==================== block 1
==> src/rtl/reg_alu_ctrl_pkg.sv <==
// Shared definitions for the reg_alu controller: instruction classes, FSM states
// and instruction field positions.
package reg_alu_ctrl_pkg;

    localparam int unsigned InstrW = 16;

    // Instruction class lives in [15:14].
    localparam int unsigned ClsLo = 14;
    localparam int unsigned OpLo  = 12;
    localparam int unsigned RdLo  = 9;
    localparam int unsigned RaLo  = 6;
    localparam int unsigned RbLo  = 3;

    typedef enum logic [1:0] {
        ClsLoad = 2'b00,
        ClsAlu  = 2'b01,
        ClsRead = 2'b10,
        ClsRsvd = 2'b11
    } instr_cls_e;

    typedef enum logic [1:0] {
        StIdle = 2'b00,
        StExec = 2'b01,
        StResp = 2'b10
    } state_e;

    function automatic instr_cls_e instr_cls(input logic [InstrW-1:0] instr);
        return instr_cls_e'(instr[ClsLo +: 2]);
    endfunction

endpackage

==> src/rtl/reg_alu_ctrl_decode.sv <==
// Combinational decode of the latched instruction into reg_alu control fields.
// Every output is zero unless the controller is in its execute cycle.
module reg_alu_ctrl_decode
    import reg_alu_ctrl_pkg::*;
#(
    parameter int unsigned DataW = 16,
    parameter int unsigned AddrW = 3
) (
    input  logic [InstrW-1:0] instr_i,
    input  logic [DataW-1:0]  imm_i,
    input  logic              exec_i,
    output logic              wr_o,
    output logic              sel_o,
    output logic [1:0]        op_o,
    output logic [AddrW-1:0]  rd_a_o,
    output logic [AddrW-1:0]  rd_b_o,
    output logic [AddrW-1:0]  wr_addr_o,
    output logic [DataW-1:0]  d_in_o,
    output logic              is_alu_o,
    output logic              is_read_o,
    output logic              retire_o,
    output logic              illegal_o
);

    // Low bits carry no field in any class.
    logic unused_instr_bits;
    assign unused_instr_bits = ^instr_i[RbLo-1:0];

    // Decode class and fields while executing.
    always_comb begin
        wr_o      = 1'b0;
        sel_o     = 1'b0;
        op_o      = '0;
        rd_a_o    = '0;
        rd_b_o    = '0;
        wr_addr_o = '0;
        d_in_o    = '0;
        is_alu_o  = 1'b0;
        is_read_o = 1'b0;
        retire_o  = 1'b0;
        illegal_o = 1'b0;
        if (exec_i) begin
            unique case (instr_cls(instr_i))
                ClsLoad: begin
                    wr_o      = 1'b1;
                    wr_addr_o = instr_i[RdLo +: AddrW];
                    d_in_o    = imm_i;
                    retire_o  = 1'b1;
                end
                ClsAlu: begin
                    wr_o      = 1'b1;
                    sel_o     = 1'b1;
                    op_o      = instr_i[OpLo +: 2];
                    rd_a_o    = instr_i[RaLo +: AddrW];
                    rd_b_o    = instr_i[RbLo +: AddrW];
                    wr_addr_o = instr_i[RdLo +: AddrW];
                    is_alu_o  = 1'b1;
                    retire_o  = 1'b1;
                end
                ClsRead: begin
                    rd_a_o    = instr_i[RaLo +: AddrW];
                    is_read_o = 1'b1;
                end
                ClsRsvd: begin
                    illegal_o = 1'b1;
                end
            endcase
        end
    end

endmodule

==> src/rtl/reg_alu_ctrl.sv <==
// Instruction sequencer for reg_alu: valid/ready instruction intake, one execute
// cycle per instruction, a response handshake for reads, sticky carry and a
// retired-instruction counter.
module reg_alu_ctrl
    import reg_alu_ctrl_pkg::*;
#(
    parameter int unsigned DataW = 16,
    parameter int unsigned AddrW = 3,
    parameter int unsigned CntW  = 16
) (
    input  logic              clk_i,
    input  logic              rst_ni,
    input  logic              instr_valid_i,
    output logic              instr_ready_o,
    input  logic [InstrW-1:0] instr_i,
    input  logic [DataW-1:0]  imm_i,
    output logic              rsp_valid_o,
    input  logic              rsp_ready_i,
    output logic [DataW-1:0]  rsp_data_o,
    output logic              ra_sel_o,
    output logic              ra_wr_o,
    output logic [1:0]        ra_op_o,
    output logic [AddrW-1:0]  ra_rd_a_o,
    output logic [AddrW-1:0]  ra_rd_b_o,
    output logic [AddrW-1:0]  ra_wr_addr_o,
    output logic [DataW-1:0]  ra_d_in_o,
    input  logic [DataW-1:0]  ra_dout_a_i,
    input  logic              ra_cout_i,
    output logic              carry_o,
    output logic              illegal_o,
    output logic [CntW-1:0]   retired_o
);

    state_e            state_q, state_d;
    logic [InstrW-1:0] instr_q, instr_d;
    logic [DataW-1:0]  imm_q, imm_d;
    logic [DataW-1:0]  rsp_data_q, rsp_data_d;
    logic              carry_q, carry_d;
    logic [CntW-1:0]   retired_q, retired_d;

    logic dec_alu, dec_read, dec_retire;

    reg_alu_ctrl_decode #(
        .DataW (DataW),
        .AddrW (AddrW)
    ) u_decode (
        .instr_i   (instr_q),
        .imm_i     (imm_q),
        .exec_i    (state_q == StExec),
        .wr_o      (ra_wr_o),
        .sel_o     (ra_sel_o),
        .op_o      (ra_op_o),
        .rd_a_o    (ra_rd_a_o),
        .rd_b_o    (ra_rd_b_o),
        .wr_addr_o (ra_wr_addr_o),
        .d_in_o    (ra_d_in_o),
        .is_alu_o  (dec_alu),
        .is_read_o (dec_read),
        .retire_o  (dec_retire),
        .illegal_o (illegal_o)
    );

    // Ready is held low while reset is asserted, even though state is already idle.
    assign instr_ready_o = rst_ni && (state_q == StIdle);
    assign rsp_valid_o   = (state_q == StResp);
    assign rsp_data_o    = rsp_data_q;
    assign carry_o       = carry_q;
    assign retired_o     = retired_q;

    // Next-state: intake in idle, side effects on execute exit, retire reads on handshake.
    always_comb begin
        state_d    = state_q;
        instr_d    = instr_q;
        imm_d      = imm_q;
        rsp_data_d = rsp_data_q;
        carry_d    = carry_q;
        retired_d  = retired_q;
        unique case (state_q)
            StIdle: begin
                if (instr_valid_i) begin
                    instr_d = instr_i;
                    imm_d   = imm_i;
                    state_d = StExec;
                end
            end
            StExec: begin
                state_d = dec_read ? StResp : StIdle;
                if (dec_read) begin
                    rsp_data_d = ra_dout_a_i;
                end
                if (dec_alu) begin
                    carry_d = ra_cout_i;
                end
                if (dec_retire) begin
                    retired_d = retired_q + CntW'(1);
                end
            end
            StResp: begin
                if (rsp_ready_i) begin
                    state_d   = StIdle;
                    retired_d = retired_q + CntW'(1);
                end
            end
            default: state_d = StIdle;
        endcase
    end

    // Controller state; async reset aborts any instruction in flight.
    always_ff @(posedge clk_i or negedge rst_ni) begin
        if (!rst_ni) begin
            state_q    <= StIdle;
            instr_q    <= '0;
            imm_q      <= '0;
            rsp_data_q <= '0;
            carry_q    <= 1'b0;
            retired_q  <= '0;
        end else begin
            state_q    <= state_d;
            instr_q    <= instr_d;
            imm_q      <= imm_d;
            rsp_data_q <= rsp_data_d;
            carry_q    <= carry_d;
            retired_q  <= retired_d;
        end
    end

endmodule

==> config.mk <==
export PLATFORM = sky130hd
export DESIGN_NAME = reg_alu_ctrl
export DESIGN_NICKNAME = d
export VERILOG_FILES = /design/src/rtl/reg_alu_ctrl_pkg.sv /design/src/rtl/reg_alu_ctrl_decode.sv /design/src/rtl/reg_alu_ctrl.sv
export SDC_FILE = /design/constraint.sdc
export NUM_CORES = 1
export LEC_CHECK = 0
export ABC_AREA = 1
export CORE_MARGIN = 2
export CORE_UTILIZATION = 40
export CTS_CLUSTER_SIZE = 24
export DETAILED_ROUTE_END_ITERATION = 7
export PLACE_DENSITY_LB_ADDON = 0.3
export SLEW_MARGIN = 20
export SYNTH_ARGS = -nofsm -noshare
export SYNTH_HDL_FRONTEND = slang
export SYNTH_SLANG_ARGS = --single-unit
==> constraint.sdc <==
create_clock -name clk_i -period 3.15 [get_ports clk_i]
set_clock_uncertainty 0.2 [all_clocks]
set_input_delay 0.4725 -clock clk_i [delete_from_list [all_inputs] [get_ports clk_i]]
set_output_delay 0.4725 -clock clk_i [all_outputs]
set_load 0.02 [all_outputs]
==================== block 2
===== src/rtl/msb_pkg.sv =====
// Shared definitions for the L2 stream fetch block.
// Holds the stream state enum, cacheline size and default widths.
package msb_pkg;

    typedef enum logic [1:0] {
        ST_IDLE,
        ST_FETCH,
        ST_DRAIN
    } st_e;

    localparam int CL_BYTES = 128;
    localparam int EA_WIDTH = 57;
    localparam int NCL      = 16;

endpackage


===== src/rtl/base_incdec.sv =====
// Up/down counter with synchronous clear.
// Ports: clk, reset (async high), i_clr, i_inc, i_dec, o_cnt.
module base_incdec #(
    parameter int W = 4
) (
    input  logic         clk,
    input  logic         reset,
    input  logic         i_clr,
    input  logic         i_inc,
    input  logic         i_dec,
    output logic [W-1:0] o_cnt
);

    localparam logic [W-1:0] ONE = W'(1);

    logic [W-1:0] cnt_q;
    logic [W-1:0] cnt_d;

    always_comb begin
        cnt_d = cnt_q;
        if (i_clr)
            cnt_d = '0;
        else if (i_inc & ~i_dec)
            cnt_d = cnt_q + ONE;
        else if (~i_inc & i_dec)
            cnt_d = cnt_q - ONE;
    end

    always_ff @(posedge clk or posedge reset) begin
        if (reset)
            cnt_q <= '0;
        else
            cnt_q <= cnt_d;
    end

    assign o_cnt = cnt_q;

endmodule


===== src/rtl/l2_fetch_rob.sv =====
// Reorder bitmap, head pointer and in-order delivery handshake.
// Ports: clk, reset, i_init/i_head (stream start), i_rsp_v/i_rsp_tag
// (returning line), o_clrsp_v/i_clrsp_r (delivery), o_clrsp_hs, o_dup.
// Built only when L2_STREAM_FETCH_REORDER_EN is defined.
`ifdef L2_STREAM_FETCH_REORDER_EN
module l2_fetch_rob
    import msb_pkg::*;
#(
    parameter int ncl        = NCL,
    parameter int clid_width = $clog2(ncl)
) (
    input  logic                  clk,
    input  logic                  reset,
    input  logic                  i_init,
    input  logic [clid_width-1:0] i_head,
    input  logic                  i_rsp_v,
    input  logic [clid_width-1:0] i_rsp_tag,
    output logic                  o_clrsp_v,
    input  logic                  i_clrsp_r,
    output logic                  o_clrsp_hs,
    output logic                  o_dup
);

    localparam logic [clid_width-1:0] ONE = clid_width'(1);

    logic [ncl-1:0]        vld_q;
    logic [ncl-1:0]        vld_d;
    logic [clid_width-1:0] head_q;
    logic [clid_width-1:0] head_d;

    assign o_clrsp_v  = vld_q[head_q];
    assign o_clrsp_hs = o_clrsp_v & i_clrsp_r;
    // Covers a repeat response and a response racing its own delivery.
    assign o_dup      = i_rsp_v & vld_q[i_rsp_tag];

    always_comb begin
        vld_d  = vld_q;
        head_d = head_q;
        if (o_clrsp_hs) begin
            vld_d[head_q] = 1'b0;
            head_d        = head_q + ONE;
        end
        if (i_rsp_v)
            vld_d[i_rsp_tag] = 1'b1;
        if (i_init) begin
            vld_d  = '0;
            head_d = i_head;
        end
    end

    always_ff @(posedge clk or posedge reset) begin
        if (reset) begin
            vld_q  <= '0;
            head_q <= '0;
        end else begin
            vld_q  <= vld_d;
            head_q <= head_d;
        end
    end

endmodule
`endif


===== src/rtl/l2_stream_fetch.sv =====
// Per-stream L2 responder: turns L1 line requests into sequential host
// reads over [ea_b, ea_e) and returns in-order line-delivered strobes.
// Ports: stream init (i_rst_*), o_end, L1 request (i_clreq_*), host read
// (o_mreq_*), host response (i_mrsp_*), L1 delivery (o_clrsp_*), o_err.
// Macro L2_STREAM_FETCH_REORDER_EN enables out-of-order host responses.
module l2_stream_fetch
    import msb_pkg::*;
#(
    parameter int ncl        = NCL,
    parameter int clid_width = $clog2(ncl),
    parameter int ncl_width  = $clog2(ncl + 1),
    parameter int ea_width   = EA_WIDTH
) (
    input  logic                  clk,
    input  logic                  reset,
    input  logic                  i_rst_v,
    output logic                  i_rst_r,
    input  logic [ea_width-1:0]   i_rst_ea_b,
    input  logic [ea_width-1:0]   i_rst_ea_e,
    output logic                  o_end,
    input  logic                  i_clreq_v,
    output logic                  i_clreq_r,
    output logic                  o_mreq_v,
    input  logic                  o_mreq_r,
    output logic [ea_width-1:0]   o_mreq_ea,
    output logic [clid_width-1:0] o_mreq_tag,
    input  logic                  i_mrsp_v,
    input  logic [clid_width-1:0] i_mrsp_tag,
    output logic                  o_clrsp_v,
    input  logic                  o_clrsp_r,
    output logic                  o_err
);

    localparam logic [ncl_width-1:0] NCL_CNT   = ncl_width'(ncl);
    localparam logic [ncl_width-1:0] CNT_ONE   = ncl_width'(1);
    localparam logic [ea_width-1:0]  EA_ONE    = ea_width'(1);

    st_e                 state_q;
    logic [ea_width-1:0] ea_cur_q;
    logic [ea_width-1:0] ea_end_q;
    logic                err_q;
    logic                err_d;

    logic [ncl_width-1:0] pend;
    logic [ncl_width-1:0] outst;

    logic init;
    logic mreq_hs;
    logic last_hs;
    logic clreq_acc;
    logic pend_ovf;
    logic rsp_ok;
    logic rsp_err;
    logic clrsp_hs;

    assign init      = i_rst_v & (state_q == ST_IDLE);
    assign i_rst_r   = (state_q == ST_IDLE);
    assign i_clreq_r = 1'b1;
    assign o_end     = (state_q == ST_IDLE);
    assign o_err     = err_q;

    assign o_mreq_v   = (state_q == ST_FETCH) & (pend != '0) & (outst < NCL_CNT);
    assign o_mreq_ea  = ea_cur_q;
    assign o_mreq_tag = ea_cur_q[clid_width-1:0];
    assign mreq_hs    = o_mreq_v & o_mreq_r;
    assign last_hs    = mreq_hs & ((ea_cur_q + EA_ONE) == ea_end_q);

    // Requests outside FETCH are accepted and dropped.
    assign clreq_acc = i_clreq_v & (state_q == ST_FETCH);
    assign pend_ovf  = clreq_acc & ~mreq_hs & (pend == NCL_CNT);

    // Responses with nothing outstanding are stale and never reach the
    // delivery path.
    assign rsp_ok = i_mrsp_v & (outst != '0);

    base_incdec #(.W(ncl_width)) u_pend (
        .clk   (clk),
        .reset (reset),
        .i_clr (init | last_hs),
        .i_inc (clreq_acc & ~pend_ovf),
        .i_dec (mreq_hs),
        .o_cnt (pend)
    );

    base_incdec #(.W(ncl_width)) u_outst (
        .clk   (clk),
        .reset (reset),
        .i_clr (init),
        .i_inc (mreq_hs),
        .i_dec (clrsp_hs),
        .o_cnt (outst)
    );

`ifdef L2_STREAM_FETCH_REORDER_EN
    l2_fetch_rob #(
        .ncl        (ncl),
        .clid_width (clid_width)
    ) u_rob (
        .clk        (clk),
        .reset      (reset),
        .i_init     (init),
        .i_head     (i_rst_ea_b[clid_width-1:0]),
        .i_rsp_v    (rsp_ok),
        .i_rsp_tag  (i_mrsp_tag),
        .o_clrsp_v  (o_clrsp_v),
        .i_clrsp_r  (o_clrsp_r),
        .o_clrsp_hs (clrsp_hs),
        .o_dup      (rsp_err)
    );
`else
    localparam logic [clid_width-1:0] TAG_ONE = clid_width'(1);

    logic [clid_width-1:0] head_q;
    logic                  clrsp_v_q;

    // In-order host: each response is delivered the next cycle; L1 must
    // always be ready, so delivery counts as done regardless of ready.
    always_ff @(posedge clk or posedge reset) begin
        if (reset) begin
            head_q    <= '0;
            clrsp_v_q <= 1'b0;
        end else begin
            clrsp_v_q <= rsp_ok;
            if (init)
                head_q <= i_rst_ea_b[clid_width-1:0];
            else if (rsp_ok)
                head_q <= head_q + TAG_ONE;
        end
    end

    assign o_clrsp_v = clrsp_v_q;
    assign clrsp_hs  = clrsp_v_q;
    assign rsp_err   = (rsp_ok & (i_mrsp_tag != head_q))
                     | (clrsp_v_q & ~o_clrsp_r);
`endif

    always_comb begin
        err_d = err_q;
        if (init & (i_rst_ea_e < i_rst_ea_b))
            err_d = 1'b1;
        if (pend_ovf | rsp_err)
            err_d = 1'b1;
        if (i_mrsp_v & (outst == '0))
            err_d = 1'b1;
    end

    always_ff @(posedge clk or posedge reset) begin
        if (reset) begin
            state_q  <= ST_IDLE;
            ea_cur_q <= '0;
            ea_end_q <= '0;
            err_q    <= 1'b0;
        end else begin
            err_q <= err_d;
            unique case (state_q)
                ST_IDLE: begin
                    if (init) begin
                        ea_cur_q <= i_rst_ea_b;
                        ea_end_q <= i_rst_ea_e;
                        state_q  <= (i_rst_ea_b < i_rst_ea_e) ? ST_FETCH : ST_IDLE;
                    end
                end
                ST_FETCH: begin
                    if (mreq_hs) begin
                        ea_cur_q <= ea_cur_q + EA_ONE;
                        if (last_hs)
                            state_q <= ST_DRAIN;
                    end
                end
                ST_DRAIN: begin
                    if (clrsp_hs & (outst == CNT_ONE))
                        state_q <= ST_IDLE;
                end
                default: state_q <= ST_IDLE;
            endcase
        end
    end

endmodule


===== config.mk =====
export PLATFORM = sky130hd
export DESIGN_NAME = l2_stream_fetch
export DESIGN_NICKNAME = d
export VERILOG_FILES = /design/src/rtl/msb_pkg.sv /design/src/rtl/base_incdec.sv /design/src/rtl/l2_fetch_rob.sv /design/src/rtl/l2_stream_fetch.sv
export SDC_FILE = /design/constraint.sdc
export NUM_CORES = 1
export LEC_CHECK = 0
export ABC_AREA = 1
export CORE_UTILIZATION = 50
export CTS_BUF_LIST = sky130_fd_sc_hd__clkbuf_8
export DETAILED_ROUTE_END_ITERATION = 8
export GPL_TIMING_DRIVEN = 0
export PLACE_DENSITY = 0.77
export RECOVER_POWER = 100
export SLEW_MARGIN = 20
export SYNTH_ARGS = -nofsm -noshare
export SYNTH_HDL_FRONTEND = slang
export SYNTH_SLANG_ARGS = --single-unit

===== constraint.sdc =====
create_clock -name clk -period 6 [get_ports clk]
set_clock_uncertainty 0.05 [all_clocks]
set_input_delay 1.5 -clock clk [delete_from_list [all_inputs] [get_ports clk]]
set_output_delay 1.5 -clock clk [all_outputs]
set_load 0.01 [all_outputs]

==================== block 3
<file path="src/rtl/svc_uart_rx_mon.sv">
`default_nettype none
// ============================================================================
// Module      : svc_uart_rx_mon
// Description : UART 8N1 receiver/monitor producing a valid/ready byte stream
//               with framing-error and overrun pulses.
// Revision    : 1.0 - initial release
// ============================================================================
module svc_uart_rx_mon #(
    parameter int CLOCK_FREQ_MHZ = 25,
    parameter int BAUD_RATE      = 115_200
) (
    input  logic       clk,
    input  logic       rst,
    input  logic       uart_rx,
    output logic       m_valid,
    output logic [7:0] m_data,
    input  logic       m_ready,
    output logic       framing_err,
    output logic       overrun,
    output logic       busy
);

    localparam int C_CLKS_PER_BIT = (CLOCK_FREQ_MHZ * 1_000_000) / BAUD_RATE;
    localparam int C_HALF_BIT     = C_CLKS_PER_BIT / 2;
    localparam int C_CNT_W        = $clog2(C_CLKS_PER_BIT + 1);

    localparam logic [C_CNT_W-1:0] C_CNT_BIT_END  = C_CNT_W'(C_CLKS_PER_BIT - 1);
    localparam logic [C_CNT_W-1:0] C_CNT_HALF_END = C_CNT_W'(C_HALF_BIT - 1);
    localparam logic [C_CNT_W-1:0] C_CNT_ONE      = C_CNT_W'(1);

    localparam logic [2:0] S_ARM   = 3'd0;
    localparam logic [2:0] S_IDLE  = 3'd1;
    localparam logic [2:0] S_START = 3'd2;
    localparam logic [2:0] S_DATA  = 3'd3;
    localparam logic [2:0] S_STOP  = 3'd4;

    logic               r_sync1;
    logic               r_rx_s;
    logic [2:0]         r_state;
    logic [C_CNT_W-1:0] r_cnt;
    logic [2:0]         r_bit_idx;
    logic [7:0]         r_shift;
    logic               r_m_valid;
    logic [7:0]         r_m_data;
    logic               r_framing_err;
    logic               r_overrun;

    logic [2:0]         w_state_nxt;
    logic [C_CNT_W-1:0] w_cnt_nxt;
    logic [2:0]         w_bit_idx_nxt;
    logic [7:0]         w_shift_nxt;
    logic               w_byte_done;
    logic               w_frame_bad;

    // Synchronizer idles high so reset never looks like a start edge
    always_ff @(posedge clk) begin
        if (rst) begin
            r_sync1 <= 1'b1;
            r_rx_s  <= 1'b1;
        end else begin
            r_sync1 <= uart_rx;
            r_rx_s  <= r_sync1;
        end
    end

    always_ff @(posedge clk) begin
        if (rst) begin
            r_state   <= S_ARM;
            r_cnt     <= '0;
            r_bit_idx <= 3'd0;
            r_shift   <= 8'd0;
        end else begin
            r_state   <= w_state_nxt;
            r_cnt     <= w_cnt_nxt;
            r_bit_idx <= w_bit_idx_nxt;
            r_shift   <= w_shift_nxt;
        end
    end

    always_comb begin
        w_state_nxt   = r_state;
        w_cnt_nxt     = r_cnt;
        w_bit_idx_nxt = r_bit_idx;
        w_shift_nxt   = r_shift;
        w_byte_done   = 1'b0;
        w_frame_bad   = 1'b0;
        case (r_state)
            S_ARM: begin
                if (r_rx_s) w_state_nxt = S_IDLE;
            end
            S_IDLE: begin
                if (!r_rx_s) begin
                    w_state_nxt = S_START;
                    w_cnt_nxt   = '0;
                end
            end
            S_START: begin
                if (r_cnt == C_CNT_HALF_END) begin
                    w_cnt_nxt = '0;
                    if (r_rx_s) begin
                        w_state_nxt = S_IDLE;
                    end else begin
                        w_state_nxt   = S_DATA;
                        w_bit_idx_nxt = 3'd0;
                    end
                end else begin
                    w_cnt_nxt = r_cnt + C_CNT_ONE;
                end
            end
            S_DATA: begin
                if (r_cnt == C_CNT_BIT_END) begin
                    w_cnt_nxt     = '0;
                    w_shift_nxt   = {r_rx_s, r_shift[7:1]};
                    w_bit_idx_nxt = r_bit_idx + 3'd1;
                    if (r_bit_idx == 3'd7) w_state_nxt = S_STOP;
                end else begin
                    w_cnt_nxt = r_cnt + C_CNT_ONE;
                end
            end
            S_STOP: begin
                if (r_cnt == C_CNT_BIT_END) begin
                    w_cnt_nxt = '0;
                    if (r_rx_s) begin
                        w_byte_done = 1'b1;
                        w_state_nxt = S_IDLE;
                    end else begin
                        // Line may be stuck low; rearm rather than hunt for a start
                        w_frame_bad = 1'b1;
                        w_state_nxt = S_ARM;
                    end
                end else begin
                    w_cnt_nxt = r_cnt + C_CNT_ONE;
                end
            end
            default: begin
                w_state_nxt = S_ARM;
                w_cnt_nxt   = '0;
            end
        endcase
    end

    always_ff @(posedge clk) begin
        if (rst) begin
            r_m_valid     <= 1'b0;
            r_m_data      <= 8'd0;
            r_framing_err <= 1'b0;
            r_overrun     <= 1'b0;
        end else begin
            r_framing_err <= w_frame_bad;
            r_overrun     <= 1'b0;
            if (w_byte_done) begin
                if (!r_m_valid || m_ready) begin
                    r_m_valid <= 1'b1;
                    r_m_data  <= r_shift;
                end else begin
                    r_overrun <= 1'b1;
                end
            end else if (r_m_valid && m_ready) begin
                r_m_valid <= 1'b0;
            end
        end
    end

    assign m_valid     = r_m_valid;
    assign m_data      = r_m_data;
    assign framing_err = r_framing_err;
    assign overrun     = r_overrun;
    assign busy        = (r_state == S_START) || (r_state == S_DATA) || (r_state == S_STOP);

endmodule
`default_nettype wire

</file>
<file path="config.mk">
export PLATFORM = sky130hd
export DESIGN_NAME = svc_uart_rx_mon
export DESIGN_NICKNAME = d
export VERILOG_FILES = /design/src/rtl/svc_uart_rx_mon.sv
export SDC_FILE = /design/constraint.sdc
export NUM_CORES = 1
export LEC_CHECK = 0
export ABC_AREA = 1
export CAP_MARGIN = 30
export CORE_MARGIN = 2
export CORE_UTILIZATION = 35
export CTS_CLUSTER_DIAMETER = 150
export DETAILED_ROUTE_END_ITERATION = 8
export PLACE_DENSITY = 0.61
export SKIP_LAST_GASP = 1
export SLEW_MARGIN = 20
export SYNTH_ARGS = -nofsm -noshare
export SYNTH_HDL_FRONTEND = slang
export SYNTH_SLANG_ARGS = --single-unit
</file>
<file path="constraint.sdc">
create_clock -name clk -period 3.4 [get_ports clk]
set_input_delay 0.68 -clock clk [delete_from_list [all_inputs] [get_ports clk]]
set_output_delay 0.68 -clock clk [all_outputs]
set_load 0.02 [all_outputs]
</file>
Figure 1. Placement density heat map (block 1).
The die is cut into 9 by 9 equal tiles; black is low, pale yellow is high, 0 to 100% covered.
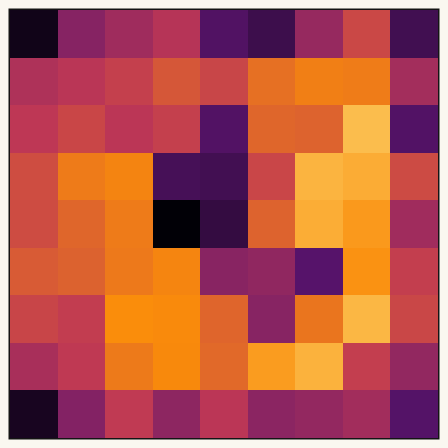
fullest tile = 86%
nearly empty tiles = 1.2%
mean over tiles = 52%
tiles over 75% full = 12%

==> flow_summary.yaml, block 1 <==
# generated from flow reports
outcome:
  outcome: "finished clean"
cells_and_area:
  ff_latch_area_sq_mm: 0.001602
  clk_share_pct: 4.174
  flop-count: 64
  comb_area_sq_mm: 0.001313
  final_cells: 580
  seq_share_pct: 35.62
  inv_count: 27
global_routing:
  antenna_found_initial: 0
  use_met2_pct: 31.19
  grtUsageMet1_pct: 20.84
cts:
  clk_latency_ns: 0.33
  cts_max_level: 3
  cts_buffers: 9
setup_path:
  reg2reg_depth: 9
  crit_buf_inv: 4
  r2r_start: "instr_q[15]"
  arrival_ns: 2.12
  cpMostUsedCell: "inv_1"
routing:
  route.met3.wl_microns: 468
  wl_mm: 6.985
  wl_per_cell_microns: 12.04
  vias: 2679
  drtIter0Drc: 56
pwr:
  p_seq_share_pct: 37.6
  p_clk_mw: 0.670
  switching_share_pct: 36.79
  power.static_leakage_nw: 2.084
  p_per_area_mw_per_mm2: 779.2
  p_int_mw: 2.215
  top_power_group: "combinational cells"
hold_path:
  hold_path_class: "primary input to async pin"
floorplanning:
  nWellTaps: 102
timing:
  finalClockPeriodUsage_pct: 88.79
  min_period_ns: 2.797
synth:
  topCombFamilyByArea: "simple AND/OR/NAND/NOR gates"
  async_flop_share_pct: 100.0
  synth-main-ff-cell: "dfrtp_1"
placement:
  post-place-ws_ns: 0.6783
  placed_area_sq_mm: 0.004309
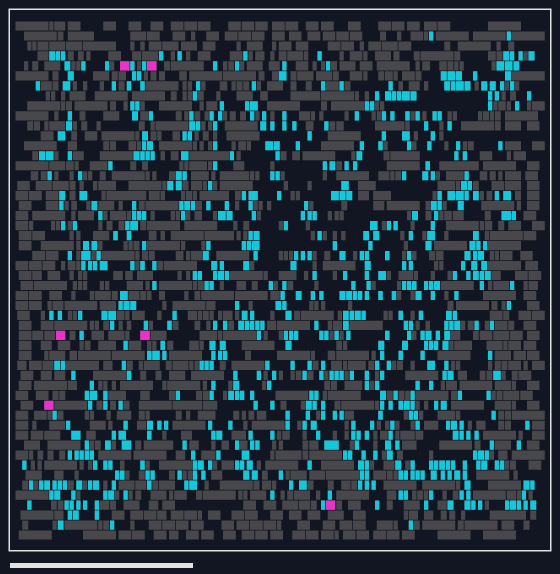
Figure 2: block 2, logic cells by family.
Bar = 50 microns.
magenta -> AND-OR and OR-AND gates  # cells 6
cyan -> NAND gates  # cells 635, where widely spread
most frequent logic cell in the layout: nand2_1
multi-input combinational area share: 46.72%
final std cells w/o fill: 2081

==> flow_summary.yaml, block 2 <==
# generated from flow reports
outcome:
  outcome: "finished with violations"
  violations: "max-capacitance violations, max-slew violations"
setup_path:
  cp_max_fo: 10
  rrSetupSlack_ns: 2.18
  end_kind: "flop"
cts:
  clk_pin_slew_ns: 0.09
cells_and_area:
  largest_class: "combinational gates"
  flop-count: 132
  final_cell_mix: "466 x nand2_1, 225 x inv_1, 168 x nor2_1"
  drive_gt1_share_pct: 3.368
flow_run:
  cap_violations: 1
  warnings: 29
pwr:
  pg_comb_mw: 3.36
  ir_worst_vdd_mv: 0.3087
routing:
  remaining_drc_errors: 0
  drtIter0Drc: 976
timing:
  drv_slew: 43
  rsz0062_at_grt: "false"
placement:
  hpwl_mm: 33.55
  numPortBuffers: 190
synth:
  yosys_cells: 1588
  ys_sh_adder_pct: 8.146
global_routing:
  busiest_layer: "met2"
Figure 3. Cell placement (block 3).
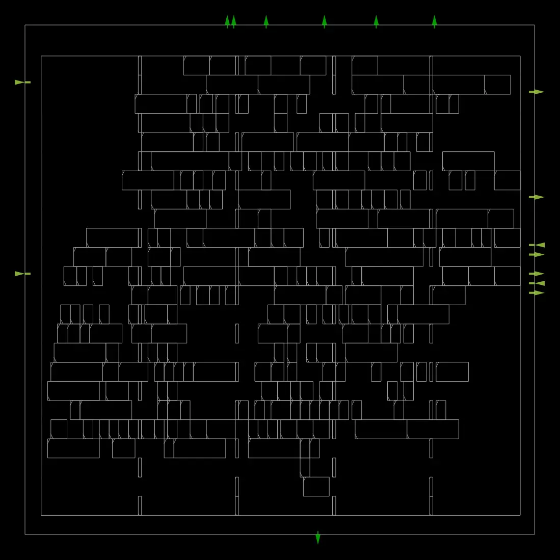
Site Rows: 24
CORE AREA: 0.004444 sq mm
Seq Cell Count: 35
final std cells w/o fill: 292

==> flow_summary.yaml, block 3 <==
# generated from flow reports
cts:
  cts_max_level: 2
  hold_buffers: 0
  clk_pin_slew_ns: 0.07
  post_cts_resized: 0
global_routing:
  gr-total-overflow: 0
  grt_first_pass_wirelength_mm: 5.602
outcome:
  outcome: "finished clean"
placement:
  post-place-ws_ns: 1.173
floorplanning:
  initial_utilization_pct: 36.85
  nWellTaps: 52
setup_path:
  crit_chain: "nor2_2, nand2_2, nand2_1, clkdlybuf4s50_1"
  r2r_start: "r_state[1]"
  timing.rr.end: "r_state[0]"
  critPathLaunchType: "flop"
routing:
  first_pass_iters: 5
  drtIter0Drc: 92
  wl_per_cell_microns: 10.89
synth:
  most_common_cell: "nand2_1"
  synthDistinctLibCells: 25
  yosys.area_share.simple_pct: 35.75
  top_cells_by_count: "54 x nand2_1, 35 x dfxtp_1, 25 x a21oi_1"
  netlist_area_sq_mm: 0.001638
  synth_top_cell_by_area: "dfxtp_1"
timing:
  setup_viol: 0
cells_and_area:
  area_delta_synth_final_pct: 20.55
  final_cell_mix: "54 x nand2_1, 35 x dfxtp_1, 25 x a21oi_1"
pwr:
  comb_power_share_pct: 25.0

## Gallery

Metal 3.
picture 1
Bar = 20 microns.
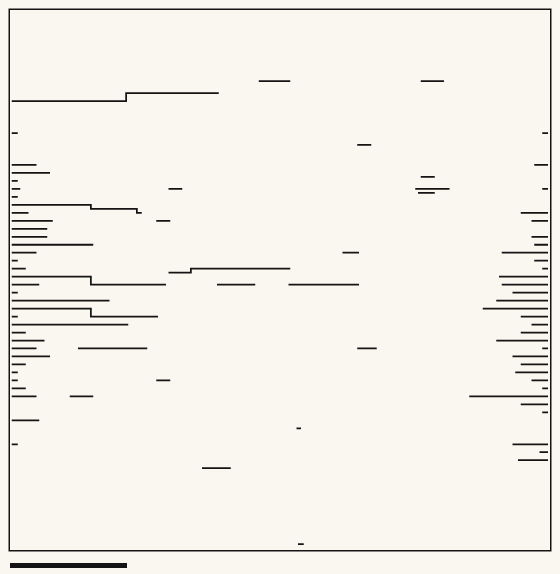
picture 2
Bar = 20 microns.
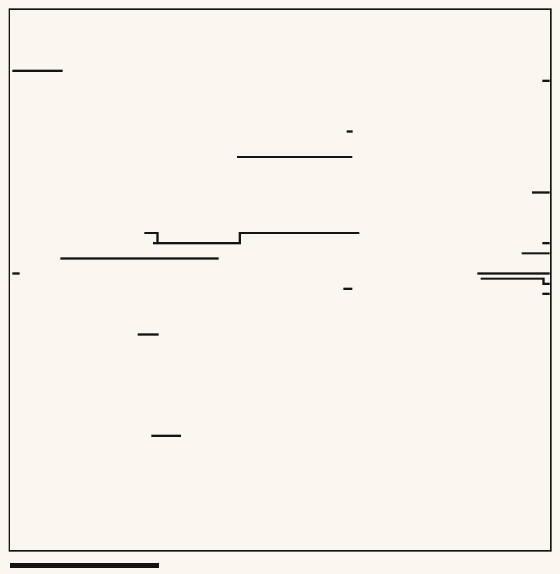
picture 3
Bar = 50 microns.
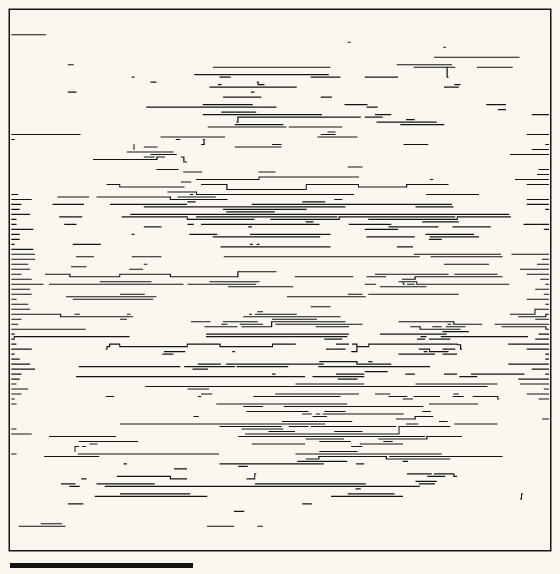
For block 1, see picture 1.
For block 2, see picture 3.
For block 3, see picture 2.
- smallest die: picture 2


==================== block 4
Figure 4. Wires at chosen ports, followed through buffers (block 4).
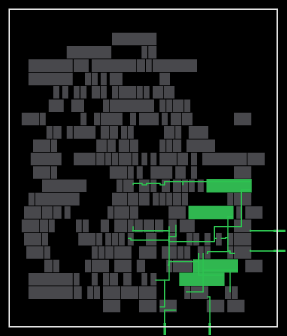

==> src/rtl/tri_lcb_seq_if.sv <==
// Control/status bundle between a latch-group sequencer and its owner.
// The master side drives requests; the slave side (the sequencer) drives latch controls.
interface tri_lcb_seq_if #(
  parameter int GROUPS = 4
);
  logic              start;
  logic              stop_req;
  logic [GROUPS-1:0] grp_en;
  logic [GROUPS-1:0] act_req;
  logic [GROUPS-1:0] act;
  logic [GROUPS-1:0] thold_b;
  logic [GROUPS-1:0] sreset;
  logic [GROUPS-1:0] released;
  logic              busy;
  logic              running;
  logic              done;

  modport master (
    output start, stop_req, grp_en, act_req,
    input  act, thold_b, sreset, released, busy, running, done
  );

  modport slave (
    input  start, stop_req, grp_en, act_req,
    output act, thold_b, sreset, released, busy, running, done
  );
endinterface

==> src/rtl/tri_lcb_seq.sv <==
// Start/stop sequencer for banks of tri_nlat latches: timed sreset, then staggered
// ascending release from thold, and staggered descending re-hold on stop.
module tri_lcb_seq #(
  parameter int GROUPS       = 4,
  parameter int RESET_CYCLES = 4,
  parameter int STAGGER      = 2,
  parameter int CNT_WIDTH    = 4
) (
  input  logic         clk,
  input  logic         rst,
  tri_lcb_seq_if.slave bus
);

  typedef enum logic [2:0] {
    S_IDLE    = 3'd0,
    S_SRESET  = 3'd1,
    S_RELEASE = 3'd2,
    S_RUN     = 3'd3,
    S_DRAIN   = 3'd4
  } state_t;

  localparam logic [CNT_WIDTH-1:0] LP_RST_LD = CNT_WIDTH'(RESET_CYCLES - 1);
  localparam logic [CNT_WIDTH-1:0] LP_STG_LD = CNT_WIDTH'(STAGGER - 1);

  state_t                r_state, w_state_nxt;
  logic [GROUPS-1:0]     r_mask,  w_mask_nxt;
  logic [GROUPS-1:0]     r_rel,   w_rel_nxt;
  logic [CNT_WIDTH-1:0]  r_cnt,   w_cnt_nxt;
  logic                  r_done,  w_done_nxt;

  logic [CNT_WIDTH-1:0]  w_cnt_dec;
  logic [GROUPS-1:0]     w_pend;
  logic [GROUPS-1:0]     w_lo;
  logic [GROUPS-1:0]     w_hi;
  logic                  w_in_sres;

  assign w_cnt_dec = (r_cnt == '0) ? '0 : r_cnt - CNT_WIDTH'(1);

  // Next group to release is the lowest enabled one still held.
  assign w_pend = r_mask & ~r_rel;
  assign w_lo   = w_pend & (~w_pend + GROUPS'(1));

  always_comb begin
    w_hi = '0;
    for (int g = 0; g < GROUPS; g++) begin
      if (r_rel[g]) begin
        w_hi    = '0;
        w_hi[g] = 1'b1;
      end
    end
  end

  always_ff @(posedge clk or posedge rst) begin
    if (rst) begin
      r_state <= S_IDLE;
      r_mask  <= '0;
      r_rel   <= '0;
      r_cnt   <= '0;
      r_done  <= 1'b0;
    end else begin
      r_state <= w_state_nxt;
      r_mask  <= w_mask_nxt;
      r_rel   <= w_rel_nxt;
      r_cnt   <= w_cnt_nxt;
      r_done  <= w_done_nxt;
    end
  end

  always_comb begin
    w_state_nxt = r_state;
    w_mask_nxt  = r_mask;
    w_rel_nxt   = r_rel;
    w_cnt_nxt   = w_cnt_dec;
    w_done_nxt  = 1'b0;
    unique case (r_state)
      S_IDLE: begin
        if (bus.start && (bus.grp_en != '0)) begin
          w_state_nxt = S_SRESET;
          w_mask_nxt  = bus.grp_en;
          w_cnt_nxt   = LP_RST_LD;
        end
      end
      S_SRESET: begin
        if (bus.stop_req) begin
          w_state_nxt = S_IDLE;
          w_done_nxt  = 1'b1;
        end else if (r_cnt == '0) begin
          // First release lands on the SRESET exit edge so thold_b never dips.
          w_state_nxt = S_RELEASE;
          w_rel_nxt   = r_rel | w_lo;
          w_cnt_nxt   = LP_STG_LD;
        end
      end
      S_RELEASE: begin
        if (bus.stop_req) begin
          w_state_nxt = S_DRAIN;
          w_rel_nxt   = r_rel & ~w_hi;
          w_cnt_nxt   = LP_STG_LD;
        end else if (w_pend == '0) begin
          w_state_nxt = S_RUN;
          w_cnt_nxt   = LP_STG_LD;
        end else if (r_cnt == '0) begin
          w_rel_nxt   = r_rel | w_lo;
          w_cnt_nxt   = LP_STG_LD;
        end
      end
      S_RUN: begin
        if (bus.stop_req) begin
          w_state_nxt = S_DRAIN;
          w_rel_nxt   = r_rel & ~w_hi;
          w_cnt_nxt   = LP_STG_LD;
        end
      end
      S_DRAIN: begin
        if (r_rel == '0) begin
          w_state_nxt = S_IDLE;
          w_done_nxt  = 1'b1;
          w_cnt_nxt   = '0;
        end else if (r_cnt == '0) begin
          w_rel_nxt   = r_rel & ~w_hi;
          w_cnt_nxt   = LP_STG_LD;
        end
      end
      default: begin
        w_state_nxt = S_IDLE;
        w_rel_nxt   = '0;
      end
    endcase
  end

  // act follows act_req combinationally so functional gating has no extra latency.
  assign w_in_sres    = (r_state == S_SRESET);
  assign bus.sreset   = {GROUPS{w_in_sres}} & r_mask;
  assign bus.thold_b  = r_rel | ({GROUPS{w_in_sres}} & r_mask);
  assign bus.act      = r_rel & bus.act_req;
  assign bus.released = r_rel;
  assign bus.busy     = (r_state != S_IDLE);
  assign bus.running  = (r_state == S_RUN);
  assign bus.done     = r_done;

endmodule
==> src/flat_wrapper.sv <==
// flat-port wrapper written by rule: the top's interface ports become plain ports
module tri_lcb_seq_flat 
#(
  parameter int GROUPS       = 4,
  parameter int RESET_CYCLES = 4,
  parameter int STAGGER      = 2,
  parameter int CNT_WIDTH    = 4
)
  (clk, rst, bus_start, bus_stop_req, bus_grp_en, bus_act_req, bus_act, bus_thold_b, bus_sreset, bus_released, bus_busy, bus_running, bus_done);
  tri_lcb_seq_if #(.GROUPS(GROUPS)) bus_i ();
  input  logic clk;
  input  logic rst;
  input wire logic [$bits(bus_i.start)-1:0] bus_start;
  input wire logic [$bits(bus_i.stop_req)-1:0] bus_stop_req;
  input wire logic [$bits(bus_i.grp_en)-1:0] bus_grp_en;
  input wire logic [$bits(bus_i.act_req)-1:0] bus_act_req;
  output wire logic [$bits(bus_i.act)-1:0] bus_act;
  output wire logic [$bits(bus_i.thold_b)-1:0] bus_thold_b;
  output wire logic [$bits(bus_i.sreset)-1:0] bus_sreset;
  output wire logic [$bits(bus_i.released)-1:0] bus_released;
  output wire logic [$bits(bus_i.busy)-1:0] bus_busy;
  output wire logic [$bits(bus_i.running)-1:0] bus_running;
  output wire logic [$bits(bus_i.done)-1:0] bus_done;
  assign bus_i.start = bus_start;
  assign bus_i.stop_req = bus_stop_req;
  assign bus_i.grp_en = bus_grp_en;
  assign bus_i.act_req = bus_act_req;
  assign bus_act = bus_i.act;
  assign bus_thold_b = bus_i.thold_b;
  assign bus_sreset = bus_i.sreset;
  assign bus_released = bus_i.released;
  assign bus_busy = bus_i.busy;
  assign bus_running = bus_i.running;
  assign bus_done = bus_i.done;
  tri_lcb_seq #(.GROUPS(GROUPS), .RESET_CYCLES(RESET_CYCLES), .STAGGER(STAGGER), .CNT_WIDTH(CNT_WIDTH)) u_core (.clk(clk), .rst(rst), .bus(bus_i));
endmodule
==> config.mk <==
export PLATFORM = sky130hd
export DESIGN_NAME = tri_lcb_seq_flat
export DESIGN_NICKNAME = d
export VERILOG_FILES = /design/src/rtl/tri_lcb_seq_if.sv /design/src/rtl/tri_lcb_seq.sv /design/src/flat_wrapper.sv
export SDC_FILE = /design/constraint.sdc
export NUM_CORES = 1
export LEC_CHECK = 0
export ABC_AREA = 1
export CAP_MARGIN = 10
export CORE_ASPECT_RATIO = 1.2
export CORE_MARGIN = 2
export CORE_UTILIZATION = 40
export CTS_CLUSTER_DIAMETER = 40
export CTS_CLUSTER_SIZE = 14
export DETAILED_ROUTE_END_ITERATION = 10
export PLACE_DENSITY = 0.68
export SETUP_SLACK_MARGIN = 0.5
export SYNTH_ARGS = -nofsm -noshare
export SYNTH_HDL_FRONTEND = slang
export SYNTH_SLANG_ARGS = --single-unit
export TNS_END_PERCENT = 1
==> constraint.sdc <==
create_clock -name clk -period 3.2 [get_ports clk]
set_input_delay 0.32 -clock clk [delete_from_list [all_inputs] [get_ports clk]]
set_output_delay 0.32 -clock clk [all_outputs]
set_load 0.03 [all_outputs]
==================== block 5
==> src/rtl/bf_io_pkg.sv <==
// Shared constants for the bfX core I/O stream buffers.
// Latency: n/a (package only).
// Backpressure: n/a (package only).
//
// Contents:
//   BF_DATA_W   - default stream word width (one Brainfuck cell)
//   BF_EOF_VAL  - default value returned when a consumer reads an empty stream
//   BF_IO_DEPTH - default number of buffered words per stream
//   ptr_w()     - pointer width helper that stays >= 1 for tiny depths
package bf_io_pkg;

    localparam int BF_DATA_W   = 8;
    localparam int BF_IO_DEPTH = 16;

    localparam logic [BF_DATA_W-1:0] BF_EOF_VAL = '0;

    // Width of a pointer addressing DEPTH entries. $clog2(1) is 0, which would
    // produce a zero-width vector, so clamp to one bit.
    function automatic int ptr_w(input int depth);
        return (depth > 1) ? $clog2(depth) : 1;
    endfunction

endpackage

==> src/rtl/io_wrap_ptr.sv <==
// Circular buffer pointer that counts 0..DEPTH-1 and wraps back to 0.
// Latency: pointer moves on the rising edge after inc is sampled high.
// Backpressure: none; the owner decides when inc may be asserted.
//
// Ports:
//   clk - rising-edge clock
//   rst - asynchronous active-high reset, forces ptr to 0
//   clr - synchronous clear to 0, takes priority over inc
//   inc - advance the pointer by one entry
//   ptr - current entry index
module io_wrap_ptr #(
    parameter int DEPTH = 16,
    parameter int PTR_W = 4
) (
    input  logic             clk,
    input  logic             rst,
    input  logic             clr,
    input  logic             inc,
    output logic [PTR_W-1:0] ptr
);

    // The wrap point is an explicit compare against the last index rather than
    // relying on natural overflow, so depths that are not a power of two work.
    localparam logic [PTR_W-1:0] LAST_IDX = PTR_W'(DEPTH - 1);

    always_ff @(posedge clk or posedge rst) begin
        if (rst) begin
            ptr <= '0;
        end else if (clr) begin
            ptr <= '0;
        end else if (inc) begin
            if (ptr == LAST_IDX) begin
                ptr <= '0;
            end else begin
                ptr <= ptr + PTR_W'(1);
            end
        end
    end

endmodule

==> src/rtl/io_stream_fifo.sv <==
// Byte-stream FIFO between a producer and a consumer, with EOF value on empty reads.
// Latency: first-word fall-through; a word pushed at edge N is on rd_data after edge N.
// Backpressure: wr_ready drops when full, rd_valid drops when empty; both from registered count.
//
// Ports:
//   clk, rst              - rising-edge clock, asynchronous active-high reset
//   flush                 - synchronous clear of contents and sticky flags
//   wr_valid/wr_ready     - producer handshake, wr_data stored when both high
//   wr_data               - word offered by the producer
//   rd_valid/rd_ready     - consumer handshake, head word removed when both high
//   rd_data               - head word, or EOF_VAL while the buffer is empty
//   count                 - number of stored words
//   full, empty           - count == DEPTH, count == 0
//   overflow, underflow   - sticky: write seen while full, read seen while empty
module io_stream_fifo
    import bf_io_pkg::*;
#(
    parameter int                 DATA_W  = BF_DATA_W,
    parameter int                 DEPTH   = BF_IO_DEPTH,
    parameter logic [DATA_W-1:0]  EOF_VAL = BF_EOF_VAL
) (
    input  logic                       clk,
    input  logic                       rst,
    input  logic                       flush,

    input  logic                       wr_valid,
    output logic                       wr_ready,
    input  logic [DATA_W-1:0]          wr_data,

    output logic                       rd_valid,
    input  logic                       rd_ready,
    output logic [DATA_W-1:0]          rd_data,

    output logic [$clog2(DEPTH+1)-1:0] count,
    output logic                       full,
    output logic                       empty,
    output logic                       overflow,
    output logic                       underflow
);

    localparam int PTR_W = ptr_w(DEPTH);
    localparam int CNT_W = $clog2(DEPTH + 1);

    localparam logic [CNT_W-1:0] CNT_FULL = CNT_W'(DEPTH);
    localparam logic [CNT_W-1:0] CNT_ONE  = CNT_W'(1);

    // Storage is deliberately left without reset: validity is tracked purely
    // by count, so stale entries are never observable.
    logic [DATA_W-1:0] mem [DEPTH];

    logic [PTR_W-1:0]  wr_ptr;
    logic [PTR_W-1:0]  rd_ptr;
    logic              push;
    logic              pop;

    // ------------------------------------------------------------------
    // Status, all derived from the registered count. Keeping them off the
    // handshake inputs means there is no combinational path from rd_ready
    // to wr_ready or from wr_valid to rd_valid.
    // ------------------------------------------------------------------
    assign full     = (count == CNT_FULL);
    assign empty    = (count == '0);
    assign wr_ready = !full;
    assign rd_valid = !empty;

    // A flush cycle swallows any handshake so nothing is half-applied.
    assign push = wr_valid && wr_ready && !flush;
    assign pop  = rd_valid && rd_ready && !flush;

    // Fall-through head; EOF_VAL stands in for data when nothing is stored,
    // which is what the core's input instruction expects on end of stream.
    assign rd_data = empty ? EOF_VAL : mem[rd_ptr];

    // ------------------------------------------------------------------
    // Pointers
    // ------------------------------------------------------------------
    io_wrap_ptr #(
        .DEPTH (DEPTH),
        .PTR_W (PTR_W)
    ) u_wr_ptr (
        .clk (clk),
        .rst (rst),
        .clr (flush),
        .inc (push),
        .ptr (wr_ptr)
    );

    io_wrap_ptr #(
        .DEPTH (DEPTH),
        .PTR_W (PTR_W)
    ) u_rd_ptr (
        .clk (clk),
        .rst (rst),
        .clr (flush),
        .inc (pop),
        .ptr (rd_ptr)
    );

    // ------------------------------------------------------------------
    // Storage write
    // ------------------------------------------------------------------
    always_ff @(posedge clk) begin
        if (push) begin
            mem[wr_ptr] <= wr_data;
        end
    end

    // ------------------------------------------------------------------
    // Occupancy. Push and pop in the same cycle cancel; when full, push is
    // already masked by wr_ready, and when empty, pop is masked by rd_valid,
    // so the simultaneous corner cases fall out of the same case statement.
    // ------------------------------------------------------------------
    always_ff @(posedge clk or posedge rst) begin
        if (rst) begin
            count <= '0;
        end else if (flush) begin
            count <= '0;
        end else begin
            case ({push, pop})
                2'b10:   count <= count + CNT_ONE;
                2'b01:   count <= count - CNT_ONE;
                default: count <= count;
            endcase
        end
    end

    // ------------------------------------------------------------------
    // Sticky error flags. They look at the raw request, not the accepted
    // handshake: any attempt to write while full or read while empty counts.
    // ------------------------------------------------------------------
    always_ff @(posedge clk or posedge rst) begin
        if (rst) begin
            overflow  <= 1'b0;
            underflow <= 1'b0;
        end else if (flush) begin
            overflow  <= 1'b0;
            underflow <= 1'b0;
        end else begin
            if (wr_valid && full) begin
                overflow <= 1'b1;
            end
            if (rd_ready && empty) begin
                underflow <= 1'b1;
            end
        end
    end

endmodule

==> config.mk <==
export PLATFORM = sky130hd
export DESIGN_NAME = io_stream_fifo
export DESIGN_NICKNAME = d
export VERILOG_FILES = /design/src/rtl/bf_io_pkg.sv /design/src/rtl/io_wrap_ptr.sv /design/src/rtl/io_stream_fifo.sv
export SDC_FILE = /design/constraint.sdc
export NUM_CORES = 1
export LEC_CHECK = 0
export CAP_MARGIN = 10
export CORE_ASPECT_RATIO = 0.8
export CORE_MARGIN = 5
export CORE_UTILIZATION = 44
export CTS_CLUSTER_SIZE = 28
export DETAILED_ROUTE_END_ITERATION = 10
export SKIP_LAST_GASP = 1
export SLEW_MARGIN = 20
export SYNTH_ARGS = -nofsm -noshare
export SYNTH_HDL_FRONTEND = slang
export SYNTH_HIERARCHICAL = 1
export SYNTH_SLANG_ARGS = --single-unit
==> constraint.sdc <==
create_clock -name clk -period 2.9 [get_ports clk]
set_input_delay 0.29 -clock clk [delete_from_list [all_inputs] [get_ports clk]]
set_output_delay 0.29 -clock clk [all_outputs]
set_load 0.01 [all_outputs]
==================== block 6
**config.mk**
```make
export PLATFORM = sky130hd
export DESIGN_NAME = fifo_wr_ptr
export DESIGN_NICKNAME = d
export VERILOG_FILES = /design/src/rtl/fifo_wr_ptr.sv
export SDC_FILE = /design/constraint.sdc
export NUM_CORES = 1
export LEC_CHECK = 0
export CAP_MARGIN = 20
export CORE_MARGIN = 2
export CORE_UTILIZATION = 48
export CTS_BUF_LIST = sky130_fd_sc_hd__clkbuf_8
export CTS_CLUSTER_SIZE = 12
export DETAILED_ROUTE_END_ITERATION = 10
export PLACE_DENSITY = 0.82
export SLEW_MARGIN = 20
export SYNTH_ARGS = -nofsm -noshare
export SYNTH_HDL_FRONTEND = slang
export SYNTH_SLANG_ARGS = --single-unit
export TNS_END_PERCENT = 5
```
**constraint.sdc**
```tcl
create_clock -name clk -period 3.14 [get_ports clk]
set_clock_uncertainty 0.05 [all_clocks]
set_input_delay 0.471 -clock clk [delete_from_list [all_inputs] [get_ports clk]]
set_output_delay 0.471 -clock clk [all_outputs]
set_load 0.005 [all_outputs]
```
**src/rtl/fifo_wr_ptr.sv**
```systemverilog
// Write-side pointer and flag logic for an async FIFO; mem_we is combinational, all flags register one cycle after the push or read-pointer change.
// Backpressure: pushes are refused while wr_full is set, and any refused attempt latches the sticky wr_overflow.
module fifo_wr_ptr #(
   parameter int ADDR_WIDTH   = 4,
   parameter int AFULL_THRESH = 12
) (
   input  logic                  clk,
   input  logic                  rst,
   input  logic                  wr_en,
   input  logic [ADDR_WIDTH:0]   wr_rdptr_gray,
   output logic                  mem_we,
   output logic [ADDR_WIDTH-1:0] wr_addr,
   output logic [ADDR_WIDTH:0]   wr_ptr_gray,
   output logic                  wr_full,
   output logic                  wr_almost_full,
   output logic [ADDR_WIDTH:0]   wr_count,
   output logic                  wr_overflow
);

   localparam int PW = ADDR_WIDTH + 1;
   localparam logic [ADDR_WIDTH:0] ONE     = {{ADDR_WIDTH{1'b0}}, 1'b1};
   localparam logic [ADDR_WIDTH:0] AFULL_V = PW'(AFULL_THRESH);

   logic                wr_push;
   logic [ADDR_WIDTH:0] wbin_q, wbin_d;
   logic [ADDR_WIDTH:0] wr_ptr_gray_q, wr_ptr_gray_d;
   logic [ADDR_WIDTH:0] wr_count_q, wr_count_d;
   logic                wr_full_q, wr_full_d;
   logic                wr_almost_full_q, wr_almost_full_d;
   logic                wr_overflow_q, wr_overflow_d;
   logic [ADDR_WIDTH:0] rbin;
   logic [ADDR_WIDTH:0] occ;

   assign wr_push = wr_en & ~wr_full_q;

   always_comb begin
      wbin_d        = wr_push ? wbin_q + ONE : wbin_q;
      wr_ptr_gray_d = wbin_d ^ (wbin_d >> 1);

      // Each binary bit is the XOR of all Gray bits at or above it.
      rbin = '0;
      for (int i = 0; i < PW; i++) begin
         rbin[i] = ^(wr_rdptr_gray >> i);
      end

      occ              = wbin_d - rbin;
      wr_count_d       = occ;
      wr_full_d        = (wr_ptr_gray_d == {~wr_rdptr_gray[ADDR_WIDTH:ADDR_WIDTH-1],
                                             wr_rdptr_gray[ADDR_WIDTH-2:0]});
      wr_almost_full_d = (occ >= AFULL_V);
      wr_overflow_d    = wr_overflow_q | (wr_en & wr_full_q);
   end

   always_ff @(posedge clk or posedge rst) begin
      if (rst) begin
         wbin_q           <= '0;
         wr_ptr_gray_q    <= '0;
         wr_count_q       <= '0;
         wr_full_q        <= 1'b0;
         wr_almost_full_q <= 1'b0;
         wr_overflow_q    <= 1'b0;
      end else begin
         wbin_q           <= wbin_d;
         wr_ptr_gray_q    <= wr_ptr_gray_d;
         wr_count_q       <= wr_count_d;
         wr_full_q        <= wr_full_d;
         wr_almost_full_q <= wr_almost_full_d;
         wr_overflow_q    <= wr_overflow_d;
      end
   end

   assign mem_we         = wr_push;
   assign wr_addr        = wbin_q[ADDR_WIDTH-1:0];
   assign wr_ptr_gray    = wr_ptr_gray_q;
   assign wr_full        = wr_full_q;
   assign wr_almost_full = wr_almost_full_q;
   assign wr_count       = wr_count_q;
   assign wr_overflow    = wr_overflow_q;

endmodule

```
==================== block 7
`src/rtl/dma_fifo_rd_ctrl.sv`:
```
// dma_fifo_rd_ctrl: pointer/flow controller for the DMA channel's synchronous-read
// cache RAM. Pushes write straight into the RAM. Reads are issued against a 4-entry
// credit and land in a skid buffer that absorbs the fixed RAM read latency, so the
// pop side sees a bubble-free valid/ready stream.
// Optional build macro: DMA_FIFO_ECC_STATUS_EN (sticky ECC status flags plus
// a per-entry double-bit tag in the skid buffer).
module dma_fifo_rd_ctrl #(
    parameter int WIDTH  = 128,
    parameter int AW     = 7,
    parameter int RD_LAT = 2    // legal 1..3
) (
    input  logic             clock,
    input  logic             reset_n,
    input  logic             flush,
    input  logic             push_valid,
    output logic             push_ready,
    input  logic [WIDTH-1:0] push_data,
    output logic             pop_valid,
    input  logic             pop_ready,
    output logic [WIDTH-1:0] pop_data,
    output logic [AW+1:0]    level,
    output logic             ram_wen,
    output logic [AW-1:0]    ram_waddr,
    output logic [WIDTH-1:0] ram_wdata,
    output logic             ram_ren,
    output logic [AW-1:0]    ram_raddr,
    input  logic [WIDTH-1:0] ram_rdata,
    input  logic             ram_sb_correct,
    input  logic             ram_db_detect,
    output logic             err_sb,
    output logic             err_db
);

    localparam int          LW      = AW + 2;
    localparam logic [AW:0] DEPTH   = (AW + 1)'(1 << AW);
    localparam logic [AW:0] PTR_ONE = (AW + 1)'(1);

    // RAM pointers carry one extra bit so full and empty are distinguishable.
    logic [AW:0]        wr_ptr;
    logic [AW:0]        rd_ptr;
    logic [AW:0]        ram_cnt;

    // Reads issued but not yet returned, and words sitting in the skid buffer.
    logic [2:0]         inflight;
    logic [2:0]         skid_cnt;
    logic [1:0]         skid_wr;
    logic [1:0]         skid_rd;
    logic [WIDTH-1:0]   skid_mem [4];

    // One bit per RAM pipeline stage; the tail marks a read returning this cycle.
    logic [RD_LAT-1:0]  vld_sr;

    logic               push;
    logic               issue;
    logic               pop;
    logic               ret;

    assign ram_cnt    = wr_ptr - rd_ptr;
    assign push_ready = (ram_cnt != DEPTH);
    assign pop_valid  = (skid_cnt != 3'd0);
    assign pop_data   = skid_mem[skid_rd];

    // Credit rule: a read is only issued if its word is guaranteed a skid slot,
    // so returns never need to be throttled or dropped.
    assign push  = push_valid & push_ready & ~flush;
    assign issue = (ram_cnt != '0) & (({1'b0, inflight} + {1'b0, skid_cnt}) < 4'd4) & ~flush;
    assign pop   = pop_valid & pop_ready;
    assign ret   = vld_sr[RD_LAT-1];

    assign ram_wen   = push;
    assign ram_waddr = wr_ptr[AW-1:0];
    assign ram_wdata = push_data;
    assign ram_ren   = issue;
    assign ram_raddr = rd_ptr[AW-1:0];

    assign level = LW'(ram_cnt) + LW'(inflight) + LW'(skid_cnt);

    // Pointer, credit and return-pipeline state; flush outranks every other update.
    always_ff @(posedge clock or negedge reset_n) begin
        // NOTE: sequential state uses non-blocking assignments so every register
        // samples pre-edge values regardless of statement order.
        if (!reset_n) begin
            wr_ptr   <= '0;
            rd_ptr   <= '0;
            inflight <= 3'd0;
            skid_cnt <= 3'd0;
            skid_wr  <= 2'd0;
            skid_rd  <= 2'd0;
            vld_sr   <= '0;
        end else if (flush) begin
            wr_ptr   <= '0;
            rd_ptr   <= '0;
            inflight <= 3'd0;
            skid_cnt <= 3'd0;
            skid_wr  <= 2'd0;
            skid_rd  <= 2'd0;
            vld_sr   <= '0;
        end else begin
            if (push)  wr_ptr  <= wr_ptr + PTR_ONE;
            if (issue) rd_ptr  <= rd_ptr + PTR_ONE;
            if (ret)   skid_wr <= skid_wr + 2'd1;
            if (pop)   skid_rd <= skid_rd + 2'd1;
            vld_sr <= RD_LAT'({vld_sr, issue});
            case ({issue, ret})
                2'b10:   inflight <= inflight + 3'd1;
                2'b01:   inflight <= inflight - 3'd1;
                default: inflight <= inflight;
            endcase
            case ({ret, pop})
                2'b10:   skid_cnt <= skid_cnt + 3'd1;
                2'b01:   skid_cnt <= skid_cnt - 3'd1;
                default: skid_cnt <= skid_cnt;
            endcase
        end
    end

    // Skid data capture on every RAM return.
    always_ff @(posedge clock) begin
        // NOTE: storage arrays carry no reset; the occupancy count alone says
        // which entries hold live data.
        if (ret) skid_mem[skid_wr] <= ram_rdata;
    end

`ifdef DMA_FIFO_ECC_STATUS_EN
    logic       sb_flag;
    logic       db_flag;
    logic [3:0] skid_db_tag;
    logic       unused_tag;

    // Sticky ECC status, collected only from returns that reach the skid buffer.
    always_ff @(posedge clock or negedge reset_n) begin
        if (!reset_n) begin
            sb_flag <= 1'b0;
            db_flag <= 1'b0;
        end else if (flush) begin
            sb_flag <= 1'b0;
            db_flag <= 1'b0;
        end else if (ret) begin
            sb_flag <= sb_flag | ram_sb_correct;
            db_flag <= db_flag | ram_db_detect;
        end
    end

    // Double-bit tag travels with its word through the skid buffer.
    always_ff @(posedge clock) begin
        if (ret) skid_db_tag[skid_wr] <= ram_db_detect;
    end

    assign err_sb     = sb_flag;
    assign err_db     = db_flag;
    assign unused_tag = skid_db_tag[skid_rd];
`else
    logic unused_ecc;

    assign err_sb     = 1'b0;
    assign err_db     = 1'b0;
    assign unused_ecc = ram_sb_correct ^ ram_db_detect;
`endif

endmodule

```
`config.mk`:
```
export PLATFORM = sky130hd
export DESIGN_NAME = dma_fifo_rd_ctrl
export DESIGN_NICKNAME = d
export VERILOG_FILES = /design/src/rtl/dma_fifo_rd_ctrl.sv
export SDC_FILE = /design/constraint.sdc
export NUM_CORES = 1
export LEC_CHECK = 0
export ABC_AREA = 1
export ABC_CLOCK_PERIOD_IN_PS = 4800
export CAP_MARGIN = 0
export CORE_AREA = 8 8 208 210
export CTS_CLUSTER_DIAMETER = 60
export DETAILED_ROUTE_END_ITERATION = 6
export DIE_AREA = 0 0 216 218
export DONT_BUFFER_PORTS = 1
export PLACE_DENSITY = 0.79
export SYNTH_ARGS = -nofsm -noshare
export SYNTH_HDL_FRONTEND = slang
export SYNTH_SLANG_ARGS = --single-unit
```
`constraint.sdc`:
```
create_clock -name clock -period 4.8 [get_ports clock]
set_input_delay 0.48 -clock clock [delete_from_list [all_inputs] [get_ports clock]]
set_output_delay 0.48 -clock clock [all_outputs]
set_load 0.005 [all_outputs]
```
Figure 5. Cell placement (block 5).
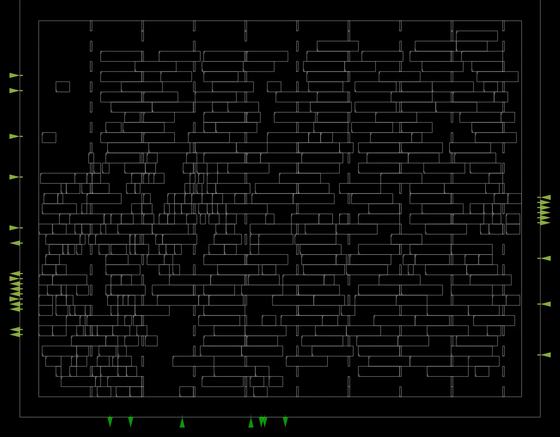
Util after Layout: 55.03%
final std cells w/o fill: 571
flop share of the area: 58.96%
Tapcell Cnt: 175

Figure 6. Logic cells by family (block 5).
Bar = 50 microns.
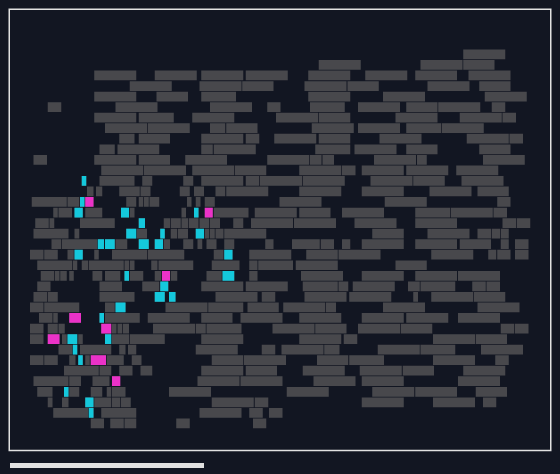
magenta -> AND and OR gates  # cells 8
cyan -> NAND gates  # cells 29, where middle left

==> flow_summary.yaml, block 5 <==
# generated from flow reports
cells_and_area:
  sh_comb_area_pct: 22.44
  largest_reg_flops: 128
  inv_count: 5
  fillers: 1008
  reg.largest.list: "mem (128), count (5)"
synth:
  ys_sh_adder_pct: 0.8502
  topCombFamilyByArea: "multiplexers"
  muxShareOfSynthArea_pct: 16.22
  synth_top_cell_by_area: "edfxtp_1"
  yosys-stat-area_sq_mm: 0.005887
  top_cells_by_count: "128 x edfxtp_1, 32 x mux4_2, 21 x nor2_1"
  synth-main-ff-cell: "edfxtp_1"
cts:
  hold_buffers: 0
routing:
  viasPerCell: 5.354
setup_path:
  cp.required_ns: 2.61
  slowest_stage: "clkdlybuf4s50_1"
  cp.depth: 5
floorplanning:
  die_h_microns: 113.5
pwr:
  power.static_leakage_nw: 2.333
timing:
  rsz0062_at_grt: "false"
  timing.fmax_mhz: 360.1
  min_period_ns: 2.777
  maxSlewHeadroom_pct: 58.26
  hold_ws_ns: 0.1374
flow_run:
  warnings: 26
outcome:
  outcome: "finished clean"
Figure 7. Logic cells by family (block 6).
Bar = 10 microns.
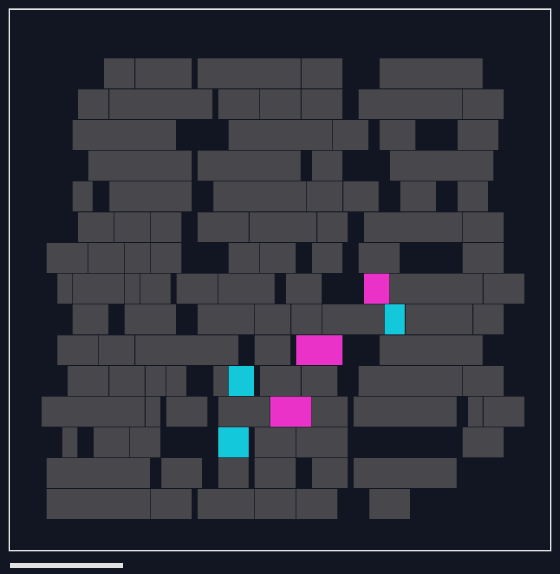
cyan -> NAND gates  # cells 3
magenta -> AND and OR gates  # cells 3
most frequent logic cell in the layout: clkdlybuf4s50_1
multi-input combinational area share: 35.96%
final std cells w/o fill: 133

==> flow_summary.yaml, block 6 <==
# generated from flow reports
outcome:
  outcome: "finished clean"
synth:
  netlist_instances: 69
  area_leaders: "dfrtp_1 46%, xor2_1 10%, xnor2_1 8.6%"
  ys.flops: 17
  synthDistinctLibCells: 23
  synth-edff-count: 0
  most_common_cell: "dfrtp_1"
  async_flop_share_pct: 100.0
setup_path:
  slowest_stage: "clkdlybuf4s50_1"
  endpoint: "wr_almost_full"
cts:
  hold_buffers: 0
  post_cts_resized: 0
floorplanning:
  num_io_pins: 26
  die_w_microns: 47.77
  nWellTaps: 25
cells_and_area:
  flop-count: 17
  inv_count: 5
  final-nonclk-buf-share_pct: 24.98
timing:
  setup_viol: 0
routing:
  wl_per_cell_microns: 14.03
  first_pass_iters: 4
  dr_wl_met2_microns: 977
hold_path:
  hold_path_class: "flop to flop"
  hp-start: "wr_overflow"
global_routing:
  grt_first_pass_wirelength_mm: 2.725
placement:
  post-place-ws_ns: -0.1647
  place.gp.congestion: 0.7237
pwr:
  seq_cell_power_mw: 0.423
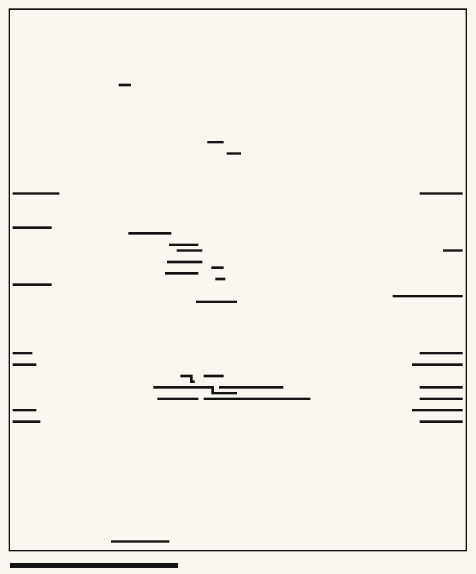
Figure 8: block 4, metal 3.
Bar = 20 microns.
longest straight run = 12.4 microns
nets with wire on the layer = 29
share of all routed wire = 5.2%
main direction = horizontal
DR vias: 1217
Total Wirelength: 2.804 mm
met3 Usage GRT: 1.636%

Notes on Figure 4 above:
green -> bus_released  # direction output, edge 2 right, 2 bottom, end cells 4, buffers 4, wire 173 microns

==> flow_summary.yaml, block 4 <==
# generated from flow reports
timing:
  drv_slew: 0
  finalClockPeriodUsage_pct: 74.04
setup_path:
  path_delay_family: "buffers and inverters"
  cp_max_fo: 12
global_routing:
  use_met2_pct: 30.12
floorplanning:
  die_w_microns: 54.31
outcome:
  outcome: "finished clean"
cells_and_area:
  comb_cells: 121
  flop-count: 16
  final_cells: 238
cts:
  post_cts_resized: 0
  clk_latency_ns: 0.29
placement:
  dp.cells: 235
  numPortBuffers: 30
synth:
  most_common_cell: "nand2_1"
Figure 9. Wires at chosen ports, followed through buffers (block 7).
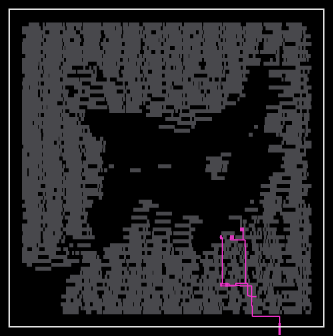
magenta -> flush  # direction input, edge bottom, end cells 5, buffers 1, wire 190 microns

Figure 10. Placement density heat map (block 7).
The die is cut into 22 by 22 equal tiles; black is low, pale yellow is high, 0 to 100% covered.
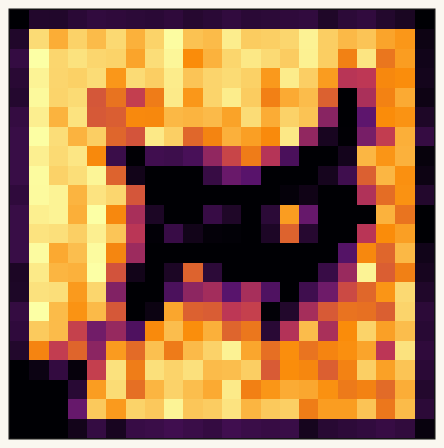
mean over tiles = 51%
densest ninth of the die = top centre
fullest tile = 100%
FP Core Util: 55.27%
CORE AREA: 0.04018 sq mm
Util after Layout: 61.79%

==> flow_summary.yaml, block 7 <==
# generated from flow reports
synth:
  ys_sh_xor_pct: 0.5859
  synthDistinctLibCells: 37
  muxShareOfSynthArea_pct: 0
setup_path:
  timing.rr.end: "inflight[2]"
  arrival_ns: 3.82
  cp.depth: 13
  critPathLaunch: "wr_ptr[0]"
outcome:
  violations: "max-slew violations"
  outcome: "finished with violations"
timing:
  hold_ws_ns: 0.06993
  hold_viol: 0
  drv_slew: 57
cells_and_area:
  clk_share_pct: 7.489
pwr:
  pg_comb_mw: 2.57
floorplanning:
  nWellTaps: 532
  num_io_pins: 548
routing:
  vias: 13500
  wl_per_cell_microns: 27.32


==> notes/layouts.md <==
Pictures saved along the way, in no particular order.

Wires at chosen ports, followed through buffers.
image #1
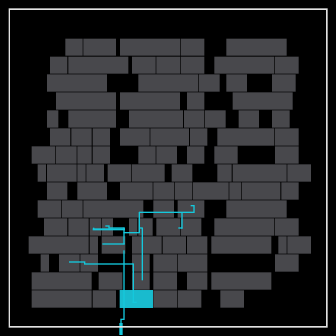
image #2
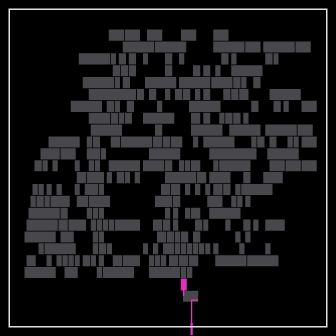
image #3
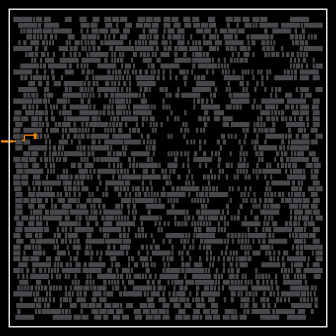
image #4
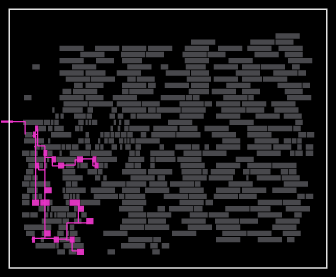
image #5
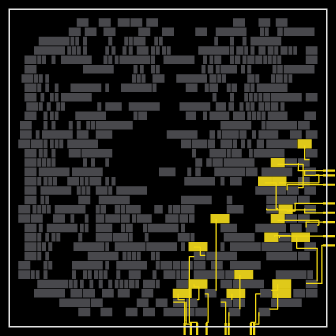
The one with the fewest cells is image #1.
Image #2 comes from block 3.
Image #4 comes from block 5.
Image #5 comes from block 1.
Image #1 comes from block 6.
Image #3 comes from block 2.


==> screenshots <==
Metal 3.
Plate I
Bar = 50 microns.
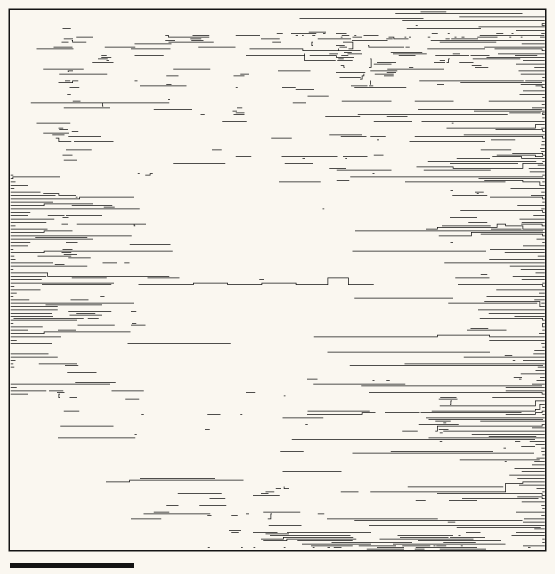
Plate II
Bar = 50 microns.
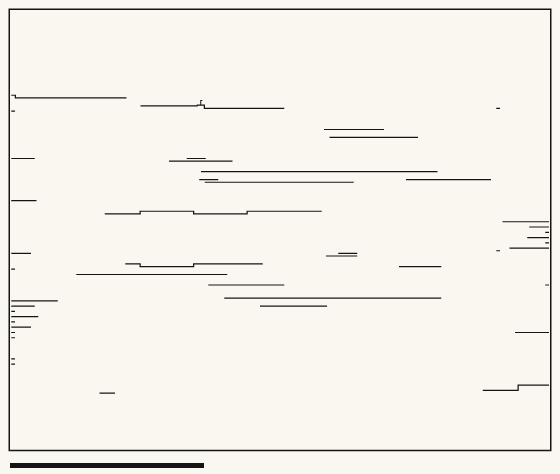
Plate III
Bar = 10 microns.
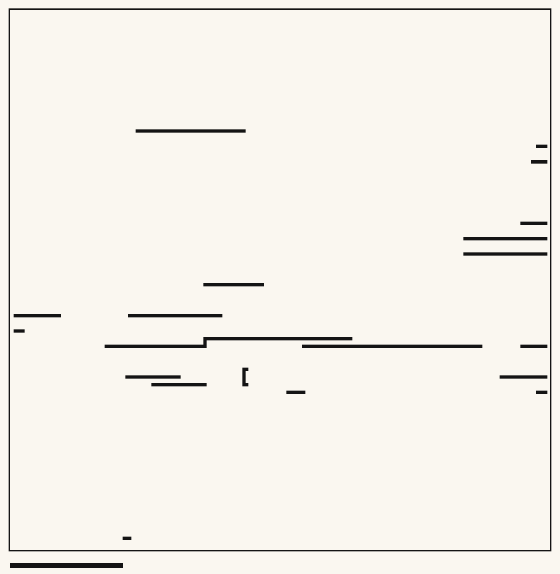
- largest die: Plate I
- smallest die: Plate III
- block 6 = Plate III
- block 7 = Plate I
- block 5 = Plate II

Key to Plate I:
wire length on this layer = 8270 microns
share of all routed wire = 14%
longest straight run = 98.0 microns

Power is estimated from default activity; no workload was simulated.
